==================== block 1
Fig. 1: block 1, metal 3
Cells faint in the background.
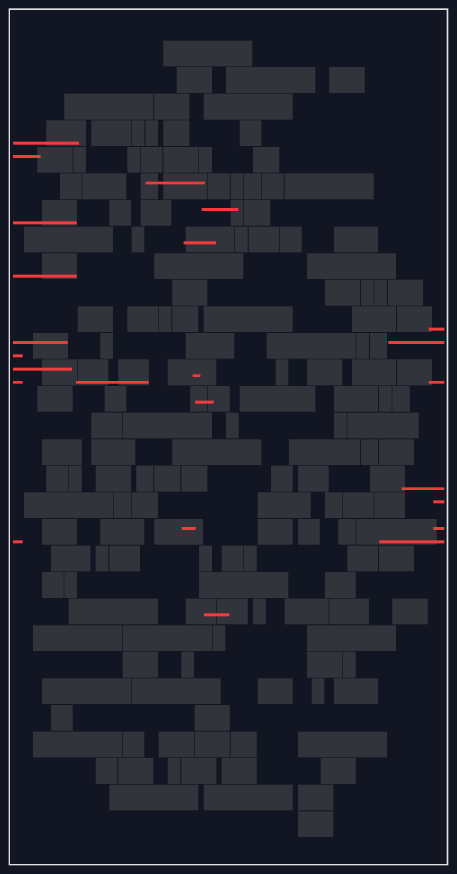

**config.mk**
```make
export PLATFORM = sky130hd
export DESIGN_NAME = step_tracker
export DESIGN_NICKNAME = d
export VERILOG_FILES = /design/src/rtl/step_tracker_pkg.sv /design/src/rtl/step_classifier.sv /design/src/rtl/step_tracker.sv
export SDC_FILE = /design/constraint.sdc
export NUM_CORES = 1
export LEC_CHECK = 0
export CORE_ASPECT_RATIO = 2
export CORE_UTILIZATION = 39
export DETAILED_ROUTE_END_ITERATION = 16
export REMOVE_ABC_BUFFERS = 1
export SLEW_MARGIN = 20
export SYNTH_ARGS = -nofsm -noshare
export SYNTH_HDL_FRONTEND = slang
export SYNTH_SLANG_ARGS = --single-unit
export TNS_END_PERCENT = 50
```
**constraint.sdc**
```tcl
create_clock -name clk -period 4.2 [get_ports clk]
set_input_delay 1.05 -clock clk [delete_from_list [all_inputs] [get_ports clk]]
set_output_delay 1.05 -clock clk [all_outputs]
set_load 0.05 [all_outputs]
```
**src/rtl/step_tracker_pkg.sv**
```systemverilog
// Shared encodings for the step tracker: status codes and FSM states.
package step_tracker_pkg;

  // One-hot sample classification; STABLE is the all-zero code.
  localparam logic [2:0] STATUS_INCR   = 3'b100;
  localparam logic [2:0] STATUS_DECR   = 3'b010;
  localparam logic [2:0] STATUS_ERROR  = 3'b001;
  localparam logic [2:0] STATUS_STABLE = 3'b000;

  typedef enum logic {
    ST_UNLOCKED = 1'b0,
    ST_LOCKED   = 1'b1
  } state_t;

endpackage

```
**src/rtl/step_classifier.sv**
```systemverilog
// Combinational classifier: compares a new sample against the tracked
// position using modulo-2^WIDTH distance and a maximum legal step.
module step_classifier
  import step_tracker_pkg::*;
#(
  parameter int unsigned WIDTH    = 4,
  parameter int unsigned MAX_STEP = 1
) (
  input  logic [WIDTH-1:0] position,
  input  logic [WIDTH-1:0] in,
  output logic [2:0]       cls,
  output logic [WIDTH-1:0] step
);

  localparam logic [WIDTH-1:0] MaxStepW = WIDTH'(MAX_STEP);

  logic [WIDTH-1:0] diff;
  logic [WIDTH-1:0] neg_diff;

  assign diff     = in - position;
  assign neg_diff = position - in;

  // Forward and backward windows cannot overlap because MAX_STEP < 2^(WIDTH-1).
  always_comb begin
    cls  = STATUS_ERROR;
    step = '0;
    if (diff == '0) begin
      cls = STATUS_STABLE;
    end else if (diff <= MaxStepW) begin
      cls  = STATUS_INCR;
      step = diff;
    end else if (neg_diff <= MaxStepW) begin
      cls  = STATUS_DECR;
      step = neg_diff;
    end
  end

endmodule

```
**src/rtl/step_tracker.sv**
```systemverilog
// Wrap-around position tracker with step classification, saturating error
// count and automatic resync after a run of consecutive errors.
module step_tracker
  import step_tracker_pkg::*;
#(
  parameter int unsigned WIDTH     = 4,
  parameter int unsigned MAX_STEP  = 1,
  parameter int unsigned ERR_LIMIT = 3,
  parameter int unsigned CNT_W     = 8
) (
  input  logic             clk,
  input  logic             rst,
  input  logic             valid,
  input  logic [WIDTH-1:0] in,
  input  logic             clear,
  output logic [2:0]       status,
  output logic             out_valid,
  output logic [WIDTH-1:0] position,
  output logic [WIDTH-1:0] step,
  output logic             locked,
  output logic             resync,
  output logic [CNT_W-1:0] err_count
);

  localparam int unsigned CW = $clog2(ERR_LIMIT + 1);
  localparam logic [CW-1:0] ErrLimitW = CW'(ERR_LIMIT);

  state_t           state_q, state_d;
  logic [WIDTH-1:0] position_q, position_d;
  logic [WIDTH-1:0] step_q, step_d;
  logic [2:0]       status_q, status_d;
  logic             out_valid_q, out_valid_d;
  logic             locked_q, locked_d;
  logic             resync_q, resync_d;
  logic [CNT_W-1:0] err_q, err_d;
  logic [CW-1:0]    cons_q, cons_d;
  logic [CW-1:0]    cons_inc;

  logic [2:0]       cls;
  logic [WIDTH-1:0] cls_step;

  step_classifier #(
    .WIDTH    (WIDTH),
    .MAX_STEP (MAX_STEP)
  ) u_classifier (
    .position (position_q),
    .in       (in),
    .cls      (cls),
    .step     (cls_step)
  );

  assign cons_inc = cons_q + CW'(1);

  // State register.
  always_ff @(posedge clk or posedge rst) begin
    if (rst) begin
      state_q <= ST_UNLOCKED;
    end else begin
      state_q <= state_d;
    end
  end

  // Next state: any valid sample locks the tracker.
  always_comb begin
    state_d = state_q;
    if (valid) begin
      state_d = ST_LOCKED;
    end
  end

  // Output and datapath next values.
  always_comb begin
    position_d  = position_q;
    step_d      = step_q;
    status_d    = status_q;
    out_valid_d = valid;
    resync_d    = 1'b0;
    locked_d    = (state_d == ST_LOCKED);
    // clear wins over any increment decided below.
    err_d       = clear ? '0 : err_q;
    cons_d      = clear ? '0 : cons_q;
    if (valid) begin
      unique case (state_q)
        ST_UNLOCKED: begin
          position_d = in;
          status_d   = STATUS_STABLE;
          step_d     = '0;
        end
        ST_LOCKED: begin
          status_d = cls;
          step_d   = cls_step;
          if (cls != STATUS_ERROR) begin
            position_d = in;
            cons_d     = '0;
          end else if (!clear) begin
            if (!(&err_q)) begin
              err_d = err_q + CNT_W'(1);
            end
            if (cons_inc == ErrLimitW) begin
              position_d = in;
              resync_d   = 1'b1;
              cons_d     = '0;
            end else begin
              cons_d = cons_inc;
            end
          end
        end
        default: ;
      endcase
    end
  end

  // Registered outputs and counters.
  always_ff @(posedge clk or posedge rst) begin
    if (rst) begin
      position_q  <= '0;
      step_q      <= '0;
      status_q    <= STATUS_STABLE;
      out_valid_q <= 1'b0;
      locked_q    <= 1'b0;
      resync_q    <= 1'b0;
      err_q       <= '0;
      cons_q      <= '0;
    end else begin
      position_q  <= position_d;
      step_q      <= step_d;
      status_q    <= status_d;
      out_valid_q <= out_valid_d;
      locked_q    <= locked_d;
      resync_q    <= resync_d;
      err_q       <= err_d;
      cons_q      <= cons_d;
    end
  end

  assign status    = status_q;
  assign out_valid = out_valid_q;
  assign position  = position_q;
  assign step      = step_q;
  assign locked    = locked_q;
  assign resync    = resync_q;
  assign err_count = err_q;

endmodule

```
==================== block 2
[src/rtl/regfile_pkg.sv]
// Shared definitions for the register file with debug dump engine:
// default sizes, dump FSM state encoding and a clog2 helper.
package regfile_pkg;

  localparam int XLEN_DEFAULT     = 32;
  localparam int NUM_REGS_DEFAULT = 32;

  localparam logic ST_IDLE   = 1'b0;
  localparam logic ST_STREAM = 1'b1;

  typedef enum logic {
    S_IDLE   = ST_IDLE,
    S_STREAM = ST_STREAM
  } dump_state_e;

  function automatic int clog2(input int n);
    int r;
    r = 0;
    while ((32'sd1 <<< r) < n) begin
      r = r + 1;
    end
    return r;
  endfunction

endpackage

[src/rtl/dump_streamer.sv]
// Dump engine: walks every register index once and presents it as
// (index, data, last) beats on a valid/ready channel.
module dump_streamer
  import regfile_pkg::*;
#(
  parameter  int XLEN     = XLEN_DEFAULT,
  parameter  int NUM_REGS = NUM_REGS_DEFAULT,
  localparam int ADDR_W   = clog2(NUM_REGS)
) (
  input  logic              clock,
  input  logic              reset,
  input  logic              dumpStart,
  input  logic              dumpReady,
  input  logic [XLEN-1:0]   rd_data,
  output logic [ADDR_W-1:0] rd_addr,
  output logic              dumpBusy,
  output logic              dumpValid,
  output logic [ADDR_W-1:0] dumpIndex,
  output logic [XLEN-1:0]   dumpData,
  output logic              dumpLast
);

  localparam logic [ADDR_W-1:0] ZERO_IDX = {ADDR_W{1'b0}};
  localparam logic [ADDR_W-1:0] ONE_IDX  = {{(ADDR_W-1){1'b0}}, 1'b1};
  localparam logic [ADDR_W-1:0] LAST_IDX = ADDR_W'(NUM_REGS - 1);

  dump_state_e       state_r;
  logic [ADDR_W-1:0] index_r;
  logic              valid_r;
  logic              last_r;
  logic [XLEN-1:0]   data_r;

  // Address of the beat loaded on the next edge: register 0 on start, else the successor.
  always_comb begin
    if (state_r == S_STREAM) begin
      rd_addr = index_r + ONE_IDX;
    end else begin
      rd_addr = ZERO_IDX;
    end
  end

  // Dump FSM with registered beat outputs; dumpStart only matters in idle.
  always_ff @(posedge clock) begin
    if (reset) begin
      state_r <= S_IDLE;
      index_r <= ZERO_IDX;
      valid_r <= 1'b0;
      last_r  <= 1'b0;
      data_r  <= {XLEN{1'b0}};
    end else begin
      case (state_r)
        S_IDLE: begin
          if (dumpStart) begin
            state_r <= S_STREAM;
            index_r <= ZERO_IDX;
            data_r  <= rd_data;
            valid_r <= 1'b1;
            last_r  <= 1'b0;
          end
        end
        S_STREAM: begin
          if (valid_r && dumpReady) begin
            if (last_r) begin
              state_r <= S_IDLE;
              index_r <= ZERO_IDX;
              valid_r <= 1'b0;
              last_r  <= 1'b0;
            end else begin
              index_r <= index_r + ONE_IDX;
              data_r  <= rd_data;
              last_r  <= ((index_r + ONE_IDX) == LAST_IDX);
            end
          end
        end
        default: begin
          state_r <= S_IDLE;
          index_r <= ZERO_IDX;
          valid_r <= 1'b0;
          last_r  <= 1'b0;
          data_r  <= {XLEN{1'b0}};
        end
      endcase
    end
  end

  assign dumpBusy  = (state_r == S_STREAM);
  assign dumpValid = valid_r;
  assign dumpIndex = index_r;
  assign dumpData  = data_r;
  assign dumpLast  = last_r;

endmodule

[src/rtl/regfile_dump.sv]
// RISC-V integer register file (x0 hardwired to zero) with a debug dump port.
// Define REGFILE_DUMP_SNAPSHOT_EN to dump an atomic snapshot taken at start.
module regfile_dump
  import regfile_pkg::*;
#(
  parameter  int XLEN     = XLEN_DEFAULT,
  parameter  int NUM_REGS = NUM_REGS_DEFAULT,
  localparam int ADDR_W   = clog2(NUM_REGS)
) (
  input  logic              clock,
  input  logic              reset,
  input  logic              regWrite,
  input  logic [ADDR_W-1:0] writeReg,
  input  logic [XLEN-1:0]   writeData,
  input  logic [ADDR_W-1:0] readReg1,
  input  logic [ADDR_W-1:0] readReg2,
  output logic [XLEN-1:0]   readData1,
  output logic [XLEN-1:0]   readData2,
  input  logic              dumpStart,
  output logic              dumpBusy,
  output logic              dumpValid,
  input  logic              dumpReady,
  output logic [ADDR_W-1:0] dumpIndex,
  output logic [XLEN-1:0]   dumpData,
  output logic              dumpLast
);

  localparam logic [ADDR_W-1:0] ZERO_IDX = {ADDR_W{1'b0}};

  logic [XLEN-1:0]   regs_r [NUM_REGS];
  logic [ADDR_W-1:0] rd_addr_s;
  logic [XLEN-1:0]   rd_data_s;

  // Register array write port; x0 is never written.
  always_ff @(posedge clock) begin
    if (reset) begin
      for (int i = 0; i < NUM_REGS; i++) begin
        regs_r[i] <= {XLEN{1'b0}};
      end
    end else if (regWrite && (writeReg != ZERO_IDX)) begin
      regs_r[writeReg] <= writeData;
    end
  end

  assign readData1 = (readReg1 == ZERO_IDX) ? {XLEN{1'b0}} : regs_r[readReg1];
  assign readData2 = (readReg2 == ZERO_IDX) ? {XLEN{1'b0}} : regs_r[readReg2];

`ifdef REGFILE_DUMP_SNAPSHOT_EN
  logic [XLEN-1:0] shadow_r [NUM_REGS];
  logic            snap_s;

  assign snap_s = dumpStart & ~dumpBusy;

  // Shadow copy taken on the start edge from pre-write contents.
  always_ff @(posedge clock) begin
    if (reset) begin
      for (int i = 0; i < NUM_REGS; i++) begin
        shadow_r[i] <= {XLEN{1'b0}};
      end
    end else if (snap_s) begin
      shadow_r[0] <= {XLEN{1'b0}};
      for (int i = 1; i < NUM_REGS; i++) begin
        shadow_r[i] <= regs_r[i];
      end
    end
  end

  assign rd_data_s = (rd_addr_s == ZERO_IDX) ? {XLEN{1'b0}} : shadow_r[rd_addr_s];
`else
  assign rd_data_s = (rd_addr_s == ZERO_IDX) ? {XLEN{1'b0}} : regs_r[rd_addr_s];
`endif

  dump_streamer #(
    .XLEN     (XLEN),
    .NUM_REGS (NUM_REGS)
  ) u_streamer (
    .clock     (clock),
    .reset     (reset),
    .dumpStart (dumpStart),
    .dumpReady (dumpReady),
    .rd_data   (rd_data_s),
    .rd_addr   (rd_addr_s),
    .dumpBusy  (dumpBusy),
    .dumpValid (dumpValid),
    .dumpIndex (dumpIndex),
    .dumpData  (dumpData),
    .dumpLast  (dumpLast)
  );

endmodule

[config.mk]
export PLATFORM = sky130hd
export DESIGN_NAME = regfile_dump
export DESIGN_NICKNAME = d
export VERILOG_FILES = /design/src/rtl/regfile_pkg.sv /design/src/rtl/dump_streamer.sv /design/src/rtl/regfile_dump.sv
export SDC_FILE = /design/constraint.sdc
export NUM_CORES = 2
export LEC_CHECK = 0
export ABC_CLOCK_PERIOD_IN_PS = 6750
export CAP_MARGIN = 30
export CORE_AREA = 10 10 414 416
export CTS_BUF_LIST = sky130_fd_sc_hd__clkbuf_2 sky130_fd_sc_hd__clkbuf_4 sky130_fd_sc_hd__clkbuf_8
export DETAILED_ROUTE_END_ITERATION = 10
export DIE_AREA = 0 0 424 426
export PLACE_DENSITY = 0.53
export SYNTH_ARGS = -nofsm -noshare
export SYNTH_HDL_FRONTEND = slang
export SYNTH_SLANG_ARGS = --single-unit
[constraint.sdc]
create_clock -name clock -period 6.75 [get_ports clock]
set_clock_uncertainty 0.05 [all_clocks]
set_input_delay 1.35 -clock clock [delete_from_list [all_inputs] [get_ports clock]]
set_output_delay 1.35 -clock clock [all_outputs]
set_load 0.01 [all_outputs]
==================== block 3
### config.mk
export PLATFORM = sky130hd
export DESIGN_NAME = uart_tx_fifo_flat
export DESIGN_NICKNAME = d
export VERILOG_FILES = /design/src/rtl/uart_pkg.sv /design/src/rtl/uart_tx_fifo_if.sv /design/src/rtl/uart_fifo_mem.sv /design/src/rtl/uart_tx_fifo.sv /design/src/flat_wrapper.sv
export SDC_FILE = /design/constraint.sdc
export NUM_CORES = 1
export LEC_CHECK = 0
export CAP_MARGIN = 10
export CELL_PAD_IN_SITES_DETAIL_PLACEMENT = 1
export CELL_PAD_IN_SITES_GLOBAL_PLACEMENT = 1
export CORE_MARGIN = 3
export CORE_UTILIZATION = 52
export CTS_CLUSTER_SIZE = 25
export DETAILED_ROUTE_END_ITERATION = 10
export PLACE_DENSITY_LB_ADDON = 0.1
export SLEW_MARGIN = 20
export SYNTH_ARGS = -nofsm -noshare
export SYNTH_HDL_FRONTEND = slang
export SYNTH_HIERARCHICAL = 1
export SYNTH_SLANG_ARGS = --single-unit
### constraint.sdc
create_clock -name CLK -period 4.2 [get_ports CLK]
set_input_delay 0.63 -clock CLK [delete_from_list [all_inputs] [get_ports CLK]]
set_output_delay 0.63 -clock CLK [all_outputs]
set_load 0.02 [all_outputs]
### src/rtl/uart_pkg.sv
`default_nettype none
// +--------------------------------------------------------------------+
// | uart_pkg : shared UART definitions (drain FSM states, data width)  |
// | Revision : 1.0                                                     |
// +--------------------------------------------------------------------+
package uart_pkg;

    localparam int unsigned UART_DW = 8;

    // Drain FSM encoding; the transmitter and receiver share this width
    localparam logic [1:0] ST_IDLE  = 2'd0;
    localparam logic [1:0] ST_ISSUE = 2'd1;
    localparam logic [1:0] ST_GUARD = 2'd2;

endpackage
`default_nettype wire

### src/rtl/uart_tx_fifo_if.sv
`default_nettype none
// +--------------------------------------------------------------------+
// | uart_tx_fifo_if : producer/status/transmitter bundle of the FIFO   |
// | Revision : 1.0                                                     |
// +--------------------------------------------------------------------+
interface uart_tx_fifo_if
    import uart_pkg::*;
#(
    parameter int unsigned DW = UART_DW,
    parameter int unsigned AW = 4
);
    logic          push_en;
    logic [DW-1:0] push_data;
    logic          flush;
    logic          clr_ovf;
    logic          full;
    logic          afull;
    logic [AW:0]   level;
    logic          ovf;
    logic          snd_wen;
    logic [DW-1:0] snd_din;
    logic          snd_rdy;

    // slave is the FIFO itself; master is the producer/transmitter side
    modport slave (
        input  push_en, push_data, flush, clr_ovf, snd_rdy,
        output full, afull, level, ovf, snd_wen, snd_din
    );

    modport master (
        output push_en, push_data, flush, clr_ovf, snd_rdy,
        input  full, afull, level, ovf, snd_wen, snd_din
    );
endinterface
`default_nettype wire

### src/rtl/uart_fifo_mem.sv
`default_nettype none
// +--------------------------------------------------------------------+
// | uart_fifo_mem : dual-port array, synchronous write / async read    |
// | Revision : 1.0                                                     |
// +--------------------------------------------------------------------+
module uart_fifo_mem
    import uart_pkg::*;
#(
    parameter int unsigned DW = UART_DW,
    parameter int unsigned AW = 4
) (
    input  wire logic          CLK,
    input  wire logic          i_we,
    input  wire logic [AW-1:0] i_waddr,
    input  wire logic [DW-1:0] i_wdata,
    input  wire logic [AW-1:0] i_raddr,
    output logic      [DW-1:0] o_rdata
);
    logic [DW-1:0] r_mem [2**AW];

    always_ff @(posedge CLK) begin
        if (i_we) begin
            r_mem[i_waddr] <= i_wdata;
        end
    end

    assign o_rdata = r_mem[i_raddr];
endmodule
`default_nettype wire

### src/rtl/uart_tx_fifo.sv
`default_nettype none
// +--------------------------------------------------------------------+
// | uart_tx_fifo : byte queue feeding the UART transmitter handshake   |
// | Revision : 1.0                                                     |
// +--------------------------------------------------------------------+
module uart_tx_fifo
    import uart_pkg::*;
#(
    parameter int unsigned DW       = UART_DW,
    parameter int unsigned AW       = 4,
    parameter int unsigned AFULL_TH = 12
) (
    input  wire logic      CLK,
    input  wire logic      RST_X,
    uart_tx_fifo_if.slave  io_bus
);
    localparam logic [AW:0] c_AFULL_TH = AFULL_TH[AW:0];
    localparam logic [AW:0] c_PTR_ONE  = {{AW{1'b0}}, 1'b1};

    logic [AW:0]   r_wptr;
    logic [AW:0]   r_rptr;
    logic          r_ovf;
    logic          r_snd_wen;
    logic [DW-1:0] r_snd_din;
    logic [1:0]    r_state;

    logic [AW:0]   w_level;
    logic          w_empty;
    logic          w_full;
    logic          w_push;
    logic          w_drop;
    logic          w_pop;
    logic [DW-1:0] w_rdata;

    // Flags come only from registered pointers, so no input-to-flag paths
    assign w_level = r_wptr - r_rptr;
    assign w_empty = (r_wptr == r_rptr);
    assign w_full  = (r_wptr[AW-1:0] == r_rptr[AW-1:0]) && (r_wptr[AW] != r_rptr[AW]);

    assign w_push = io_bus.push_en & ~w_full & ~io_bus.flush;
    assign w_drop = io_bus.push_en &  w_full & ~io_bus.flush;
    assign w_pop  = (r_state == ST_IDLE) & ~w_empty & io_bus.snd_rdy & ~io_bus.flush;

    uart_fifo_mem #(
        .DW (DW),
        .AW (AW)
    ) u_mem (
        .CLK     (CLK),
        .i_we    (w_push),
        .i_waddr (r_wptr[AW-1:0]),
        .i_wdata (io_bus.push_data),
        .i_raddr (r_rptr[AW-1:0]),
        .o_rdata (w_rdata)
    );

    always_ff @(posedge CLK or negedge RST_X) begin
        if (!RST_X) begin
            r_wptr <= '0;
            r_rptr <= '0;
            r_ovf  <= 1'b0;
        end else begin
            if (w_push) begin
                r_wptr <= r_wptr + c_PTR_ONE;
            end
            if (io_bus.flush) begin
                r_rptr <= r_wptr;
            end else if (w_pop) begin
                r_rptr <= r_rptr + c_PTR_ONE;
            end
            // A drop in the same cycle as a clear keeps the flag set
            if (w_drop) begin
                r_ovf <= 1'b1;
            end else if (io_bus.clr_ovf) begin
                r_ovf <= 1'b0;
            end
        end
    end

    // GUARD spans the cycle where the transmitter's rdy is still falling
    always_ff @(posedge CLK or negedge RST_X) begin
        if (!RST_X) begin
            r_state   <= ST_IDLE;
            r_snd_wen <= 1'b0;
            r_snd_din <= '0;
        end else begin
            case (r_state)
                ST_IDLE: begin
                    if (w_pop) begin
                        r_snd_din <= w_rdata;
                        r_snd_wen <= 1'b1;
                        r_state   <= ST_ISSUE;
                    end
                end
                ST_ISSUE: begin
                    r_snd_wen <= 1'b0;
                    r_state   <= ST_GUARD;
                end
                ST_GUARD: begin
                    r_state <= ST_IDLE;
                end
                default: begin
                    r_snd_wen <= 1'b0;
                    r_state   <= ST_IDLE;
                end
            endcase
        end
    end

    assign io_bus.full    = w_full;
    assign io_bus.afull   = (w_level >= c_AFULL_TH);
    assign io_bus.level   = w_level;
    assign io_bus.ovf     = r_ovf;
    assign io_bus.snd_wen = r_snd_wen;
    assign io_bus.snd_din = r_snd_din;
endmodule
`default_nettype wire

### src/flat_wrapper.sv
// flat-port wrapper written by rule: the top's interface ports become plain ports
module uart_tx_fifo_flat import uart_pkg::*;
#(
    parameter int unsigned DW       = UART_DW,
    parameter int unsigned AW       = 4,
    parameter int unsigned AFULL_TH = 12
)
  (CLK, RST_X, io_bus_push_en, io_bus_push_data, io_bus_flush, io_bus_clr_ovf, io_bus_snd_rdy, io_bus_full, io_bus_afull, io_bus_level, io_bus_ovf, io_bus_snd_wen, io_bus_snd_din);
  uart_tx_fifo_if #(.DW(DW), .AW(AW)) io_bus_i ();
  input  wire logic CLK;
  input  wire logic RST_X;
  input wire logic [$bits(io_bus_i.push_en)-1:0] io_bus_push_en;
  input wire logic [$bits(io_bus_i.push_data)-1:0] io_bus_push_data;
  input wire logic [$bits(io_bus_i.flush)-1:0] io_bus_flush;
  input wire logic [$bits(io_bus_i.clr_ovf)-1:0] io_bus_clr_ovf;
  input wire logic [$bits(io_bus_i.snd_rdy)-1:0] io_bus_snd_rdy;
  output wire logic [$bits(io_bus_i.full)-1:0] io_bus_full;
  output wire logic [$bits(io_bus_i.afull)-1:0] io_bus_afull;
  output wire logic [$bits(io_bus_i.level)-1:0] io_bus_level;
  output wire logic [$bits(io_bus_i.ovf)-1:0] io_bus_ovf;
  output wire logic [$bits(io_bus_i.snd_wen)-1:0] io_bus_snd_wen;
  output wire logic [$bits(io_bus_i.snd_din)-1:0] io_bus_snd_din;
  assign io_bus_i.push_en = io_bus_push_en;
  assign io_bus_i.push_data = io_bus_push_data;
  assign io_bus_i.flush = io_bus_flush;
  assign io_bus_i.clr_ovf = io_bus_clr_ovf;
  assign io_bus_i.snd_rdy = io_bus_snd_rdy;
  assign io_bus_full = io_bus_i.full;
  assign io_bus_afull = io_bus_i.afull;
  assign io_bus_level = io_bus_i.level;
  assign io_bus_ovf = io_bus_i.ovf;
  assign io_bus_snd_wen = io_bus_i.snd_wen;
  assign io_bus_snd_din = io_bus_i.snd_din;
  uart_tx_fifo #(.DW(DW), .AW(AW), .AFULL_TH(AFULL_TH)) u_core (.CLK(CLK), .RST_X(RST_X), .io_bus(io_bus_i));
endmodule
==================== block 4
### config.mk
export PLATFORM = sky130hd
export DESIGN_NAME = ps2_char_writer
export DESIGN_NICKNAME = d
export VERILOG_FILES = /design/src/rtl/ps2_pkg.sv /design/src/rtl/ps2_scancode_rom.sv /design/src/rtl/ps2_char_writer.sv
export SDC_FILE = /design/constraint.sdc
export NUM_CORES = 1
export LEC_CHECK = 0
export CAP_MARGIN = 30
export CORE_MARGIN = 1
export CORE_UTILIZATION = 30
export CTS_BUF_LIST = sky130_fd_sc_hd__clkbuf_16
export DETAILED_ROUTE_END_ITERATION = 10
export HOLD_SLACK_MARGIN = 0.1
export SYNTH_ARGS = -nofsm -noshare
export SYNTH_HDL_FRONTEND = slang
export SYNTH_HIERARCHICAL = 1
export SYNTH_SLANG_ARGS = --single-unit
### constraint.sdc
create_clock -name clock -period 2.7 [get_ports clock]
set_clock_uncertainty 0.2 [all_clocks]
set_input_delay 0.27 -clock clock [delete_from_list [all_inputs] [get_ports clock]]
set_output_delay 0.27 -clock clock [all_outputs]
set_load 0.01 [all_outputs]
### src/rtl/ps2_pkg.sv
// Shared types and constants for the PS/2 keyboard-to-character-FIFO path.
// PS2_SHIFT_EN (optional define) enables shift-key handling in ps2_char_writer.
package ps2_pkg;

  typedef enum logic [2:0] {
    IDLE,
    DATA,
    PARITY,
    STOP,
    DECODE,
    WRITE
  } state_t;

  localparam logic [7:0] BREAK_CODE = 8'hF0;
  localparam logic [7:0] EXT_CODE   = 8'hE0;
  localparam logic [7:0] ASCII_NL   = 8'h0A;
  localparam logic [7:0] ASCII_BS   = 8'h08;
  localparam logic [7:0] ASCII_SP   = 8'h20;
  localparam logic [7:0] SHIFT_L    = 8'h12;
  localparam logic [7:0] SHIFT_R    = 8'h59;

  // Data bits plus parity bit must hold an odd number of ones.
  function automatic logic odd_parity_ok(input logic [7:0] data, input logic par);
    return ^{data, par};
  endfunction

  function automatic logic is_shift_code(input logic [7:0] code);
    return (code == SHIFT_L) || (code == SHIFT_R);
  endfunction

  // Selects the shifted or unshifted form of a character.
  function automatic logic [7:0] pick(input logic shift, input logic [7:0] lower,
                                      input logic [7:0] upper);
    return shift ? upper : lower;
  endfunction

endpackage

### src/rtl/ps2_scancode_rom.sv
// Combinational set-2 scancode (+ shift) to ASCII lookup.
// valid=0 marks codes that produce no character.
module ps2_scancode_rom
  import ps2_pkg::*;
(
  input  logic [7:0] scancode,
  input  logic       shift,
  output logic       valid,
  output logic [7:0] ascii
);

  // Table lookup; anything not listed is unmapped.
  always_comb begin
    valid = 1'b1;
    ascii = '0;
    case (scancode)
      8'h1C: ascii = pick(shift, 8'h61, 8'h41); // a
      8'h32: ascii = pick(shift, 8'h62, 8'h42); // b
      8'h21: ascii = pick(shift, 8'h63, 8'h43); // c
      8'h23: ascii = pick(shift, 8'h64, 8'h44); // d
      8'h24: ascii = pick(shift, 8'h65, 8'h45); // e
      8'h2B: ascii = pick(shift, 8'h66, 8'h46); // f
      8'h34: ascii = pick(shift, 8'h67, 8'h47); // g
      8'h33: ascii = pick(shift, 8'h68, 8'h48); // h
      8'h43: ascii = pick(shift, 8'h69, 8'h49); // i
      8'h3B: ascii = pick(shift, 8'h6A, 8'h4A); // j
      8'h42: ascii = pick(shift, 8'h6B, 8'h4B); // k
      8'h4B: ascii = pick(shift, 8'h6C, 8'h4C); // l
      8'h3A: ascii = pick(shift, 8'h6D, 8'h4D); // m
      8'h31: ascii = pick(shift, 8'h6E, 8'h4E); // n
      8'h44: ascii = pick(shift, 8'h6F, 8'h4F); // o
      8'h4D: ascii = pick(shift, 8'h70, 8'h50); // p
      8'h15: ascii = pick(shift, 8'h71, 8'h51); // q
      8'h2D: ascii = pick(shift, 8'h72, 8'h52); // r
      8'h1B: ascii = pick(shift, 8'h73, 8'h53); // s
      8'h2C: ascii = pick(shift, 8'h74, 8'h54); // t
      8'h3C: ascii = pick(shift, 8'h75, 8'h55); // u
      8'h2A: ascii = pick(shift, 8'h76, 8'h56); // v
      8'h1D: ascii = pick(shift, 8'h77, 8'h57); // w
      8'h22: ascii = pick(shift, 8'h78, 8'h58); // x
      8'h35: ascii = pick(shift, 8'h79, 8'h59); // y
      8'h1A: ascii = pick(shift, 8'h7A, 8'h5A); // z
      8'h16: ascii = pick(shift, 8'h31, 8'h21); // 1 !
      8'h1E: ascii = pick(shift, 8'h32, 8'h40); // 2 @
      8'h26: ascii = pick(shift, 8'h33, 8'h23); // 3 #
      8'h25: ascii = pick(shift, 8'h34, 8'h24); // 4 $
      8'h2E: ascii = pick(shift, 8'h35, 8'h25); // 5 %
      8'h36: ascii = pick(shift, 8'h36, 8'h5E); // 6 ^
      8'h3D: ascii = pick(shift, 8'h37, 8'h26); // 7 &
      8'h3E: ascii = pick(shift, 8'h38, 8'h2A); // 8 *
      8'h46: ascii = pick(shift, 8'h39, 8'h28); // 9 (
      8'h45: ascii = pick(shift, 8'h30, 8'h29); // 0 )
      8'h29: ascii = ASCII_SP;
      8'h5A: ascii = ASCII_NL;
      8'h66: ascii = ASCII_BS;
      default: valid = 1'b0;
    endcase
  end

endmodule

### src/rtl/ps2_char_writer.sv
// PS/2 keyboard receiver: synchronizes and filters the PS/2 lines, frames
// 11-bit packets, tracks break/extended prefixes and writes ASCII into a FIFO.
// Define PS2_SHIFT_EN to track the shift keys and emit shifted characters.
module ps2_char_writer
  import ps2_pkg::*;
#(
  parameter int unsigned FILTER_LEN     = 8,
  parameter int unsigned TIMEOUT_CYCLES = 100000
) (
  input  logic       clock,
  input  logic       reset,
  input  logic       ps2_clk,
  input  logic       ps2_data,
  input  logic       fifo_full,
  output logic       fifo_write,
  output logic [7:0] data_to_fifo,
  output logic       frame_error,
  output logic       overflow
);

  localparam int unsigned FW = $clog2(FILTER_LEN + 1);
  localparam int unsigned TW = $clog2(TIMEOUT_CYCLES + 1);

  logic [1:0]    clk_sync;
  logic [1:0]    data_sync;
  logic          clk_filt;
  logic          clk_filt_d;
  logic [FW-1:0] flt_cnt;
  logic          fall;
  logic          bit_in;

  state_t        state;
  state_t        state_next;
  logic [7:0]    shift_reg;
  logic [2:0]    bit_cnt;
  logic          par_bit;
  logic [TW-1:0] to_cnt;
  logic          in_frame;
  logic          timeout;
  logic          err;
  logic          ovf;
  logic          brk_flag;
  logic          ext_flag;
  logic          pend;
  logic [7:0]    char_q;
  logic [7:0]    last_char;
  logic          rom_shift;
  logic          rom_valid;
  logic [7:0]    rom_ascii;
`ifdef PS2_SHIFT_EN
  logic          shift_flag;
`endif

  // Two-flop synchronizers; idle level of both lines is high.
  always_ff @(posedge clock or posedge reset) begin
    if (reset) begin
      clk_sync  <= '1;
      data_sync <= '1;
    end else begin
      clk_sync  <= {clk_sync[0], ps2_clk};
      data_sync <= {data_sync[0], ps2_data};
    end
  end

  // Glitch filter: the filtered clock only follows after FILTER_LEN equal samples.
  always_ff @(posedge clock or posedge reset) begin
    if (reset) begin
      clk_filt   <= 1'b1;
      clk_filt_d <= 1'b1;
      flt_cnt    <= '0;
    end else begin
      clk_filt_d <= clk_filt;
      if (clk_sync[1] == clk_filt) begin
        flt_cnt <= '0;
      end else if (flt_cnt == FW'(FILTER_LEN - 1)) begin
        clk_filt <= clk_sync[1];
        flt_cnt  <= '0;
      end else begin
        flt_cnt <= flt_cnt + FW'(1);
      end
    end
  end

  assign fall     = clk_filt_d & ~clk_filt;
  assign bit_in   = data_sync[1];
  assign in_frame = (state == DATA) || (state == PARITY) || (state == STOP);
  assign timeout  = in_frame && !fall && (to_cnt == TW'(TIMEOUT_CYCLES - 1));

`ifdef PS2_SHIFT_EN
  assign rom_shift = shift_flag;
`else
  assign rom_shift = 1'b0;
`endif

  ps2_scancode_rom u_rom (
    .scancode (shift_reg),
    .shift    (rom_shift),
    .valid    (rom_valid),
    .ascii    (rom_ascii)
  );

  // FSM state register.
  always_ff @(posedge clock or posedge reset) begin
    if (reset) state <= IDLE;
    else       state <= state_next;
  end

  // Next-state logic plus error, write and overflow strobes.
  always_comb begin
    state_next = state;
    err        = 1'b0;
    ovf        = 1'b0;
    fifo_write = 1'b0;
    if (timeout) begin
      err        = 1'b1;
      state_next = IDLE;
    end else begin
      case (state)
        IDLE: begin
          if (fall) begin
            if (!bit_in) state_next = DATA;
            else         err        = 1'b1;
          end
        end
        DATA: begin
          if (fall && (bit_cnt == 3'd7)) state_next = PARITY;
        end
        PARITY: begin
          if (fall) state_next = STOP;
        end
        STOP: begin
          if (fall) begin
            if (bit_in && odd_parity_ok(shift_reg, par_bit)) begin
              state_next = DECODE;
            end else begin
              err        = 1'b1;
              state_next = IDLE;
            end
          end
        end
        DECODE: state_next = WRITE;
        WRITE: begin
          fifo_write = pend & ~fifo_full;
          ovf        = pend & fifo_full;
          state_next = IDLE;
        end
        default: state_next = IDLE;
      endcase
    end
  end

  // Frame datapath: shifting, parity capture, timeout count and prefix flags.
  always_ff @(posedge clock or posedge reset) begin
    if (reset) begin
      shift_reg <= '0;
      bit_cnt   <= '0;
      par_bit   <= 1'b0;
      to_cnt    <= '0;
      brk_flag  <= 1'b0;
      ext_flag  <= 1'b0;
      pend      <= 1'b0;
      char_q    <= '0;
`ifdef PS2_SHIFT_EN
      shift_flag <= 1'b0;
`endif
    end else begin
      if (fall || !in_frame) to_cnt <= '0;
      else                   to_cnt <= to_cnt + TW'(1);

      if (err) begin
        brk_flag <= 1'b0;
        ext_flag <= 1'b0;
      end

      case (state)
        IDLE: bit_cnt <= '0;
        DATA: begin
          if (fall) begin
            shift_reg <= {bit_in, shift_reg[7:1]};
            bit_cnt   <= bit_cnt + 3'd1;
          end
        end
        PARITY: begin
          if (fall) par_bit <= bit_in;
        end
        DECODE: begin
          // Prefixes arm a flag; the next non-prefix code is swallowed and
          // disarms both flags, so E0 F0 xx releases an extended key cleanly.
          pend <= 1'b0;
          if (shift_reg == BREAK_CODE) begin
            brk_flag <= 1'b1;
          end else if (shift_reg == EXT_CODE) begin
            ext_flag <= 1'b1;
          end else if (brk_flag || ext_flag) begin
            brk_flag <= 1'b0;
            ext_flag <= 1'b0;
`ifdef PS2_SHIFT_EN
            if (brk_flag && is_shift_code(shift_reg)) shift_flag <= 1'b0;
`endif
          end
`ifdef PS2_SHIFT_EN
          else if (is_shift_code(shift_reg)) begin
            shift_flag <= 1'b1;
          end
`endif
          else begin
            pend   <= rom_valid;
            char_q <= rom_ascii;
          end
        end
        default: ;
      endcase
    end
  end

  // Registered status pulses and the held copy of the last written character.
  always_ff @(posedge clock or posedge reset) begin
    if (reset) begin
      frame_error <= 1'b0;
      overflow    <= 1'b0;
      last_char   <= '0;
    end else begin
      frame_error <= err;
      overflow    <= ovf;
      if (fifo_write) last_char <= char_q;
    end
  end

  // Present the fresh character during the strobe, otherwise hold the last one.
  always_comb begin
    data_to_fifo = last_char;
    if (fifo_write) data_to_fifo = char_q;
  end

endmodule

Fig. 2: block 3, metal 3
Cells faint in the background.
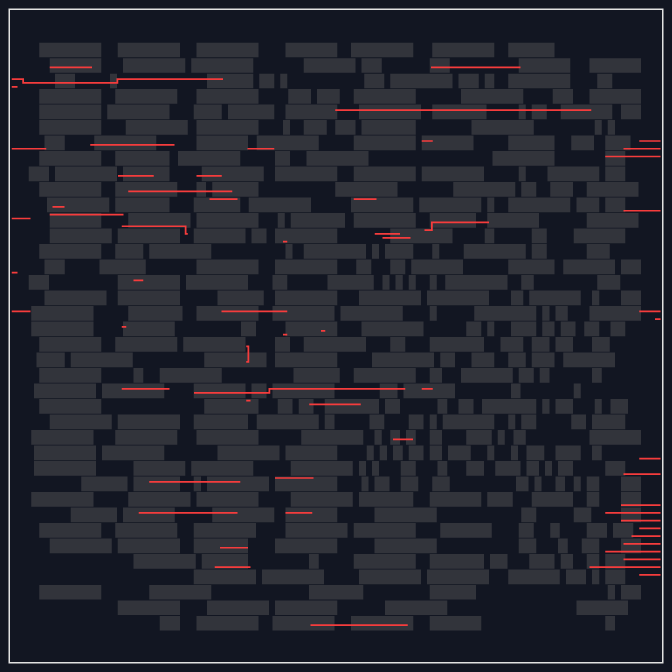
41 nets have wire on it. The longest straight run is 44.6 um. The layer holds 3.8% of the routed length. The layer carries 478 um of wire.
total number of vias: 3131
Total Wirelength: 12.7 mm
grt met3 use: 4.65%

Fig. 3: block 3, signal wires on met4
Bar = 20 um. Cells faint in the background.
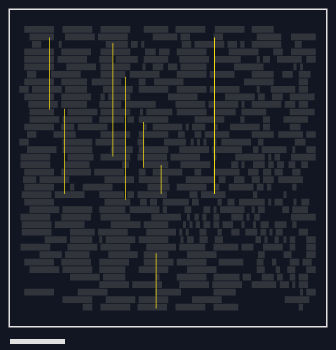
The longest straight run is 56.4 um. The wires run mostly vertical. The layer holds 1.9% of the routed length. The layer carries 244 um of wire. 4 nets have wire on it.

==> flow_metrics.py, block 3 <==
# Metrics from the implementation run
metrics = {
    "run_status": {
        "status": "complete, no violations",
    },
    "routing": {
        "wl_met2_mm": 6.66,
    },
    "sta": {
        "cycle_use_final_pct": 85.0,
        "fin_tns_setup_ns": 0,
        "finClkSkew_ns": 0.00556,
    },
    "critical_path": {
        "timing.rr.start": "u_core/r_wptr[0]",
        "worst_ep_arrival_time_ns": 2.94,
        "crit_path_end_kind": "output pin",
        "cpMaxStageDelayCell": "sky130_fd_sc_hd__clkdlybuf4s50_1",
        "timing.reg2reg.setup_slack_ns": 1.22,
    },
    "global_route": {
        "grt_busiest_layer": "met2",
        "antenna_found_initial": 0,
    },
    "yosys": {
        "avgSynthCellArea_um2": 19.3,
        "yosys.area.top_type": "sky130_fd_sc_hd__edfxtp_1",
        "number_of_flip_flops_and_latches_in_the_synthesized_netlist": 150,
        "yosys-top-cells-area": "sky130_fd_sc_hd__edfxtp_1 (63%), sky130_fd_sc_hd__dfrtp_1 (9.0%), sky130_fd_sc_hd__mux4_2 (6.6%), sky130_fd_sc_hd__mux4_1 (6.0%), sky130_fd_sc_hd__a22oi_1 (2.0%)",
    },
    "final_layout": {
        "largest_reg_flops": 128,
        "clkbuf_count": 23,
    },
    "power": {
        "power.sequential.fraction_pct": 36.8,
        "swShare_pct": 31.7,
    },
    "cts": {
        "cts.htree.levels": 4,
        "postCtsResizedCells": 0,
    },
}
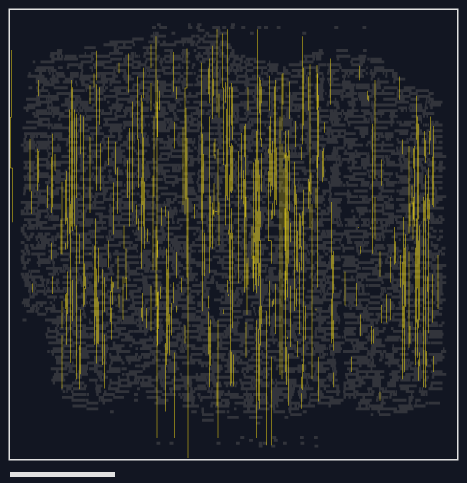
Fig. 4. Signal wires on met4 (block 2).
Bar = 100 um. Cells faint in the background.
The layer holds 6.9% of the routed length. The longest straight run is 247 um.

==> flow_metrics.py, block 2 <==
# Metrics from the implementation run
metrics = {
    "run_status": {
        "status": "complete, no violations",
    },
    "yosys": {
        "yosysChipArea_um2": 64700,
        "number_of_flip_flops_and_latches_in_the_synthesized_netlist": 1064,
        "synth-edff-count": 1024,
        "yosysMostFrequentCell": "sky130_fd_sc_hd__edfxtp_1",
        "top_cells_by_count": "sky130_fd_sc_hd__edfxtp_1 (1024), sky130_fd_sc_hd__and2_1 (994), sky130_fd_sc_hd__mux4_2 (656)",
        "yosys-top-cells-area": "sky130_fd_sc_hd__edfxtp_1 (48%), sky130_fd_sc_hd__mux4_2 (23%), sky130_fd_sc_hd__and2_1 (9.6%), sky130_fd_sc_hd__nand2_1 (3.5%), sky130_fd_sc_hd__mux2i_1 (2.2%)",
        "avgSynthCellArea_um2": 13.0,
        "yosys_cell_count": 4981,
        "async_flop_share_pct": 0,
    },
    "routing": {
        "dr.pass1.iters": 8,
        "wl_met2_mm": 126,
    },
    "die": {
        "rows": 148,
        "floorplan.initialDensity_pct": 39.8,
    },
    "final_layout": {
        "inverter_tally_of_the_final_layout_excluding_the_clock_network": 70,
        "largest_cell_class": "flip-flops and latches",
        "lay_top_count": "sky130_fd_sc_hd__edfxtp_1",
        "seqAreaFraction_pct": 43.0,
        "num-fill-cells": 14700,
    },
    "cts": {
        "cts_buffers": 185,
        "cts.htree.levels": 4,
        "post_cts.repair.setup_buffers": 0,
    },
    "critical_path": {
        "cpLargestDelayFamily": "buffers and inverters",
        "crit_path_end_kind": "output pin",
        "crit_start": "readReg1[0]",
        "crit-reg2reg-capture": "u_streamer.dumpData[7]",
    },
    "power": {
        "power.sequential.fraction_pct": 46.3,
    },
    "global_route": {
        "grt_use_met2_pct": 46.4,
    },
    "place": {
        "postPlaceCellArea_um2": 69400,
    },
    "sta": {
        "max_freq_mhz": 177,
        "slew_headroom_pct": 23.5,
    },
    "worst_hold_path": {
        "whs_path_depth": 3,
    },
}
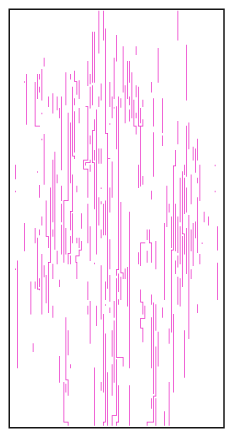
Fig. 5. Met2 routing (block 1).
The longest straight run is 36.2 um. The wires run mostly vertical. The layer carries 1600 um of wire. 160 nets have wire on it.
met2 routing resource usage after global routing: 29.5%
Total Wirelength: 3.00 mm
total number of vias: 1085

Fig. 6: block 1, congestion heat map
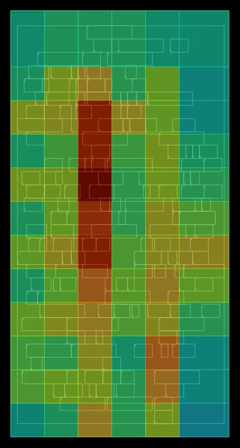
M1 GR Usage: 19.6%
wire length per cell after detailed routing: 14.3 um
Overall Global Routing Usage: 16.8%

Notes on Fig. 1 above:
The layer holds 2.6% of the routed length. The longest straight run is 7.10 um. 19 nets have wire on it.
grt met3 use: 1.45%

==> flow_metrics.py, block 1 <==
# Metrics from the implementation run
metrics = {
    "run_status": {
        "status": "complete, no violations",
    },
    "cts": {
        "post_cts.repair.setup_buffers": 0,
        "hold_buffers": 0,
        "insertion_delay_ns": 0.27,
        "clkSlewWorstSetupHoldPaths_ns": 0.08,
    },
    "power": {
        "power.largest_group": "combinational logic",
        "power_report.internal_total_mw": 0.623,
        "power_sequential_mw": 0.336,
        "power.density_nw_per_um2": 656,
        "share_clk_of_total_power_pct": 13.6,
        "max_ir_drop_vdd_mv": 0.408,
    },
    "global_route": {
        "total_overflow_reported_by_the_global_router": 0,
        "grt_pass1_vias": 1065,
        "pin_count_of_the_biggest_net_entering_global_routing": 25,
    },
    "yosys": {
        "number_of_flip_flops_and_latches_in_the_synthesized_netlist": 24,
        "top_cells_by_count": "sky130_fd_sc_hd__dfrtp_1 (24), sky130_fd_sc_hd__inv_1 (13), sky130_fd_sc_hd__nand2_1 (10)",
        "area_of_the_mapped_netlist_um2": 1420,
        "yosys.area_share.simple_pct": 20.6,
        "muxShareOfSynthArea_pct": 10.1,
        "xor_area_share_pct": 2.46,
        "yosys.area.top_type": "sky130_fd_sc_hd__dfrtp_1",
        "synthesis.instances": 133,
    },
    "sta": {
        "cycle_use_final_pct": 83.5,
        "timing.final.setup_violations": 0,
        "rsz0062_at_grt": "no",
        "finalHoldWorstSlack_ns": 0.505,
    },
    "critical_path": {
        "critical_path_class": "in2reg",
        "cpMaxStageDelayCell": "sky130_fd_sc_hd__clkdlybuf4s50_1",
        "number_of_cells_on_the_worst_reg_to_reg_path": 8,
        "timing.reg2reg.setup_slack_ns": 1.56,
        "setup.worst_path.end": "position[3]",
    },
    "die": {
        "fp.dieH_um": 87.4,
    },
    "final_layout": {
        "seqAreaFraction_pct": 33.3,
        "layout.area.comb_um2": 742,
        "non_clock_buffer_area_share_pct": 16.5,
        "layout.comb_gates.multi_input": 91,
        "inverter_tally_of_the_final_layout_excluding_the_clock_network": 13,
        "lay_top_count": "sky130_fd_sc_hd__clkdlybuf4s50_1",
        "final_layout_size_suffix_gt1_share_pct": 10.5,
    },
    "job": {
        "stage_log_warnings": 28,
    },
    "routing": {
        "wire_length_on_met1_mm": 1.24,
    },
    "worst_hold_path": {
        "whs_path_depth": 1,
        "hold_path_class": "reg2reg",
    },
}
Fig. 7: block 4, signal wires on met4
Bar = 20 um. Cells faint in the background.
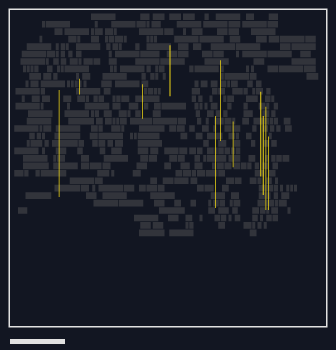
The longest straight run is 38.8 um. 10 nets have wire on it. The layer holds 3.0% of the routed length. The wires run mostly vertical.

==> flow_metrics.py, block 4 <==
# Metrics from the implementation run
metrics = {
    "global_route": {
        "grt_pass1_vias": 3166,
        "grt_busiest_layer": "met2",
        "globalRouteMet3Util_pct": 3.06,
        "global_route_wire_length_before_repair_mm": 15.6,
        "total_overflow_reported_by_the_global_router": 0,
    },
    "power": {
        "power.sequential.fraction_pct": 41.6,
        "power.largest_group": "registers",
        "power.total_mw": 2.65,
    },
    "yosys": {
        "async_flop_share_pct": 100,
        "xor_area_share_pct": 6.17,
        "postSynth.topFlopCell": "sky130_fd_sc_hd__dfrtp_1",
        "yosys.area_share.simple_pct": 25.0,
    },
    "final_layout": {
        "largest_reg_flops": 17,
        "syn_to_layout_area_delta_pct": 22.5,
        "seq_cell_count": 63,
        "stdcell_count": 630,
        "area.sequential_um2": 1590,
    },
    "routing": {
        "wl_per_cell_um": 14.7,
        "route.antenna.remaining_nets": 0,
    },
    "place": {
        "placed_cells": 612,
        "postPlaceCellArea_um2": 4420,
    },
    "die": {
        "floorplan.initialDensity_pct": 30.7,
        "rows": 41,
        "fp.dieH_um": 115,
    },
    "run_status": {
        "status": "complete, no violations",
    },
    "critical_path": {
        "worst_ep_arrival_time_ns": 2.57,
        "setup.worst_path.start_class": "flip-flop",
    },
}

==================== block 5
Fig. 8: block 5, met2 routing
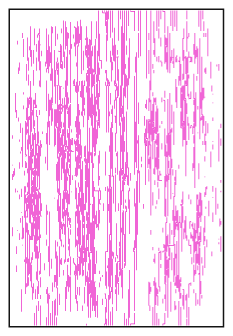

File: config.mk
export PLATFORM = sky130hd
export DESIGN_NAME = histogram_cdf_generator
export DESIGN_NICKNAME = d
export VERILOG_FILES = /design/src/rtl/histogram_cdf_generator.sv
export SDC_FILE = /design/constraint.sdc
export NUM_CORES = 1
export LEC_CHECK = 0
export CAP_MARGIN = 20
export CELL_PAD_IN_SITES_DETAIL_PLACEMENT = 0
export CELL_PAD_IN_SITES_GLOBAL_PLACEMENT = 1
export CORE_ASPECT_RATIO = 1.5
export CORE_MARGIN = 1.5
export CORE_UTILIZATION = 31
export CTS_CLUSTER_DIAMETER = 60
export DETAILED_ROUTE_END_ITERATION = 6
export PLACE_DENSITY_LB_ADDON = 0.08
export SLEW_MARGIN = 0
export SYNTH_ARGS = -nofsm -noshare
export SYNTH_HDL_FRONTEND = slang
export SYNTH_SLANG_ARGS = --single-unit
File: constraint.sdc
create_clock -name clk -period 2.6 [get_ports clk]
set_input_delay 0.52 -clock clk [delete_from_list [all_inputs] [get_ports clk]]
set_output_delay 0.52 -clock clk [all_outputs]
set_load 0.01 [all_outputs]
File: src/rtl/histogram_cdf_generator.sv
// histogram_cdf_generator
// Builds a pixel-value histogram of one decoded image and then its cumulative
// distribution (CDF). All RAMs are external and synchronous: read data is
// valid the cycle after CE with the address, and writes happen on the clock
// edge with CE&WE.
//
// Ports:
//   clk, rst                  clock, synchronous active-high reset
//   image_generated           level: a decoded image is ready in image RAM
//   stop                      abort the current pass (returns to IDLE)
//   is_image_RAM_available    image RAM grant; pixel reads stall while low
//   image_RAM_*               pixel read port (CE, address, read data)
//   histogram_RAM_*           histogram bin RAM (CE, WE, address, wr/rd data)
//   CDF_RAM_*                 CDF write port (WE, address, write data)
//   histogram_generated       histogram complete (set on entering the CDF phase)
//   CDF_generated             CDF complete, held in DONE
//   CDF_min                   first nonzero CDF value
//   is_histogram_RAM_available  histogram RAM released to other users (DONE)
module histogram_cdf_generator #(
  parameter int IMAGE_WIDTH              = 320,
  parameter int IMAGE_HEIGHT             = 240,
  parameter int PIXEL_WIDTH              = 8,
  parameter int HISTOGRAM_RAM_DATA_WIDTH = $clog2(IMAGE_WIDTH*IMAGE_HEIGHT),
  parameter int IMAGE_RAM_ADDRESS_WIDTH  = $clog2(IMAGE_WIDTH*IMAGE_HEIGHT)
) (
  input  logic                                clk,
  input  logic                                rst,
  input  logic                                image_generated,
  input  logic                                stop,
  input  logic                                is_image_RAM_available,
  output logic                                image_RAM_CE,
  output logic [IMAGE_RAM_ADDRESS_WIDTH-1:0]  image_RAM_address,
  input  logic [PIXEL_WIDTH-1:0]              image_RAM_data_input,
  output logic                                histogram_RAM_CE,
  output logic                                histogram_RAM_WE,
  output logic [PIXEL_WIDTH-1:0]              histogram_RAM_address,
  output logic [HISTOGRAM_RAM_DATA_WIDTH-1:0] histogram_RAM_data_output,
  input  logic [HISTOGRAM_RAM_DATA_WIDTH-1:0] histogram_RAM_data_input,
  output logic                                CDF_RAM_WE,
  output logic [PIXEL_WIDTH-1:0]              CDF_RAM_address,
  output logic [HISTOGRAM_RAM_DATA_WIDTH-1:0] CDF_RAM_data_output,
  output logic                                histogram_generated,
  output logic                                CDF_generated,
  output logic [HISTOGRAM_RAM_DATA_WIDTH-1:0] CDF_min,
  output logic                                is_histogram_RAM_available
);

  localparam int HW   = HISTOGRAM_RAM_DATA_WIDTH;
  localparam int PW   = PIXEL_WIDTH;
  localparam int AW   = IMAGE_RAM_ADDRESS_WIDTH;
  localparam int NPIX = IMAGE_WIDTH * IMAGE_HEIGHT;
  localparam logic [AW-1:0] LAST_PIX = AW'(NPIX - 1);

  typedef enum logic [2:0] {
    IDLE, CLEAR, PIX_RD, HIST_RD, HIST_WR, CDF_RD, CDF_WR, DONE
  } state_t;

  state_t          state_q, state_d;
  logic [PW-1:0]   bin_q, bin_d;
  logic [AW-1:0]   pix_q, pix_d;
  logic [HW-1:0]   acc_q, acc_d;
  logic [HW-1:0]   min_q, min_d;
  logic            hgen_q, hgen_d;
  logic            cgen_q, cgen_d;
  logic [HW-1:0]   cdf_sum;

  function automatic logic [HW-1:0] sat_inc(input logic [HW-1:0] x);
    if (x == {HW{1'b1}}) return x;
    return x + 1'b1;
  endfunction

  function automatic logic [HW-1:0] sat_add(input logic [HW-1:0] a,
                                            input logic [HW-1:0] b);
    logic [HW:0] s;
    s = {1'b0, a} + {1'b0, b};
    if (s[HW]) return {HW{1'b1}};
    return s[HW-1:0];
  endfunction

  assign cdf_sum = sat_add(acc_q, histogram_RAM_data_input);

  always_comb begin
    state_d = state_q;
    bin_d   = bin_q;
    pix_d   = pix_q;
    acc_d   = acc_q;
    min_d   = min_q;
    hgen_d  = hgen_q;
    cgen_d  = cgen_q;

    image_RAM_CE               = 1'b0;
    image_RAM_address          = pix_q;
    histogram_RAM_CE           = 1'b0;
    histogram_RAM_WE           = 1'b0;
    histogram_RAM_address      = bin_q;
    histogram_RAM_data_output  = '0;
    CDF_RAM_WE                 = 1'b0;
    CDF_RAM_address            = bin_q;
    CDF_RAM_data_output        = cdf_sum;
    is_histogram_RAM_available = 1'b0;

    unique case (state_q)
      IDLE: begin
        if (image_generated) begin
          state_d = CLEAR;
          bin_d   = '0;
          pix_d   = '0;
          acc_d   = '0;
        end
      end
      CLEAR: begin
        histogram_RAM_CE = 1'b1;
        histogram_RAM_WE = 1'b1;
        bin_d            = bin_q + 1'b1;
        if (bin_q == {PW{1'b1}}) begin
          state_d = PIX_RD;
          pix_d   = '0;
        end
      end
      PIX_RD: begin
        if (is_image_RAM_available) begin
          image_RAM_CE = 1'b1;
          state_d      = HIST_RD;
        end
      end
      HIST_RD: begin
        // Pixel value arrives now; it is both the bin to remember for the
        // write-back and the address of the histogram read.
        bin_d                 = image_RAM_data_input;
        histogram_RAM_CE      = 1'b1;
        histogram_RAM_address = image_RAM_data_input;
        state_d               = HIST_WR;
      end
      HIST_WR: begin
        // Write-back completes before the next pixel is even fetched, so
        // repeated values always see the freshly written count.
        histogram_RAM_CE          = 1'b1;
        histogram_RAM_WE          = 1'b1;
        histogram_RAM_data_output = sat_inc(histogram_RAM_data_input);
        if (pix_q == LAST_PIX) begin
          state_d = CDF_RD;
          bin_d   = '0;
          acc_d   = '0;
          hgen_d  = 1'b1;
        end else begin
          pix_d   = pix_q + 1'b1;
          state_d = PIX_RD;
        end
      end
      CDF_RD: begin
        histogram_RAM_CE = 1'b1;
        state_d          = CDF_WR;
      end
      CDF_WR: begin
        CDF_RAM_WE = 1'b1;
        acc_d      = cdf_sum;
        // The CDF never decreases, so an all-zero CDF_min means no nonzero
        // value has been written yet in this pass.
        if ((min_q == '0) && (cdf_sum != '0)) min_d = cdf_sum;
        bin_d = bin_q + 1'b1;
        if (bin_q == {PW{1'b1}}) begin
          state_d = DONE;
          cgen_d  = 1'b1;
        end else begin
          state_d = CDF_RD;
        end
      end
      DONE: begin
        is_histogram_RAM_available = 1'b1;
        if (!image_generated) begin
          state_d = IDLE;
          hgen_d  = 1'b0;
          cgen_d  = 1'b0;
          min_d   = '0;
        end
      end
      default: state_d = IDLE;
    endcase

    if (stop) begin
      state_d = IDLE;
      hgen_d  = 1'b0;
      cgen_d  = 1'b0;
      min_d   = '0;
    end
  end

  always_ff @(posedge clk) begin
    if (rst) begin
      state_q <= IDLE;
      bin_q   <= '0;
      pix_q   <= '0;
      acc_q   <= '0;
      min_q   <= '0;
      hgen_q  <= 1'b0;
      cgen_q  <= 1'b0;
    end else begin
      state_q <= state_d;
      bin_q   <= bin_d;
      pix_q   <= pix_d;
      acc_q   <= acc_d;
      min_q   <= min_d;
      hgen_q  <= hgen_d;
      cgen_q  <= cgen_d;
    end
  end

  assign histogram_generated = hgen_q;
  assign CDF_generated       = cgen_q;
  assign CDF_min             = min_q;

endmodule

==================== block 6
## config.mk

```make
export PLATFORM = sky130hd
export DESIGN_NAME = store_buffer_flat
export DESIGN_NICKNAME = d
export VERILOG_FILES = /design/src/rtl/store_buffer_if.sv /design/src/rtl/store_buffer.sv /design/src/flat_wrapper.sv
export SDC_FILE = /design/constraint.sdc
export NUM_CORES = 1
export LEC_CHECK = 0
export ABC_AREA = 1
export CORE_AREA = 4 4 194 177
export DETAILED_ROUTE_END_ITERATION = 7
export DIE_AREA = 0 0 198 181
export GPL_ROUTABILITY_DRIVEN = 1
export SLEW_MARGIN = 20
export SYNTH_ARGS = -nofsm -noshare
export SYNTH_HDL_FRONTEND = slang
export SYNTH_SLANG_ARGS = --single-unit
```

## constraint.sdc

```tcl
create_clock -name clk -period 3.4 [get_ports clk]
set_input_delay 0.68 -clock clk [delete_from_list [all_inputs] [get_ports clk]]
set_output_delay 0.68 -clock clk [all_outputs]
set_load 0.1 [all_outputs]
```

## src/rtl/store_buffer_if.sv

```systemverilog
// Request, load-result and data-memory signals of the store buffer bundled in one interface.
// Handshake: a request transfers on a rising clk edge where req_valid && req_ready; req_ready may depend on req_we.
interface store_buffer_if #(
  parameter int WORD_LEN = 16
);
  logic                req_valid;
  logic                req_we;
  logic [WORD_LEN-1:0] req_addr;
  logic [WORD_LEN-1:0] req_wdata;
  logic                req_ready;
  logic                ld_valid;
  logic [WORD_LEN-1:0] ld_data;
  logic                mem_writeEn;
  logic                mem_readEn;
  logic [WORD_LEN-1:0] mem_address;
  logic [WORD_LEN-1:0] mem_dataIn;
  logic [WORD_LEN-1:0] mem_dataOut;
  logic                sb_empty;

  modport master (
    output req_valid, req_we, req_addr, req_wdata, mem_dataOut,
    input  req_ready, ld_valid, ld_data, mem_writeEn, mem_readEn,
           mem_address, mem_dataIn, sb_empty
  );

  modport slave (
    input  req_valid, req_we, req_addr, req_wdata, mem_dataOut,
    output req_ready, ld_valid, ld_data, mem_writeEn, mem_readEn,
           mem_address, mem_dataIn, sb_empty
  );
endinterface

```

## src/rtl/store_buffer.sv

```systemverilog
// Store buffer: stores queue in a circular FIFO and drain whenever no load owns the memory port;
// loads forward from the youngest matching buffered store and are starvation-limited.
module store_buffer #(
  parameter int WORD_LEN     = 16,
  parameter int DEPTH        = 4,
  parameter int STARVE_LIMIT = 4
) (
  input logic           clk,
  input logic           rst,
  store_buffer_if.slave bus
);
  localparam int PW = (DEPTH > 1) ? $clog2(DEPTH) : 1;
  localparam int CW = $clog2(DEPTH + 1);
  localparam int SW = $clog2(STARVE_LIMIT + 1);

  logic [WORD_LEN-1:0] addr_q [DEPTH];
  logic [WORD_LEN-1:0] data_q [DEPTH];
  logic [PW-1:0]       head;
  logic [PW-1:0]       tail;
  logic [CW-1:0]       count;
  logic [SW-1:0]       starve;

  logic                nonempty;
  logic                store_ready;
  logic                load_ready;
  logic                push;
  logic                load_acc;
  logic                drain;
  logic                fwd_hit;
  logic [WORD_LEN-1:0] fwd_data;
  logic [WORD_LEN-1:0] load_result;
  logic [PW-1:0]       idx;

  always_comb begin
    nonempty    = (count != '0);
    store_ready = (count < CW'(DEPTH));
    load_ready  = !((starve == SW'(STARVE_LIMIT)) && nonempty);
    push        = !rst && bus.req_valid && bus.req_we && store_ready;
    load_acc    = !rst && bus.req_valid && !bus.req_we && load_ready;
    // Any non-empty cycle the load does not claim is a drain cycle.
    drain       = !rst && nonempty && !load_acc;
  end

  // Walk entries oldest to youngest so the last hit is the youngest store.
  always_comb begin
    fwd_hit  = 1'b0;
    fwd_data = '0;
    idx      = head;
    for (int i = 0; i < DEPTH; i++) begin
      idx = head + PW'(i);
      if ((CW'(i) < count) && (addr_q[idx] == bus.req_addr)) begin
        fwd_hit  = 1'b1;
        fwd_data = data_q[idx];
      end
    end
    load_result = fwd_hit ? fwd_data : bus.mem_dataOut;
  end

  assign bus.req_ready   = bus.req_we ? store_ready : load_ready;
  assign bus.sb_empty    = !nonempty;
  assign bus.mem_readEn  = load_acc;
  assign bus.mem_writeEn = drain;
  assign bus.mem_address = load_acc ? bus.req_addr : addr_q[head];
  assign bus.mem_dataIn  = data_q[head];

  always_ff @(posedge clk) begin
    if (push) begin
      addr_q[tail] <= bus.req_addr;
      data_q[tail] <= bus.req_wdata;
    end
  end

  always_ff @(posedge clk) begin
    if (rst) begin
      head         <= '0;
      tail         <= '0;
      count        <= '0;
      starve       <= '0;
      bus.ld_valid <= 1'b0;
      bus.ld_data  <= '0;
    end else begin
      if (push)  tail <= tail + PW'(1);
      if (drain) head <= head + PW'(1);
      unique case ({push, drain})
        2'b10:   count <= count + CW'(1);
        2'b01:   count <= count - CW'(1);
        default: count <= count;
      endcase
      if (drain || !nonempty)
        starve <= '0;
      else if (load_acc && (starve != SW'(STARVE_LIMIT)))
        starve <= starve + SW'(1);
      bus.ld_valid <= load_acc;
      if (load_acc) bus.ld_data <= load_result;
    end
  end
endmodule

```

## src/flat_wrapper.sv

```systemverilog
// flat-port wrapper written by rule: the top's interface ports become plain ports
module store_buffer_flat 
#(
  parameter int WORD_LEN     = 16,
  parameter int DEPTH        = 4,
  parameter int STARVE_LIMIT = 4
)
  (clk, rst, bus_req_valid, bus_req_we, bus_req_addr, bus_req_wdata, bus_mem_dataOut, bus_req_ready, bus_ld_valid, bus_ld_data, bus_mem_writeEn, bus_mem_readEn, bus_mem_address, bus_mem_dataIn, bus_sb_empty);
  store_buffer_if #(.WORD_LEN(WORD_LEN)) bus_i ();
  input logic clk;
  input logic rst;
  input wire logic [$bits(bus_i.req_valid)-1:0] bus_req_valid;
  input wire logic [$bits(bus_i.req_we)-1:0] bus_req_we;
  input wire logic [$bits(bus_i.req_addr)-1:0] bus_req_addr;
  input wire logic [$bits(bus_i.req_wdata)-1:0] bus_req_wdata;
  input wire logic [$bits(bus_i.mem_dataOut)-1:0] bus_mem_dataOut;
  output wire logic [$bits(bus_i.req_ready)-1:0] bus_req_ready;
  output wire logic [$bits(bus_i.ld_valid)-1:0] bus_ld_valid;
  output wire logic [$bits(bus_i.ld_data)-1:0] bus_ld_data;
  output wire logic [$bits(bus_i.mem_writeEn)-1:0] bus_mem_writeEn;
  output wire logic [$bits(bus_i.mem_readEn)-1:0] bus_mem_readEn;
  output wire logic [$bits(bus_i.mem_address)-1:0] bus_mem_address;
  output wire logic [$bits(bus_i.mem_dataIn)-1:0] bus_mem_dataIn;
  output wire logic [$bits(bus_i.sb_empty)-1:0] bus_sb_empty;
  assign bus_i.req_valid = bus_req_valid;
  assign bus_i.req_we = bus_req_we;
  assign bus_i.req_addr = bus_req_addr;
  assign bus_i.req_wdata = bus_req_wdata;
  assign bus_i.mem_dataOut = bus_mem_dataOut;
  assign bus_req_ready = bus_i.req_ready;
  assign bus_ld_valid = bus_i.ld_valid;
  assign bus_ld_data = bus_i.ld_data;
  assign bus_mem_writeEn = bus_i.mem_writeEn;
  assign bus_mem_readEn = bus_i.mem_readEn;
  assign bus_mem_address = bus_i.mem_address;
  assign bus_mem_dataIn = bus_i.mem_dataIn;
  assign bus_sb_empty = bus_i.sb_empty;
  store_buffer #(.WORD_LEN(WORD_LEN), .DEPTH(DEPTH), .STARVE_LIMIT(STARVE_LIMIT)) u_core (.clk(clk), .rst(rst), .bus(bus_i));
endmodule
```

==================== block 7
## src/rtl/gate_deadtime_ctrl.sv

```systemverilog
// gate_deadtime_ctrl: complementary half-bridge gate commands with dead time from comparator results
// Ports: clk, rst (async, active-low), en (0 clears everything), cmp_valid (step tick),
//   cmp_gt/cmp_lt (comparator agb/alb), gate_hi/gate_lo (state-decoded gates),
//   fault (sticky illegal code), switch_cnt (gate turn-on count, wraps),
//   done_sig (cmp_valid delayed one clock, aligned with gate update).
module gate_deadtime_ctrl #(
  parameter int DEAD_STEPS = 2,
  parameter int CNT_W = 16
) (
  input  logic             clk,
  input  logic             rst,
  input  logic             en,
  input  logic             cmp_valid,
  input  logic             cmp_gt,
  input  logic             cmp_lt,
  output logic             gate_hi,
  output logic             gate_lo,
  output logic             fault,
  output logic [CNT_W-1:0] switch_cnt,
  output logic             done_sig
);
  typedef enum logic [2:0] {OFF, DT_HI, HI, DT_LO, LO, FLT} state_t;
  typedef enum logic [1:0] {C_NONE, C_HI, C_LO} cmd_t;
  localparam logic [7:0] DT_LOAD = DEAD_STEPS == 0 ? 8'd0 : 8'(DEAD_STEPS - 1);
  state_t state, state_n, tgt, dtst;
  cmd_t prev, prev_n, cmd;
  logic [7:0] dt, dt_n;
  logic fault_n, ill;
  logic [CNT_W-1:0] cnt_n;
  assign ill = cmp_gt & cmp_lt;
  // no-code ticks repeat the last legal command, so dead time keeps counting down
  assign cmd = cmp_gt & ~cmp_lt ? C_HI : cmp_lt & ~cmp_gt ? C_LO : prev;
  assign tgt = cmd == C_HI ? HI : LO;
  assign dtst = cmd == C_HI ? DT_HI : DT_LO;
  always_comb begin
    state_n = state;
    dt_n = dt;
    prev_n = prev;
    fault_n = fault;
    cnt_n = switch_cnt;
    if (!en) begin
      state_n = OFF;
      dt_n = '0;
      prev_n = C_NONE;
      fault_n = 1'b0;
      cnt_n = '0;
    end else if (cmp_valid) begin
      prev_n = ill ? prev : cmd;
      if (ill || state == FLT) begin
        state_n = FLT;
        fault_n = 1'b1;
      end else if (cmd != C_NONE && state != tgt) begin
        if (state == dtst) begin
          state_n = dt == 8'd0 ? tgt : state;
          dt_n = dt == 8'd0 ? dt : dt - 8'd1;
          cnt_n = dt == 8'd0 ? switch_cnt + 1'b1 : switch_cnt;
        end else if (DEAD_STEPS == 0) begin
          state_n = tgt;
          cnt_n = switch_cnt + 1'b1;
        end else begin
          // entering or reversing inside dead time restarts the count
          state_n = dtst;
          dt_n = DT_LOAD;
        end
      end
    end
  end
  always_ff @(posedge clk or negedge rst) begin
    if (!rst) begin
      state <= OFF;
      dt <= '0;
      prev <= C_NONE;
      fault <= 1'b0;
      switch_cnt <= '0;
      done_sig <= 1'b0;
    end else begin
      state <= state_n;
      dt <= dt_n;
      prev <= prev_n;
      fault <= fault_n;
      switch_cnt <= cnt_n;
      done_sig <= cmp_valid;
    end
  end
  assign gate_hi = state == HI;
  assign gate_lo = state == LO;
endmodule

```

## config.mk

```make
export PLATFORM = sky130hd
export DESIGN_NAME = gate_deadtime_ctrl
export DESIGN_NICKNAME = d
export VERILOG_FILES = /design/src/rtl/gate_deadtime_ctrl.sv
export SDC_FILE = /design/constraint.sdc
export NUM_CORES = 1
export LEC_CHECK = 0
export ABC_AREA = 1
export CORE_ASPECT_RATIO = 0.6
export CORE_UTILIZATION = 40
export CTS_BUF_LIST = sky130_fd_sc_hd__clkbuf_8
export DETAILED_ROUTE_END_ITERATION = 10
export DONT_BUFFER_PORTS = 1
export GPL_TIMING_DRIVEN = 1
export HOLD_SLACK_MARGIN = 0.08
export PLACE_DENSITY = 0.56
export SYNTH_ARGS = -nofsm -noshare
export SYNTH_HDL_FRONTEND = slang
export SYNTH_SLANG_ARGS = --single-unit
```

## constraint.sdc

```tcl
create_clock -name clk -period 2.4 [get_ports clk]
set_clock_uncertainty 0.15 [all_clocks]
set_input_delay 0.36 -clock clk [delete_from_list [all_inputs] [get_ports clk]]
set_output_delay 0.36 -clock clk [all_outputs]
set_load 0.01 [all_outputs]
```

Fig. 9: block 6, congestion heat map
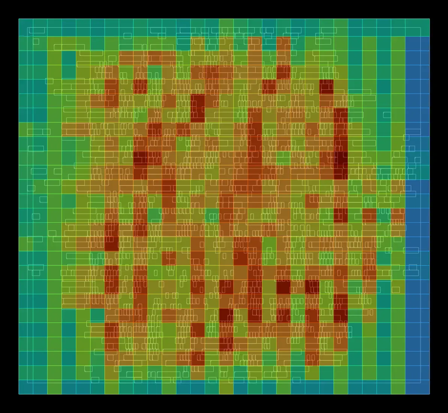
met2 routing resource usage after global routing: 35.4%
M1 GR Usage: 32.7%
grt met3 use: 3.45%

==> flow_metrics.py, block 6 <==
# Metrics from the implementation run
metrics = {
    "yosys": {
        "yosysChipArea_um2": 11200,
        "top_cells_by_count": "sky130_fd_sc_hd__nand2_1 (712), sky130_fd_sc_hd__nor2_1 (171), sky130_fd_sc_hd__nand3_1 (140)",
        "compound_area_share_pct": 9.98,
        "number_of_flip_flops_and_latches_in_the_synthesized_netlist": 157,
        "yosys.area_share.simple_pct": 39.2,
        "synth.cellmix.adderShare_pct": 1.23,
    },
    "cts": {
        "clkSlewWorstSetupHoldPaths_ns": 0.07,
        "clock_tree.root_cell": "sky130_fd_sc_hd__clkbuf_16",
    },
    "critical_path": {
        "critical_path.cell_chain": "inv_1 -> nand2_1 -> nand3_1 -> nand2_1 -> nor2_4 -> buf_12 -> o21ai_0 -> buf_12",
        "worst-path-stages": 8,
        "crit_start": "u_core.count[2]",
    },
    "power": {
        "combinationalPowerShare_pct": 49.7,
        "power_in_the_clock_group_mw": 2.01,
        "power.sequential.fraction_pct": 26.2,
        "power.total_mw": 8.32,
        "swShare_pct": 47.7,
        "p_switching_mw": 3.97,
        "power.density_nw_per_um2": 601,
        "p_comb_mw": 4.13,
    },
    "global_route": {
        "global_route_wire_length_before_repair_mm": 63.4,
    },
    "final_layout": {
        "layout.area.comb_um2": 5910,
        "area.sequential_um2": 4430,
        "layout.comb_gates.multi_input": 1317,
    },
    "sta": {
        "slew_headroom_pct": 33.4,
        "report.final.slew_viol_count": 0,
        "cycle_use_final_pct": 96.3,
    },
    "die": {
        "ioPinCount": 105,
        "floorplan.initialDensity_pct": 34.5,
    },
    "place": {
        "placed_cells": 2183,
    },
    "worst_hold_path": {
        "worst_hold_startpoint": "u_core.starve[0]",
    },
    "run_status": {
        "status": "complete, no violations",
    },
}
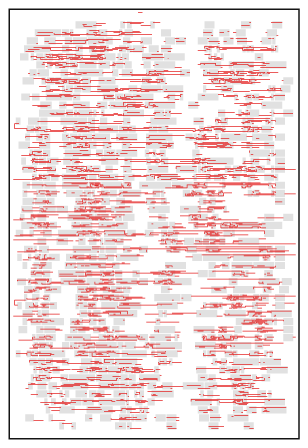
Fig. 10. Signal wires on met1 (block 5).
Cells faint in the background.
The wires run mostly horizontal. The layer holds 38% of the routed length. 754 nets have wire on it. The layer carries 6100 um of wire. The longest straight run is 48.3 um.
total number of vias: 4896
M1 GR Usage: 22.9%
Total Wirelength: 16.1 mm

## Picture notes: Fig. 8
The layer holds 55% of the routed length. 721 nets have wire on it.
met2 routing resource usage after global routing: 43.4%

==> flow_metrics.py, block 5 <==
# Metrics from the implementation run
metrics = {
    "run_status": {
        "status": "complete, but fails checks",
        "violations": "negative setup slack",
    },
    "final_layout": {
        "final_layout_size_suffix_gt1_share_pct": 39.6,
        "stdcell_count": 949,
        "lay_top_count": "sky130_fd_sc_hd__buf_4",
        "non_clock_buffer_area_share_pct": 30.1,
        "net_total_in_the_final_layout": 836,
        "clkbuf_count": 9,
        "seqAreaFraction_pct": 17.1,
    },
    "power": {
        "swShare_pct": 25.3,
        "share_clk_of_total_power_pct": 46.1,
        "power.density_nw_per_um2": 345,
        "power.sequential.fraction_pct": 37.9,
        "power_report.internal_total_mw": 1.94,
        "p_switching_mw": 0.658,
    },
    "yosys": {
        "yosys_cell_count": 528,
        "synthesis.instances": 528,
        "yosys.area_share.simple_pct": 27.3,
        "synth.cellmix.adderShare_pct": 6.48,
        "yosys-top-cells-area": "sky130_fd_sc_hd__dfxtp_1 (31%), sky130_fd_sc_hd__nor2_1 (6.1%), sky130_fd_sc_hd__ha_1 (6.0%), sky130_fd_sc_hd__nand2_1 (5.6%), sky130_fd_sc_hd__xor2_1 (5.5%)",
        "xor_area_share_pct": 7.98,
    },
    "routing": {
        "wl_met2_mm": 8.87,
        "wire_length_on_met1_mm": 6.10,
        "detail_route.vias_per_cell": 5.16,
    },
    "sta": {
        "final-hold-violation-count": 0,
        "timing.final.setup_violations": 22,
        "report.final.slew_viol_count": 0,
        "finalWorstSetupSlack_ns": -0.499,
        "cycle_use_final_pct": 119,
    },
    "cts": {
        "clkSlewWorstSetupHoldPaths_ns": 0.05,
        "hold_buffers": 0,
        "clock_tree.root_cell": "sky130_fd_sc_hd__clkbuf_16",
    },
    "critical_path": {
        "critical_path_class": "reg2out",
        "timing.critical_path.buf_inv": 3,
        "timing.reg2reg.setup_slack_ns": 0.05,
    },
    "global_route": {
        "grt_busiest_layer": "met2",
    },
    "place": {
        "place.gp.congestion": 0.905,
        "placed_cells": 894,
    },
    "worst_hold_path": {
        "min_delay_endpoint": "acc_q[0]",
    },
    "die": {
        "num_tap_cells": 159,
    },
    "job": {
        "max_cap_viol_count": 0,
    },
}
Fig. 11: block 7, signal wires on met1
Cells faint in the background.
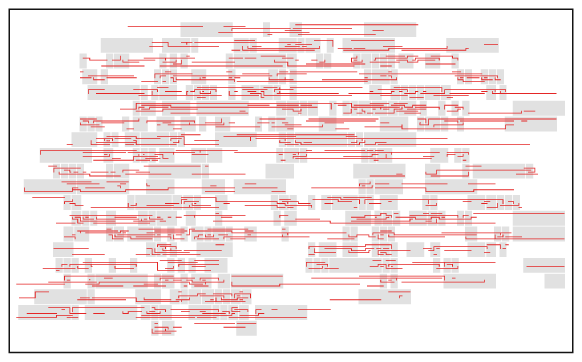
The longest straight run is 35.4 um. The layer holds 57% of the routed length. The wires run mostly horizontal.
total number of vias: 1849
M1 GR Usage: 31.3%
Total Wirelength: 5.10 mm

==> flow_metrics.py, block 7 <==
# Metrics from the implementation run
metrics = {
    "routing": {
        "detail_route.iter0.violations": 117,
        "remaining_drc_errors": 0,
    },
    "final_layout": {
        "layout.area.comb_um2": 1230,
        "net_total_in_the_final_layout": 320,
        "reg_top3": "switch_cnt (16), dt (8), state (3)",
        "non_clock_buffer_area_share_pct": 2.72,
        "fraction_of_area_in_multi_input_gates_pct": 51.6,
        "postLayoutCellArea_um2": 2390,
        "num-fill-cells": 524,
    },
    "sta": {
        "finalWorstPathRequiredPeriod_ns": 2.03,
    },
    "yosys": {
        "number_of_flip_flops_and_latches_in_the_synthesized_netlist": 31,
        "yosys-top-cells-area": "sky130_fd_sc_hd__dfrtp_1 (36%), sky130_fd_sc_hd__nand2_1 (17%), sky130_fd_sc_hd__nor2_1 (5.7%), sky130_fd_sc_hd__xor2_1 (5.6%), sky130_fd_sc_hd__o21bai_1 (5.5%)",
        "netlist.area_leader.share_pct": 35.6,
    },
    "worst_hold_path": {
        "hold_path_class": "in2reg",
    },
    "global_route": {
        "antenna_found_initial": 0,
        "pin_count_of_the_biggest_net_entering_global_routing": 32,
    },
    "place": {
        "dp_worst_setup_slack_ns": 0.426,
    },
    "run_status": {
        "status": "complete, no violations",
    },
}

==================== block 8
===== src/rtl/quad_tick_counter.sv =====
// rtl/quad_tick_counter.sv - 4x quadrature decoder with glitch filter, wrapping position and windowed speed
// Optional index input/flag enabled by defining ETC_INDEX_EN.
module quad_tick_counter #(
  parameter int CNT_W    = 9,
  parameter int WIN_W    = 16,
  parameter int FILT_LEN = 3
) (
  input  logic             CLK,
  input  logic             RST_1,
  input  logic             E_1,
  input  logic             E_2,
  input  logic             CLR,
  input  logic [WIN_W-1:0] WIN_CYC,
`ifdef ETC_INDEX_EN
  input  logic             IDX,
  output logic             IDX_SEEN,
`endif
  output logic [CNT_W-1:0] POS,
  output logic [CNT_W-1:0] SPEED,
  output logic             SPEED_VLD,
  output logic             DIR,
  output logic             ERR
);

  localparam int AW = CNT_W + 1;
  localparam logic [3:0] L_FILT = 4'(FILT_LEN);
  localparam logic signed [CNT_W+1:0] L_SMAX = (CNT_W+2)'((1 << (CNT_W-1)) - 1);
  localparam logic signed [CNT_W+1:0] L_SMIN = (CNT_W+2)'(-(1 << (CNT_W-1)));
  localparam logic signed [CNT_W+1:0] L_AMAX = (CNT_W+2)'((1 << CNT_W) - 1);
  localparam logic signed [CNT_W+1:0] L_AMIN = (CNT_W+2)'(-(1 << CNT_W));

  // Bit 1 carries phase A (E_1), bit 0 phase B (E_2).
  logic [1:0] r_sync1, r_sync2, r_last, r_filt, r_prev;
  logic [3:0] r_fcnt [2];
  logic [3:0] w_fcnt_nxt [2];
  logic [1:0] w_filt_nxt;

  logic [AW-1:0]          r_acc;
  logic [WIN_W-1:0]       r_wcnt;
  logic [1:0]             w_delta;
  logic                   w_fwd, w_rev, w_ill, w_term;
  logic signed [CNT_W+1:0] w_step, w_sum;
  logic [CNT_W-1:0]       w_spd_sat;
  logic [AW-1:0]          w_acc_sat;
  logic                   w_idx_rise;

  // Gray phase to position index so forward is always +1 modulo 4.
  function automatic logic [1:0] g2i(input logic [1:0] ab);
    return {ab[0], ab[1] ^ ab[0]};
  endfunction

  always_comb begin
    for (int i = 0; i < 2; i++) begin
      if (r_sync2[i] != r_last[i])
        w_fcnt_nxt[i] = 4'd1;
      else if (r_fcnt[i] >= L_FILT)
        w_fcnt_nxt[i] = L_FILT;
      else
        w_fcnt_nxt[i] = r_fcnt[i] + 4'd1;
      w_filt_nxt[i] = (w_fcnt_nxt[i] == L_FILT) ? r_sync2[i] : r_filt[i];
    end
  end

  always_comb begin
    w_delta = g2i(r_filt) - g2i(r_prev);
    w_fwd   = (w_delta == 2'd1);
    w_rev   = (w_delta == 2'd3);
    w_ill   = (w_delta == 2'd2);
    w_step  = '0;
    if (w_fwd)
      w_step = (CNT_W+2)'(1);
    else if (w_rev)
      w_step = '1;
    w_sum = $signed({r_acc[AW-1], r_acc}) + w_step;
    if (w_sum > L_SMAX)
      w_spd_sat = L_SMAX[CNT_W-1:0];
    else if (w_sum < L_SMIN)
      w_spd_sat = L_SMIN[CNT_W-1:0];
    else
      w_spd_sat = w_sum[CNT_W-1:0];
    // Accumulator also clamps so a very long window cannot wrap through zero.
    if (w_sum > L_AMAX)
      w_acc_sat = L_AMAX[AW-1:0];
    else if (w_sum < L_AMIN)
      w_acc_sat = L_AMIN[AW-1:0];
    else
      w_acc_sat = w_sum[AW-1:0];
    w_term = (WIN_CYC != '0) && (r_wcnt >= WIN_CYC - 1'b1);
  end

`ifdef ETC_INDEX_EN
  logic r_idx_s1, r_idx_s2, r_idx_d;
  assign w_idx_rise = r_idx_s2 & ~r_idx_d;

  always_ff @(posedge CLK or negedge RST_1) begin
    if (!RST_1) begin
      r_idx_s1 <= 1'b0;
      r_idx_s2 <= 1'b0;
      r_idx_d  <= 1'b0;
      IDX_SEEN <= 1'b0;
    end else begin
      r_idx_s1 <= IDX;
      r_idx_s2 <= r_idx_s1;
      r_idx_d  <= r_idx_s2;
      if (CLR)
        IDX_SEEN <= 1'b0;
      else if (w_idx_rise)
        IDX_SEEN <= 1'b1;
    end
  end
`else
  assign w_idx_rise = 1'b0;
`endif

  always_ff @(posedge CLK or negedge RST_1) begin
    if (!RST_1) begin
      r_sync1   <= '0;
      r_sync2   <= '0;
      r_last    <= '0;
      r_filt    <= '0;
      r_prev    <= '0;
      r_fcnt[0] <= '0;
      r_fcnt[1] <= '0;
      r_acc     <= '0;
      r_wcnt    <= '0;
      POS       <= '0;
      SPEED     <= '0;
      SPEED_VLD <= 1'b0;
      DIR       <= 1'b1;
      ERR       <= 1'b0;
    end else begin
      r_sync1   <= {E_1, E_2};
      r_sync2   <= r_sync1;
      r_last    <= r_sync2;
      r_filt    <= w_filt_nxt;
      r_prev    <= r_filt;
      r_fcnt[0] <= w_fcnt_nxt[0];
      r_fcnt[1] <= w_fcnt_nxt[1];
      SPEED_VLD <= 1'b0;

      if (CLR || w_idx_rise)
        POS <= '0;
      else
        POS <= POS + w_step[CNT_W-1:0];

      if (CLR)
        ERR <= 1'b0;
      else if (w_ill)
        ERR <= 1'b1;

      if (!CLR && w_fwd)
        DIR <= 1'b1;
      else if (!CLR && w_rev)
        DIR <= 1'b0;

      if (WIN_CYC == '0 || CLR) begin
        r_wcnt <= '0;
        r_acc  <= '0;
      end else if (w_term) begin
        SPEED     <= w_spd_sat;
        SPEED_VLD <= 1'b1;
        r_wcnt    <= '0;
        r_acc     <= '0;
      end else begin
        r_wcnt <= r_wcnt + 1'b1;
        r_acc  <= w_acc_sat;
      end
    end
  end

endmodule

===== config.mk =====
export PLATFORM = sky130hd
export DESIGN_NAME = quad_tick_counter
export DESIGN_NICKNAME = d
export VERILOG_FILES = /design/src/rtl/quad_tick_counter.sv
export SDC_FILE = /design/constraint.sdc
export NUM_CORES = 1
export LEC_CHECK = 0
export ABC_AREA = 0
export CAP_MARGIN = 20
export CORE_AREA = 2 2 87 89
export CTS_CLUSTER_DIAMETER = 30
export DETAILED_ROUTE_END_ITERATION = 10
export DIE_AREA = 0 0 89 91
export PLACE_DENSITY = 0.86
export SYNTH_ARGS = -nofsm -noshare
export SYNTH_HDL_FRONTEND = slang
export SYNTH_SLANG_ARGS = --single-unit

===== constraint.sdc =====
create_clock -name CLK -period 4.4 [get_ports CLK]
set_clock_uncertainty 0.05 [all_clocks]
set_input_delay 0.88 -clock CLK [delete_from_list [all_inputs] [get_ports CLK]]
set_output_delay 0.88 -clock CLK [all_outputs]
set_load 0.005 [all_outputs]

==================== block 9
$ cat src/rtl/pc_gen_unit_if.sv
// Fetch-PC bundle: redirect/stall requests into the PC generator and the PC state it reports back.
interface pc_gen_unit_if #(
  parameter int XLEN  = 32,
  parameter int CNT_W = 16
);
  logic             stall_if;
  logic             trap_valid;
  logic [XLEN-1:0]  trap_target;
  logic             br_valid;
  logic [XLEN-1:0]  br_target;
  logic             jmp_valid;
  logic [XLEN-1:0]  jmp_target;
  logic [XLEN-1:0]  pc;
  logic [XLEN-1:0]  pc_plus;
  logic [XLEN-1:0]  pc_next;
  logic             pc_valid;
  logic             misalign_err;
  logic [CNT_W-1:0] redirect_cnt;

  modport master (
    output stall_if, trap_valid, trap_target, br_valid, br_target, jmp_valid, jmp_target,
    input  pc, pc_plus, pc_next, pc_valid, misalign_err, redirect_cnt
  );

  modport slave (
    input  stall_if, trap_valid, trap_target, br_valid, br_target, jmp_valid, jmp_target,
    output pc, pc_plus, pc_next, pc_valid, misalign_err, redirect_cnt
  );
endinterface

$ cat src/rtl/pc_gen_unit.sv
// IF-stage PC generator: trap > branch > jump > stall > PC+STEP, one-cycle redirect latency.
// No backpressure of its own; stall_if holds the PC and any redirect overrides the stall.
module pc_gen_unit #(
  parameter int          XLEN       = 32,
  parameter int          STEP       = 4,
  parameter logic [31:0] RESET_VEC  = 32'h0000_3000,
  parameter int          ALIGN_BITS = 2,
  parameter int          CNT_W      = 16
) (
  input logic         clk,
  input logic         rstn,
  pc_gen_unit_if.slave bus
);

  localparam logic [XLEN-1:0] RST_PC     = XLEN'(RESET_VEC);
  localparam logic [XLEN-1:0] ALIGN_MASK = ~((XLEN'(1) << ALIGN_BITS) - XLEN'(1));

  logic [XLEN-1:0]  pc_q;
  logic             vld_q;
  logic             mis_q;
  logic [CNT_W-1:0] cnt_q;

  logic [XLEN-1:0]  pc_plus;
  logic [XLEN-1:0]  pc_next;
  logic [XLEN-1:0]  raw_target;
  logic             redirect;
  logic             mis_d;

  assign pc_plus = pc_q + XLEN'(STEP);

  // Requests are only honoured once the first fetch address is live.
  always_comb begin
    raw_target = bus.jmp_target;
    redirect   = 1'b0;
    mis_d      = 1'b0;
    pc_next    = pc_q;
    if (vld_q) begin
      redirect = bus.trap_valid | bus.br_valid | bus.jmp_valid;
      if (bus.trap_valid)    raw_target = bus.trap_target;
      else if (bus.br_valid) raw_target = bus.br_target;
      if (redirect) begin
        pc_next = raw_target & ALIGN_MASK;
        mis_d   = |(raw_target & ~ALIGN_MASK);
      end else if (!bus.stall_if) begin
        pc_next = pc_plus;
      end
    end
  end

  always_ff @(posedge clk or negedge rstn) begin
    if (!rstn) begin
      pc_q  <= RST_PC;
      vld_q <= 1'b0;
      mis_q <= 1'b0;
      cnt_q <= '0;
    end else begin
      pc_q  <= pc_next;
      vld_q <= 1'b1;
      mis_q <= mis_d;
      if (redirect && (cnt_q != {CNT_W{1'b1}})) begin
        cnt_q <= cnt_q + CNT_W'(1);
      end
    end
  end

  assign bus.pc           = pc_q;
  assign bus.pc_plus      = pc_plus;
  assign bus.pc_next      = pc_next;
  assign bus.pc_valid     = vld_q;
  assign bus.misalign_err = mis_q;
  assign bus.redirect_cnt = cnt_q;

endmodule

$ cat src/flat_wrapper.sv
// flat-port wrapper written by rule: the top's interface ports become plain ports
module pc_gen_unit_flat 
#(
  parameter int          XLEN       = 32,
  parameter int          STEP       = 4,
  parameter logic [31:0] RESET_VEC  = 32'h0000_3000,
  parameter int          ALIGN_BITS = 2,
  parameter int          CNT_W      = 16
)
  (clk, rstn, bus_stall_if, bus_trap_valid, bus_trap_target, bus_br_valid, bus_br_target, bus_jmp_valid, bus_jmp_target, bus_pc, bus_pc_plus, bus_pc_next, bus_pc_valid, bus_misalign_err, bus_redirect_cnt);
  pc_gen_unit_if #(.XLEN(XLEN), .CNT_W(CNT_W)) bus_i ();
  input logic clk;
  input logic rstn;
  input wire logic [$bits(bus_i.stall_if)-1:0] bus_stall_if;
  input wire logic [$bits(bus_i.trap_valid)-1:0] bus_trap_valid;
  input wire logic [$bits(bus_i.trap_target)-1:0] bus_trap_target;
  input wire logic [$bits(bus_i.br_valid)-1:0] bus_br_valid;
  input wire logic [$bits(bus_i.br_target)-1:0] bus_br_target;
  input wire logic [$bits(bus_i.jmp_valid)-1:0] bus_jmp_valid;
  input wire logic [$bits(bus_i.jmp_target)-1:0] bus_jmp_target;
  output wire logic [$bits(bus_i.pc)-1:0] bus_pc;
  output wire logic [$bits(bus_i.pc_plus)-1:0] bus_pc_plus;
  output wire logic [$bits(bus_i.pc_next)-1:0] bus_pc_next;
  output wire logic [$bits(bus_i.pc_valid)-1:0] bus_pc_valid;
  output wire logic [$bits(bus_i.misalign_err)-1:0] bus_misalign_err;
  output wire logic [$bits(bus_i.redirect_cnt)-1:0] bus_redirect_cnt;
  assign bus_i.stall_if = bus_stall_if;
  assign bus_i.trap_valid = bus_trap_valid;
  assign bus_i.trap_target = bus_trap_target;
  assign bus_i.br_valid = bus_br_valid;
  assign bus_i.br_target = bus_br_target;
  assign bus_i.jmp_valid = bus_jmp_valid;
  assign bus_i.jmp_target = bus_jmp_target;
  assign bus_pc = bus_i.pc;
  assign bus_pc_plus = bus_i.pc_plus;
  assign bus_pc_next = bus_i.pc_next;
  assign bus_pc_valid = bus_i.pc_valid;
  assign bus_misalign_err = bus_i.misalign_err;
  assign bus_redirect_cnt = bus_i.redirect_cnt;
  pc_gen_unit #(.XLEN(XLEN), .STEP(STEP), .RESET_VEC(RESET_VEC), .ALIGN_BITS(ALIGN_BITS), .CNT_W(CNT_W)) u_core (.clk(clk), .rstn(rstn), .bus(bus_i));
endmodule
$ cat config.mk
export PLATFORM = sky130hd
export DESIGN_NAME = pc_gen_unit_flat
export DESIGN_NICKNAME = d
export VERILOG_FILES = /design/src/rtl/pc_gen_unit_if.sv /design/src/rtl/pc_gen_unit.sv /design/src/flat_wrapper.sv
export SDC_FILE = /design/constraint.sdc
export NUM_CORES = 1
export LEC_CHECK = 0
export CORE_MARGIN = 3
export CORE_UTILIZATION = 39
export CTS_CLUSTER_DIAMETER = 150
export DETAILED_ROUTE_END_ITERATION = 16
export PLACE_DENSITY = 0.9
export SLEW_MARGIN = 20
export SYNTH_ARGS = -nofsm -noshare
export SYNTH_HDL_FRONTEND = slang
export SYNTH_SLANG_ARGS = --single-unit
$ cat constraint.sdc
create_clock -name clk -period 3.6 [get_ports clk]
set_clock_uncertainty 0.05 [all_clocks]
set_input_delay 1.08 -clock clk [delete_from_list [all_inputs] [get_ports clk]]
set_output_delay 1.08 -clock clk [all_outputs]
set_load 0.02 [all_outputs]
Fig. 12: block 8, signal wires on met4
Bar = 20 um. Cells faint in the background.
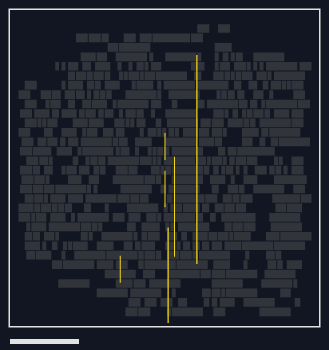
The layer holds 1.8% of the routed length. The wires run mostly vertical. The longest straight run is 59.8 um. 5 nets have wire on it. The layer carries 141 um of wire.
total number of vias: 3073
Total Wirelength: 7.99 mm

==> flow_metrics.py, block 8 <==
# Metrics from the implementation run
metrics = {
    "cts": {
        "clock_tree_from_tritoncts": "yes",
        "deepest_clock_path_buffer_count": 2,
        "clkSlewWorstSetupHoldPaths_ns": 0.06,
        "cts.htree.levels": 3,
    },
    "final_layout": {
        "clkbuf_count": 14,
        "syn_to_layout_area_delta_pct": 21.4,
        "layout.clock.cell_area_share_pct": 4.77,
        "num-fill-cells": 588,
        "seq_cell_count": 65,
        "reg_top3": "r_wcnt (16), r_acc (10)",
        "postLayoutCellArea_um2": 4660,
        "non_clock_buffer_area_share_pct": 10.8,
    },
    "job": {
        "stage_log_warnings": 26,
    },
    "worst_hold_path": {
        "whs_path_depth": 0,
        "hold_path_class": "reg2reg",
    },
    "yosys": {
        "number_of_flip_flops_and_latches_in_the_synthesized_netlist": 65,
        "yosys.cell_types.count": 53,
        "muxShareOfSynthArea_pct": 2.18,
        "yosys.area.top_type": "sky130_fd_sc_hd__dfrtp_1",
        "xor_area_share_pct": 12.9,
        "yosys-top-cells-area": "sky130_fd_sc_hd__dfrtp_1 (42%), sky130_fd_sc_hd__ha_1 (8.5%), sky130_fd_sc_hd__xnor2_1 (7.7%), sky130_fd_sc_hd__nor2_1 (4.0%), sky130_fd_sc_hd__xor2_1 (3.9%)",
        "ys_seq_share_pct": 42.4,
        "synth.cellmix.adderShare_pct": 8.47,
    },
    "global_route": {
        "m1_gr_usage_pct": 25.3,
        "grt_busiest_layer": "met2",
        "global_route_wire_length_before_repair_mm": 13.6,
    },
    "critical_path": {
        "path_max_fanout": 7,
        "worst_ep_arrival_time_ns": 4.25,
        "number_of_cells_on_the_worst_reg_to_reg_path": 12,
        "critical_path_required_ns": 4.57,
        "worst-path-stages": 14,
        "setup.worst_path.start_class": "primary input",
        "critical_path_class": "in2reg",
    },
    "power": {
        "combinationalPowerShare_pct": 50.4,
        "power.largest_group": "combinational logic",
        "power_in_the_clock_group_mw": 0.567,
        "p_switching_mw": 1.15,
        "share_clk_of_total_power_pct": 20.2,
    },
    "sta": {
        "worst_slew_pin_slew_ns": 0.902,
        "final-hold-violation-count": 0,
    },
    "routing": {
        "detail_route.iter0.violations": 158,
        "wl_met2_mm": 4.16,
        "wire_length_on_met1_mm": 3.42,
        "detail_route.vias_per_cell": 5.59,
    },
    "run_status": {
        "status": "complete, no violations",
    },
}
Fig. 13: block 9, met2 routing
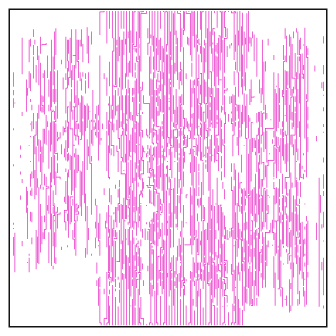
The wires run mostly vertical. The longest straight run is 43.7 um.

==> flow_metrics.py, block 9 <==
# Metrics from the implementation run
metrics = {
    "yosys": {
        "xor_area_share_pct": 10.1,
        "yosys.area_share.simple_pct": 25.1,
        "avgSynthCellArea_um2": 8.43,
        "netlist.area_leader.share_pct": 32.9,
    },
    "place": {
        "postPlaceCellArea_um2": 6450,
        "placed_cells": 808,
    },
    "final_layout": {
        "signal_buffers": 334,
        "lay_top_count": "sky130_fd_sc_hd__clkdlybuf4s50_1",
        "final_layout_size_suffix_gt1_share_pct": 32.7,
        "net_total_in_the_final_layout": 849,
        "clkbuf_count": 5,
        "fraction_of_area_in_multi_input_gates_pct": 36.5,
        "area.sequential_um2": 1260,
    },
    "critical_path": {
        "critical_path_class": "in2out",
        "crit-reg2reg-capture": "u_core.bus.pc[5]",
        "cpMaxStageDelayCell": "sky130_fd_sc_hd__or4_4",
        "crit_path_end_kind": "output pin",
    },
    "die": {
        "num_tap_cells": 108,
        "rows": 34,
        "fp.dieArea_um2": 10600,
    },
    "worst_hold_path": {
        "hold_path_class": "reg2reg",
        "whs_path_depth": 1,
    },
    "power": {
        "combinationalPowerShare_pct": 53.3,
        "power_sequential_mw": 0.761,
        "max_ir_drop_vdd_mv": 0.358,
        "p_comb_mw": 1.27,
        "power.total_mw": 2.39,
        "power_report.internal_total_mw": 1.43,
    },
    "sta": {
        "rsz0062_at_grt": "yes",
        "cycle_use_final_pct": 106,
        "timing.final.setup_violations": 22,
        "fin_tns_setup_ns": -2.11,
        "finalHoldWorstSlack_ns": 0.455,
        "finalWorstSetupSlack_ns": -0.208,
    },
    "run_status": {
        "status": "complete, but fails checks",
        "violations": "negative setup slack",
    },
    "global_route": {
        "global_route.usage.total_pct": 30.9,
        "total_overflow_reported_by_the_global_router": 0,
        "pin_count_of_the_biggest_net_entering_global_routing": 51,
    },
    "routing": {
        "drt_wl_total_mm": 18.8,
    },
    "cts": {
        "post_cts.repair.setup_buffers": 19,
        "cts.htree.levels": 2,
        "insertion_delay_ns": 0.31,
    },
}

==================== block 10
Fig. 14: block 10, metal 3
Cells faint in the background.
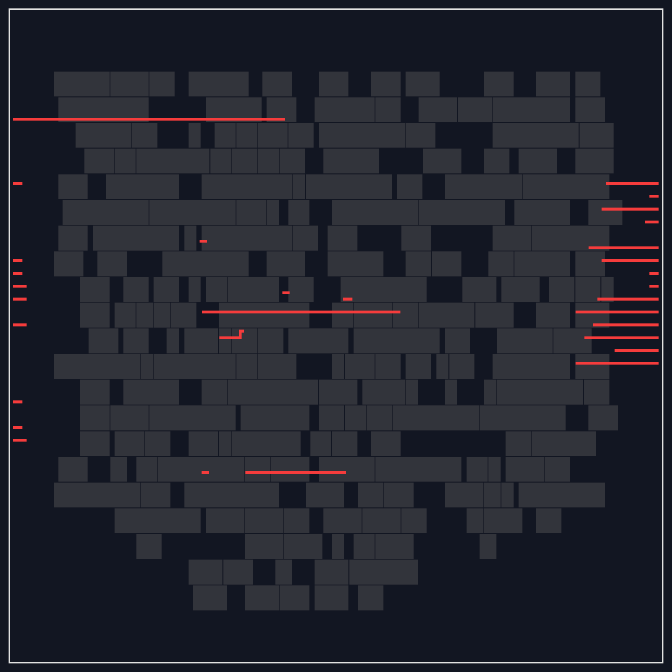

`src/rtl/status_flag_unit_pkg.sv`:
```
// Shared definitions for the status flag unit: flag indices, condition codes,
// FSM state encoding and the status width.
package status_flag_unit_pkg;

    localparam int STATUS_W = 4;

    localparam int FLAG_Z = 3;
    localparam int FLAG_C = 2;
    localparam int FLAG_N = 1;
    localparam int FLAG_V = 0;

    localparam logic [3:0] COND_EQ = 4'b0000;
    localparam logic [3:0] COND_NE = 4'b0001;
    localparam logic [3:0] COND_CS = 4'b0010;
    localparam logic [3:0] COND_CC = 4'b0011;
    localparam logic [3:0] COND_MI = 4'b0100;
    localparam logic [3:0] COND_PL = 4'b0101;
    localparam logic [3:0] COND_VS = 4'b0110;
    localparam logic [3:0] COND_VC = 4'b0111;
    localparam logic [3:0] COND_HI = 4'b1000;
    localparam logic [3:0] COND_LS = 4'b1001;
    localparam logic [3:0] COND_GE = 4'b1010;
    localparam logic [3:0] COND_LT = 4'b1011;
    localparam logic [3:0] COND_GT = 4'b1100;
    localparam logic [3:0] COND_LE = 4'b1101;
    localparam logic [3:0] COND_AL = 4'b1110;
    localparam logic [3:0] COND_NK = 4'b1111;

    typedef enum logic [0:0] {
        IDLE = 1'b0,
        BUSY = 1'b1
    } state_e;

endpackage

```
`src/rtl/status_flag_unit_if.sv`:
```
// Pipeline-facing signal bundle of the status flag unit; the pipeline side
// drives through master, the flag unit sits on slave.
interface status_flag_unit_if
    import status_flag_unit_pkg::*;
#(
    parameter int CNT_W = 16
);
    logic                flush;
    logic                freeze;
    logic                exe_valid;
    logic                exe_s;
    logic                exe_mc;
    logic [STATUS_W-1:0] exe_status;
    logic [STATUS_W-1:0] mc_status;
    logic                id_cond_used;
    logic [STATUS_W-1:0] status;
    logic [STATUS_W-1:0] status_fwd;
    logic                flag_hazard;
    logic                exe_stall;
    logic                mc_busy;
    logic [CNT_W-1:0]    upd_count;

    modport master (
        output flush, freeze, exe_valid, exe_s, exe_mc, exe_status, mc_status, id_cond_used,
        input  status, status_fwd, flag_hazard, exe_stall, mc_busy, upd_count
    );

    modport slave (
        input  flush, freeze, exe_valid, exe_s, exe_mc, exe_status, mc_status, id_cond_used,
        output status, status_fwd, flag_hazard, exe_stall, mc_busy, upd_count
    );
endinterface

```
`src/rtl/status_flag_unit_flag_latency_timer.sv`:
```
// IDLE/BUSY tracker for a pending multi-cycle flag write; counts down the
// remaining latency and flags the final BUSY cycle.
module flag_latency_timer
    import status_flag_unit_pkg::*;
#(
    parameter int MC_LAT = 3
) (
    input  logic clk,
    input  logic rst,
    input  logic start,
    input  logic clr,
    output logic busy,
    output logic last
);
    localparam logic [3:0] LOAD_VAL = 4'(MC_LAT - 1);

    state_e     state_r;
    state_e     state_nxt_s;
    logic [3:0] lat_cnt_r;
    logic [3:0] lat_cnt_nxt_s;
    logic       busy_s;
    logic       last_s;

    assign busy_s = (state_r == BUSY);
    assign last_s = busy_s & (lat_cnt_r == 4'd0);

    // State and latency counter registers
    always_ff @(posedge clk or posedge rst) begin
        if (rst) begin
            state_r   <= IDLE;
            lat_cnt_r <= 4'd0;
        end else begin
            state_r   <= state_nxt_s;
            lat_cnt_r <= lat_cnt_nxt_s;
        end
    end

    // Next state: load on start, count down while busy; clr overrides everything
    always_comb begin
        state_nxt_s   = state_r;
        lat_cnt_nxt_s = lat_cnt_r;
        case (state_r)
            IDLE: begin
                if (start) begin
                    state_nxt_s   = BUSY;
                    lat_cnt_nxt_s = LOAD_VAL;
                end else begin
                    lat_cnt_nxt_s = 4'd0;
                end
            end
            BUSY: begin
                if (lat_cnt_r == 4'd0) begin
                    state_nxt_s = IDLE;
                end else begin
                    lat_cnt_nxt_s = lat_cnt_r - 4'd1;
                end
            end
            default: begin
                state_nxt_s   = IDLE;
                lat_cnt_nxt_s = 4'd0;
            end
        endcase
        if (clr) begin
            state_nxt_s   = IDLE;
            lat_cnt_nxt_s = 4'd0;
        end else begin
            state_nxt_s = state_nxt_s;
        end
    end

    assign busy = busy_s;
    assign last = last_s;
endmodule

```
`src/rtl/status_flag_unit.sv`:
```
// Processor status register with same-cycle flag bypass, multi-cycle flag
// write tracking, ID flag hazard and EXE stall generation.
module status_flag_unit
    import status_flag_unit_pkg::*;
#(
    parameter int MC_LAT = 3,
    parameter int CNT_W  = 16
) (
    input  logic               clk,
    input  logic               rst,
    status_flag_unit_if.slave  bus
);
    logic                wr_req_s;
    logic                busy_s;
    logic                last_s;
    logic                mc_start_s;
    logic                commit_exe_s;
    logic                commit_mc_s;
    logic [STATUS_W-1:0] status_r;
    logic [STATUS_W-1:0] status_fwd_s;
    logic [CNT_W-1:0]    upd_count_r;

    assign wr_req_s     = bus.exe_valid & bus.exe_s & ~bus.freeze & ~bus.flush;
    assign mc_start_s   = ~busy_s & wr_req_s & bus.exe_mc;
    assign commit_exe_s = ~busy_s & wr_req_s & ~bus.exe_mc;
    // A flush on the final BUSY cycle discards the multi-cycle result
    assign commit_mc_s  = last_s & ~bus.flush;

    flag_latency_timer #(.MC_LAT(MC_LAT)) u_timer (
        .clk   (clk),
        .rst   (rst),
        .start (mc_start_s),
        .clr   (bus.flush),
        .busy  (busy_s),
        .last  (last_s)
    );

    // Status register and committed-write counter
    always_ff @(posedge clk or posedge rst) begin
        if (rst) begin
            status_r    <= 4'b0000;
            upd_count_r <= {CNT_W{1'b0}};
        end else begin
            if (commit_exe_s) begin
                status_r <= bus.exe_status;
            end else if (commit_mc_s) begin
                status_r <= bus.mc_status;
            end else begin
                status_r <= status_r;
            end
            if (commit_exe_s | commit_mc_s) begin
                upd_count_r <= upd_count_r + CNT_W'(1);
            end else begin
                upd_count_r <= upd_count_r;
            end
        end
    end

    // Bypass the value about to be committed so the condition check sees it now
    always_comb begin
        status_fwd_s = status_r;
        if (commit_exe_s) begin
            status_fwd_s = bus.exe_status;
        end else if (commit_mc_s) begin
            status_fwd_s = bus.mc_status;
        end else begin
            status_fwd_s = status_r;
        end
    end

    assign bus.status      = status_r;
    assign bus.status_fwd  = status_fwd_s;
    assign bus.upd_count   = upd_count_r;
    assign bus.mc_busy     = busy_s;
    assign bus.exe_stall   = busy_s & bus.exe_valid & bus.exe_s;
    assign bus.flag_hazard = bus.id_cond_used & ((busy_s & ~last_s) | mc_start_s);
endmodule

```
`src/flat_wrapper.sv`:
```
// flat-port wrapper written by rule: the top's interface ports become plain ports
module status_flag_unit_flat import status_flag_unit_pkg::*;
#(
    parameter int MC_LAT = 3,
    parameter int CNT_W  = 16
)
  (clk, rst, bus_flush, bus_freeze, bus_exe_valid, bus_exe_s, bus_exe_mc, bus_exe_status, bus_mc_status, bus_id_cond_used, bus_status, bus_status_fwd, bus_flag_hazard, bus_exe_stall, bus_mc_busy, bus_upd_count);
  status_flag_unit_if #(.CNT_W(CNT_W)) bus_i ();
  input  logic clk;
  input  logic rst;
  input wire logic [$bits(bus_i.flush)-1:0] bus_flush;
  input wire logic [$bits(bus_i.freeze)-1:0] bus_freeze;
  input wire logic [$bits(bus_i.exe_valid)-1:0] bus_exe_valid;
  input wire logic [$bits(bus_i.exe_s)-1:0] bus_exe_s;
  input wire logic [$bits(bus_i.exe_mc)-1:0] bus_exe_mc;
  input wire logic [$bits(bus_i.exe_status)-1:0] bus_exe_status;
  input wire logic [$bits(bus_i.mc_status)-1:0] bus_mc_status;
  input wire logic [$bits(bus_i.id_cond_used)-1:0] bus_id_cond_used;
  output wire logic [$bits(bus_i.status)-1:0] bus_status;
  output wire logic [$bits(bus_i.status_fwd)-1:0] bus_status_fwd;
  output wire logic [$bits(bus_i.flag_hazard)-1:0] bus_flag_hazard;
  output wire logic [$bits(bus_i.exe_stall)-1:0] bus_exe_stall;
  output wire logic [$bits(bus_i.mc_busy)-1:0] bus_mc_busy;
  output wire logic [$bits(bus_i.upd_count)-1:0] bus_upd_count;
  assign bus_i.flush = bus_flush;
  assign bus_i.freeze = bus_freeze;
  assign bus_i.exe_valid = bus_exe_valid;
  assign bus_i.exe_s = bus_exe_s;
  assign bus_i.exe_mc = bus_exe_mc;
  assign bus_i.exe_status = bus_exe_status;
  assign bus_i.mc_status = bus_mc_status;
  assign bus_i.id_cond_used = bus_id_cond_used;
  assign bus_status = bus_i.status;
  assign bus_status_fwd = bus_i.status_fwd;
  assign bus_flag_hazard = bus_i.flag_hazard;
  assign bus_exe_stall = bus_i.exe_stall;
  assign bus_mc_busy = bus_i.mc_busy;
  assign bus_upd_count = bus_i.upd_count;
  status_flag_unit #(.MC_LAT(MC_LAT), .CNT_W(CNT_W)) u_core (.clk(clk), .rst(rst), .bus(bus_i));
endmodule
```
`config.mk`:
```
export PLATFORM = sky130hd
export DESIGN_NAME = status_flag_unit_flat
export DESIGN_NICKNAME = d
export VERILOG_FILES = /design/src/rtl/status_flag_unit_pkg.sv /design/src/rtl/status_flag_unit_if.sv /design/src/rtl/status_flag_unit_flag_latency_timer.sv /design/src/rtl/status_flag_unit.sv /design/src/flat_wrapper.sv
export SDC_FILE = /design/constraint.sdc
export NUM_CORES = 1
export LEC_CHECK = 0
export CORE_MARGIN = 4
export CORE_UTILIZATION = 35
export CTS_BUF_LIST = sky130_fd_sc_hd__clkbuf_4
export CTS_CLUSTER_DIAMETER = 60
export DETAILED_ROUTE_END_ITERATION = 16
export PLACE_DENSITY_LB_ADDON = 0.12
export SETUP_SLACK_MARGIN = 0.02
export SLEW_MARGIN = 25
export SYNTH_ARGS = -nofsm -noshare
export SYNTH_HDL_FRONTEND = slang
export SYNTH_SLANG_ARGS = --single-unit
```
`constraint.sdc`:
```
create_clock -name clk -period 1.65 [get_ports clk]
set_input_delay 0.4125 -clock clk [delete_from_list [all_inputs] [get_ports clk]]
set_output_delay 0.4125 -clock clk [all_outputs]
set_load 0.01 [all_outputs]
```
==================== block 11
## src/rtl/lms_pkg.sv

```systemverilog
// Shared types and constants for the lms sample feeder.
// Holds the pair struct, default widths and a saturating increment.
package lms_pkg;

    localparam int LMS_W      = 16;
    localparam int LMS_PERIOD = 8;
    localparam int LMS_UCNT_W = 16;

    typedef struct packed {
        logic signed [LMS_W-1:0] x;
        logic signed [LMS_W-1:0] d;
    } lms_pair_t;

    function automatic logic [LMS_UCNT_W-1:0] sat_inc(
        input logic [LMS_UCNT_W-1:0] v
    );
        return (v == '1) ? v : v + 1'b1;
    endfunction

endpackage

```

## src/rtl/lms_pair_fifo.sv

```systemverilog
// Synchronous FIFO of {x,d} pairs with extra-bit full/empty pointers.
// Ports: i_push/i_wdata, i_pop/o_rdata (show-ahead), i_flush, o_full, o_empty, o_level.
module lms_pair_fifo
    import lms_pkg::*;
#(
    parameter type T     = lms_pair_t,
    parameter int  DEPTH = 16,
    parameter int  AW    = $clog2(DEPTH)
) (
    input  logic        clk,
    input  logic        rst_n,
    input  logic        i_flush,
    input  logic        i_push,
    input  T            i_wdata,
    input  logic        i_pop,
    output T            o_rdata,
    output logic        o_full,
    output logic        o_empty,
    output logic [AW:0] o_level
);

    logic [AW:0] r_wptr;
    logic [AW:0] r_rptr;
    T            r_mem [DEPTH];
    logic        w_wr;
    logic        w_rd;

    assign o_empty = (r_wptr == r_rptr);
    assign o_full  = (r_wptr[AW] != r_rptr[AW]) &&
                     (r_wptr[AW-1:0] == r_rptr[AW-1:0]);
    assign o_level = r_wptr - r_rptr;
    assign o_rdata = r_mem[r_rptr[AW-1:0]];
    assign w_wr    = i_push && !o_full && !i_flush;
    assign w_rd    = i_pop && !o_empty && !i_flush;

    always_ff @(posedge clk or negedge rst_n) begin
        if (!rst_n) begin
            r_wptr <= '0;
            r_rptr <= '0;
        end else if (i_flush) begin
            r_wptr <= '0;
            r_rptr <= '0;
        end else begin
            if (w_wr) r_wptr <= r_wptr + 1'b1;
            if (w_rd) r_rptr <= r_rptr + 1'b1;
        end
    end

    // Storage needs no reset: pointers alone define valid contents.
    always_ff @(posedge clk) begin
        if (w_wr) r_mem[r_wptr[AW-1:0]] <= i_wdata;
    end

endmodule

```

## src/rtl/lms_sample_feeder.sv

```systemverilog
// Paces buffered {x,d} pairs onto the lms filter, one per PERIOD clocks,
// and counts empty-FIFO (underrun) periods.
// Ports: clk, rst_n (async, low), run, s_valid/s_ready/s_x/s_d (source),
//        xin/din/lms_en (to lms), tick, level, underrun_cnt, clr.
// Option: define LMS_FEEDER_PRIME_EN to hold pacing until the FIFO is half
//         full after reset, clr or a run rise.
module lms_sample_feeder
    import lms_pkg::*;
#(
    parameter int W      = LMS_W,
    parameter int PERIOD = LMS_PERIOD,
    parameter int DEPTH  = 16,
    parameter int AW     = $clog2(DEPTH)
) (
    input  logic                  clk,
    input  logic                  rst_n,
    input  logic                  run,
    input  logic                  s_valid,
    output logic                  s_ready,
    input  logic [W-1:0]          s_x,
    input  logic [W-1:0]          s_d,
    output logic [W-1:0]          xin,
    output logic [W-1:0]          din,
    output logic                  lms_en,
    output logic                  tick,
    output logic [AW:0]           level,
    output logic [LMS_UCNT_W-1:0] underrun_cnt,
    input  logic                  clr
);

    typedef struct packed {
        logic signed [W-1:0] x;
        logic signed [W-1:0] d;
    } pair_t;

    localparam int CW = (PERIOD > 2) ? $clog2(PERIOD) : 1;
    localparam logic [CW-1:0] LAST = CW'(PERIOD - 1);

    logic [CW-1:0] r_cnt;
    logic          w_full;
    logic          w_empty;
    logic          w_pace;
    logic          w_issue;
    pair_t         w_head;
    pair_t         w_wdata;

    assign s_ready = !w_full;
    assign w_wdata = '{x: s_x, d: s_d};

`ifdef LMS_FEEDER_PRIME_EN
    logic r_primed;
    logic w_lvl_ok;

    assign w_lvl_ok = (level >= (AW + 1)'(DEPTH / 2));
    // Pacing is held until the FIFO has been half full once per run.
    assign w_pace   = run && !clr && (r_primed || w_lvl_ok);

    always_ff @(posedge clk or negedge rst_n) begin
        if (!rst_n) r_primed <= 1'b0;
        else        r_primed <= run && !clr && (r_primed || w_lvl_ok);
    end
`else
    assign w_pace = run;
`endif

    assign w_issue = w_pace && (r_cnt == LAST) && !clr;

    always_ff @(posedge clk or negedge rst_n) begin
        if (!rst_n)              r_cnt <= '0;
        else if (!w_pace)        r_cnt <= '0;
        else if (r_cnt == LAST)  r_cnt <= '0;
        else                     r_cnt <= r_cnt + 1'b1;
    end

    always_ff @(posedge clk or negedge rst_n) begin
        if (!rst_n) begin
            xin    <= '0;
            din    <= '0;
            lms_en <= 1'b0;
            tick   <= 1'b0;
        end else begin
            tick <= w_issue;
            if (w_issue) begin
                // An empty FIFO issues zeros with en low so lms never adapts.
                xin    <= w_empty ? '0 : w_head.x;
                din    <= w_empty ? '0 : w_head.d;
                lms_en <= !w_empty;
            end else if (clr || !w_pace) begin
                lms_en <= 1'b0;
            end
        end
    end

    always_ff @(posedge clk or negedge rst_n) begin
        if (!rst_n)                 underrun_cnt <= '0;
        else if (clr)               underrun_cnt <= '0;
        else if (w_issue && w_empty) underrun_cnt <= sat_inc(underrun_cnt);
    end

    lms_pair_fifo #(
        .T     (pair_t),
        .DEPTH (DEPTH),
        .AW    (AW)
    ) u_fifo (
        .clk     (clk),
        .rst_n   (rst_n),
        .i_flush (clr),
        .i_push  (s_valid),
        .i_wdata (w_wdata),
        .i_pop   (w_issue),
        .o_rdata (w_head),
        .o_full  (w_full),
        .o_empty (w_empty),
        .o_level (level)
    );

endmodule

```

## config.mk

```make
export PLATFORM = sky130hd
export DESIGN_NAME = lms_sample_feeder
export DESIGN_NICKNAME = d
export VERILOG_FILES = /design/src/rtl/lms_pkg.sv /design/src/rtl/lms_pair_fifo.sv /design/src/rtl/lms_sample_feeder.sv
export SDC_FILE = /design/constraint.sdc
export NUM_CORES = 1
export LEC_CHECK = 0
export CAP_MARGIN = 10
export CORE_MARGIN = 10
export CORE_UTILIZATION = 65
export DETAILED_ROUTE_END_ITERATION = 10
export GPL_TIMING_DRIVEN = 0
export PLACE_DENSITY_LB_ADDON = 0.3
export SYNTH_ARGS = -nofsm -noshare
export SYNTH_HDL_FRONTEND = slang
export SYNTH_SLANG_ARGS = --single-unit
```

## constraint.sdc

```tcl
create_clock -name clk -period 10.3 [get_ports clk]
set_input_delay 1.03 -clock clk [delete_from_list [all_inputs] [get_ports clk]]
set_output_delay 1.03 -clock clk [all_outputs]
set_load 0.03 [all_outputs]
```

Fig. 15: block 10, met2 routing
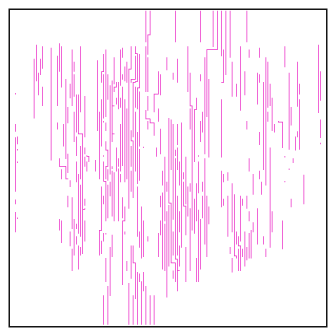
215 nets have wire on it. The longest straight run is 30.4 um. The layer holds 52% of the routed length. The layer carries 2050 um of wire. The wires run mostly vertical.

About Fig. 14:
The layer holds 3.6% of the routed length. The wires run mostly horizontal. 28 nets have wire on it.

==> flow_metrics.py, block 10 <==
# Metrics from the implementation run
metrics = {
    "sta": {
        "timing.final.setup_violations": 21,
        "finalWorstSetupSlack_ns": -0.655,
    },
    "power": {
        "max_ir_drop_vdd_mv": 0.586,
        "power.sequential.fraction_pct": 41.6,
        "power_in_the_clock_group_mw": 0.291,
    },
    "yosys": {
        "top_cells_by_count": "sky130_fd_sc_hd__dfrtp_1 (25), sky130_fd_sc_hd__xnor2_1 (14), sky130_fd_sc_hd__nor2_1 (12)",
        "area_of_the_mapped_netlist_um2": 1300,
        "yosys.cell_types.count": 31,
        "yosys.area_share.simple_pct": 25.0,
        "yosys_cell_count": 122,
        "number_of_flip_flops_and_latches_in_the_synthesized_netlist": 25,
    },
    "global_route": {
        "antenna_found_initial": 0,
        "total_overflow_reported_by_the_global_router": 0,
    },
    "final_layout": {
        "fraction_of_area_in_multi_input_gates_pct": 38.9,
        "largest_reg_flops": 16,
        "antenna_cells_inserted": 0,
        "layout.clock.cell_area_share_pct": 1.20,
    },
    "routing": {
        "detail_route.vias_per_cell": 4.87,
    },
    "place": {
        "placed_cells": 225,
        "post-dp-hpwl_mm": 2.46,
    },
    "run_status": {
        "status": "complete, but fails checks",
        "violations": "negative setup slack",
    },
    "die": {
        "rows": 21,
    },
    "cts": {
        "clkSlewWorstSetupHoldPaths_ns": 0.14,
    },
    "critical_path": {
        "number_of_cells_on_the_worst_reg_to_reg_path": 10,
    },
}
Fig. 16: block 11, metal 3
Cells faint in the background.
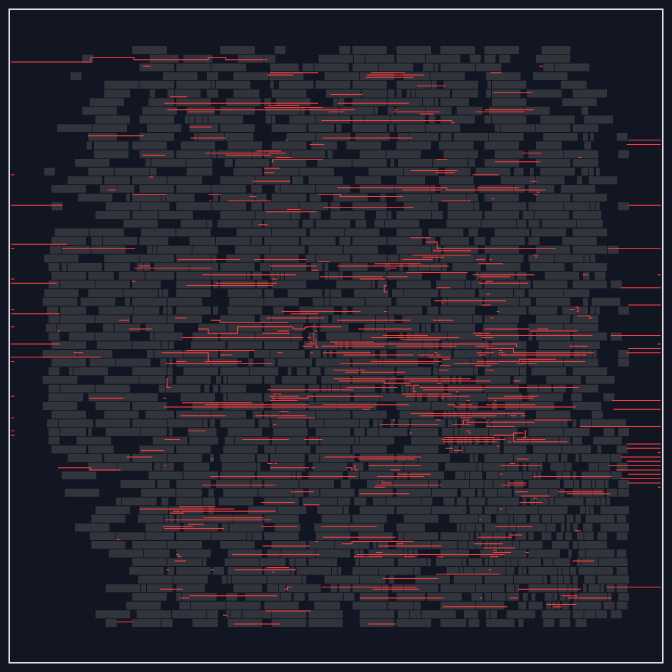
235 nets have wire on it. The longest straight run is 65.5 um. The layer carries 4550 um of wire.

==> flow_metrics.py, block 11 <==
# Metrics from the implementation run
metrics = {
    "critical_path": {
        "cpMaxStageDelayCell": "sky130_fd_sc_hd__nor3_2",
        "critical_path_required_ns": 10.58,
        "timing.reg2reg.setup_slack_ns": 6.07,
        "cpLargestDelayFamily": "simple AND/OR/NAND/NOR gates",
        "critical_path.cell_chain": "inv_1 -> ha_1 -> and4_1 -> clkbuf_1 -> a21boi_1 -> nor2b_1 -> nand2_1 -> nor3_2 -> buf_8 -> buf_6",
    },
    "place": {
        "placed_cells": 1702,
        "dp_worst_setup_slack_ns": 6.11,
    },
    "yosys": {
        "number_of_flip_flops_and_latches_in_the_synthesized_netlist": 575,
        "topCombFamilyByArea": "multiplexers",
        "netlist.area_leader.share_pct": 69.6,
        "synth-edff-count": 512,
    },
    "sta": {
        "finClkSkew_ns": 0.0208,
        "max_freq_mhz": 236,
        "finalWorstSetupSlack_ns": 6.07,
    },
    "global_route": {
        "grt_pass1_vias": 12600,
        "total_overflow_reported_by_the_global_router": 0,
    },
    "power": {
        "p_switching_mw": 0.919,
        "share_clk_of_total_power_pct": 42.4,
        "max_ir_drop_vdd_mv": 0.159,
    },
    "cts": {
        "deepest_clock_path_buffer_count": 3,
    },
    "final_layout": {
        "lay_top_cells": "sky130_fd_sc_hd__edfxtp_1 (512), sky130_fd_sc_hd__mux4_2 (95), sky130_fd_sc_hd__clkdlybuf4s50_1 (91), sky130_fd_sc_hd__mux2i_1 (68), sky130_fd_sc_hd__o21ai_0 (66)",
    },
    "run_status": {
        "status": "complete, no violations",
    },
    "routing": {
        "via_count": 12100,
    },
}

==> layout pictures side by side <==
Signal wires on met1.
Cells faint in the background.
image #1
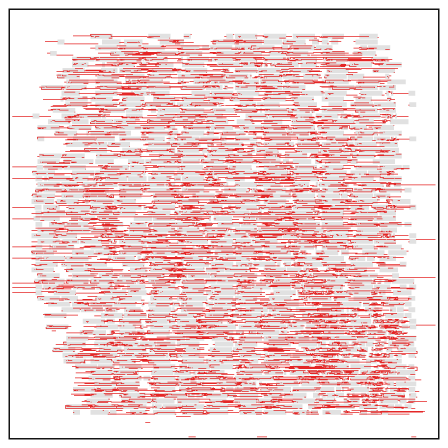
image #2
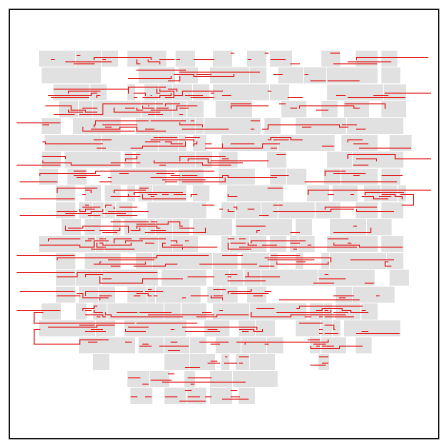
Image #1 is block 11.
Image #2 is block 10.

Key to image #2:
The longest straight run is 19.8 um. The layer holds 42% of the routed length. The layer carries 1660 um of wire. 201 nets have wire on it.



==> screenshots <==
Congestion heat map.
shot_01.png
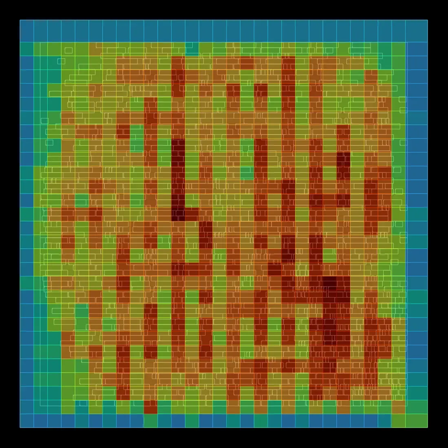
shot_02.png
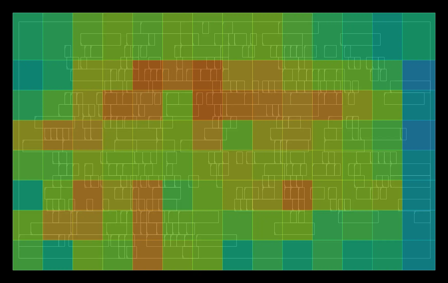
shot_03.png
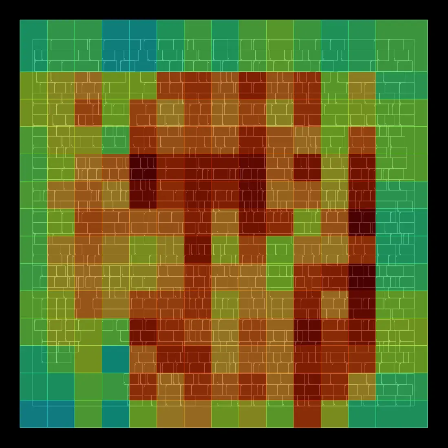
shot_04.png
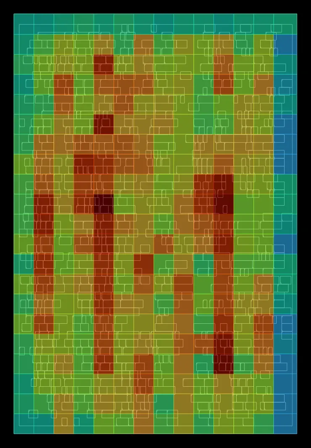
shot_05.png
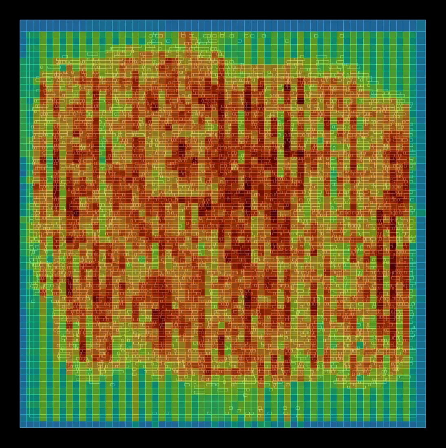
shot_06.png
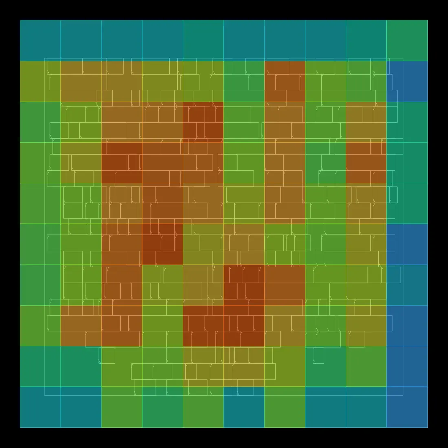
The one with the most wire per cell is shot_05.png.
The one with the lowest track usage is shot_06.png.
shot_04.png: block 5
shot_02.png: block 7
shot_01.png: block 11
shot_03.png: block 9
shot_06.png: block 10
shot_05.png: block 2


==> gallery <==
Signal wires on met4.
Plate I
Bar = 10 um. Cells faint in the background.
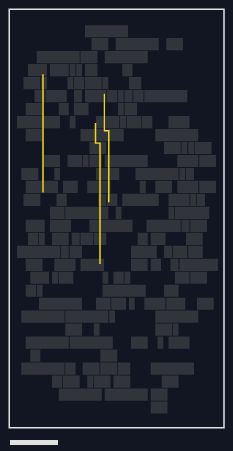
Plate II
Bar = 50 um. Cells faint in the background.
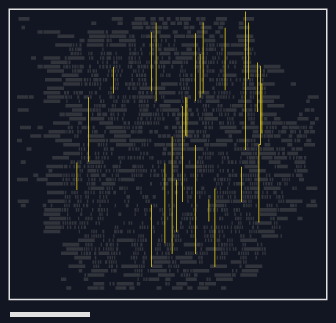
Plate III
Bar = 50 um. Cells faint in the background.
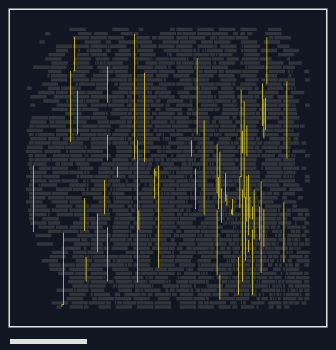
Plate IV
Bar = 20 um. Cells faint in the background.
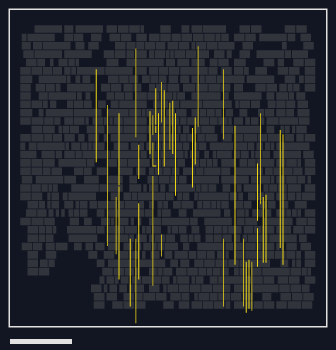
Plate V
Bar = 20 um. Cells faint in the background.
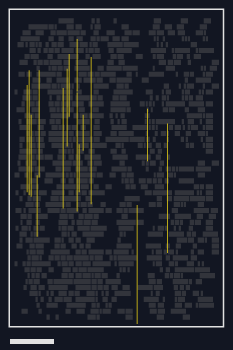
- block 6 = Plate II
- block 1 = Plate I
- block 9 = Plate IV
- block 5 = Plate V
- block 11 = Plate III
- smallest die: Plate I
- largest die: Plate III

Key to Plate III:
The wires run mostly vertical. The longest straight run is 91.8 um. 42 nets have wire on it. The layer holds 3.5% of the routed length. The layer carries 1790 um of wire.

Power figures rest on the tool's default switching activity, not on a simulated workload.
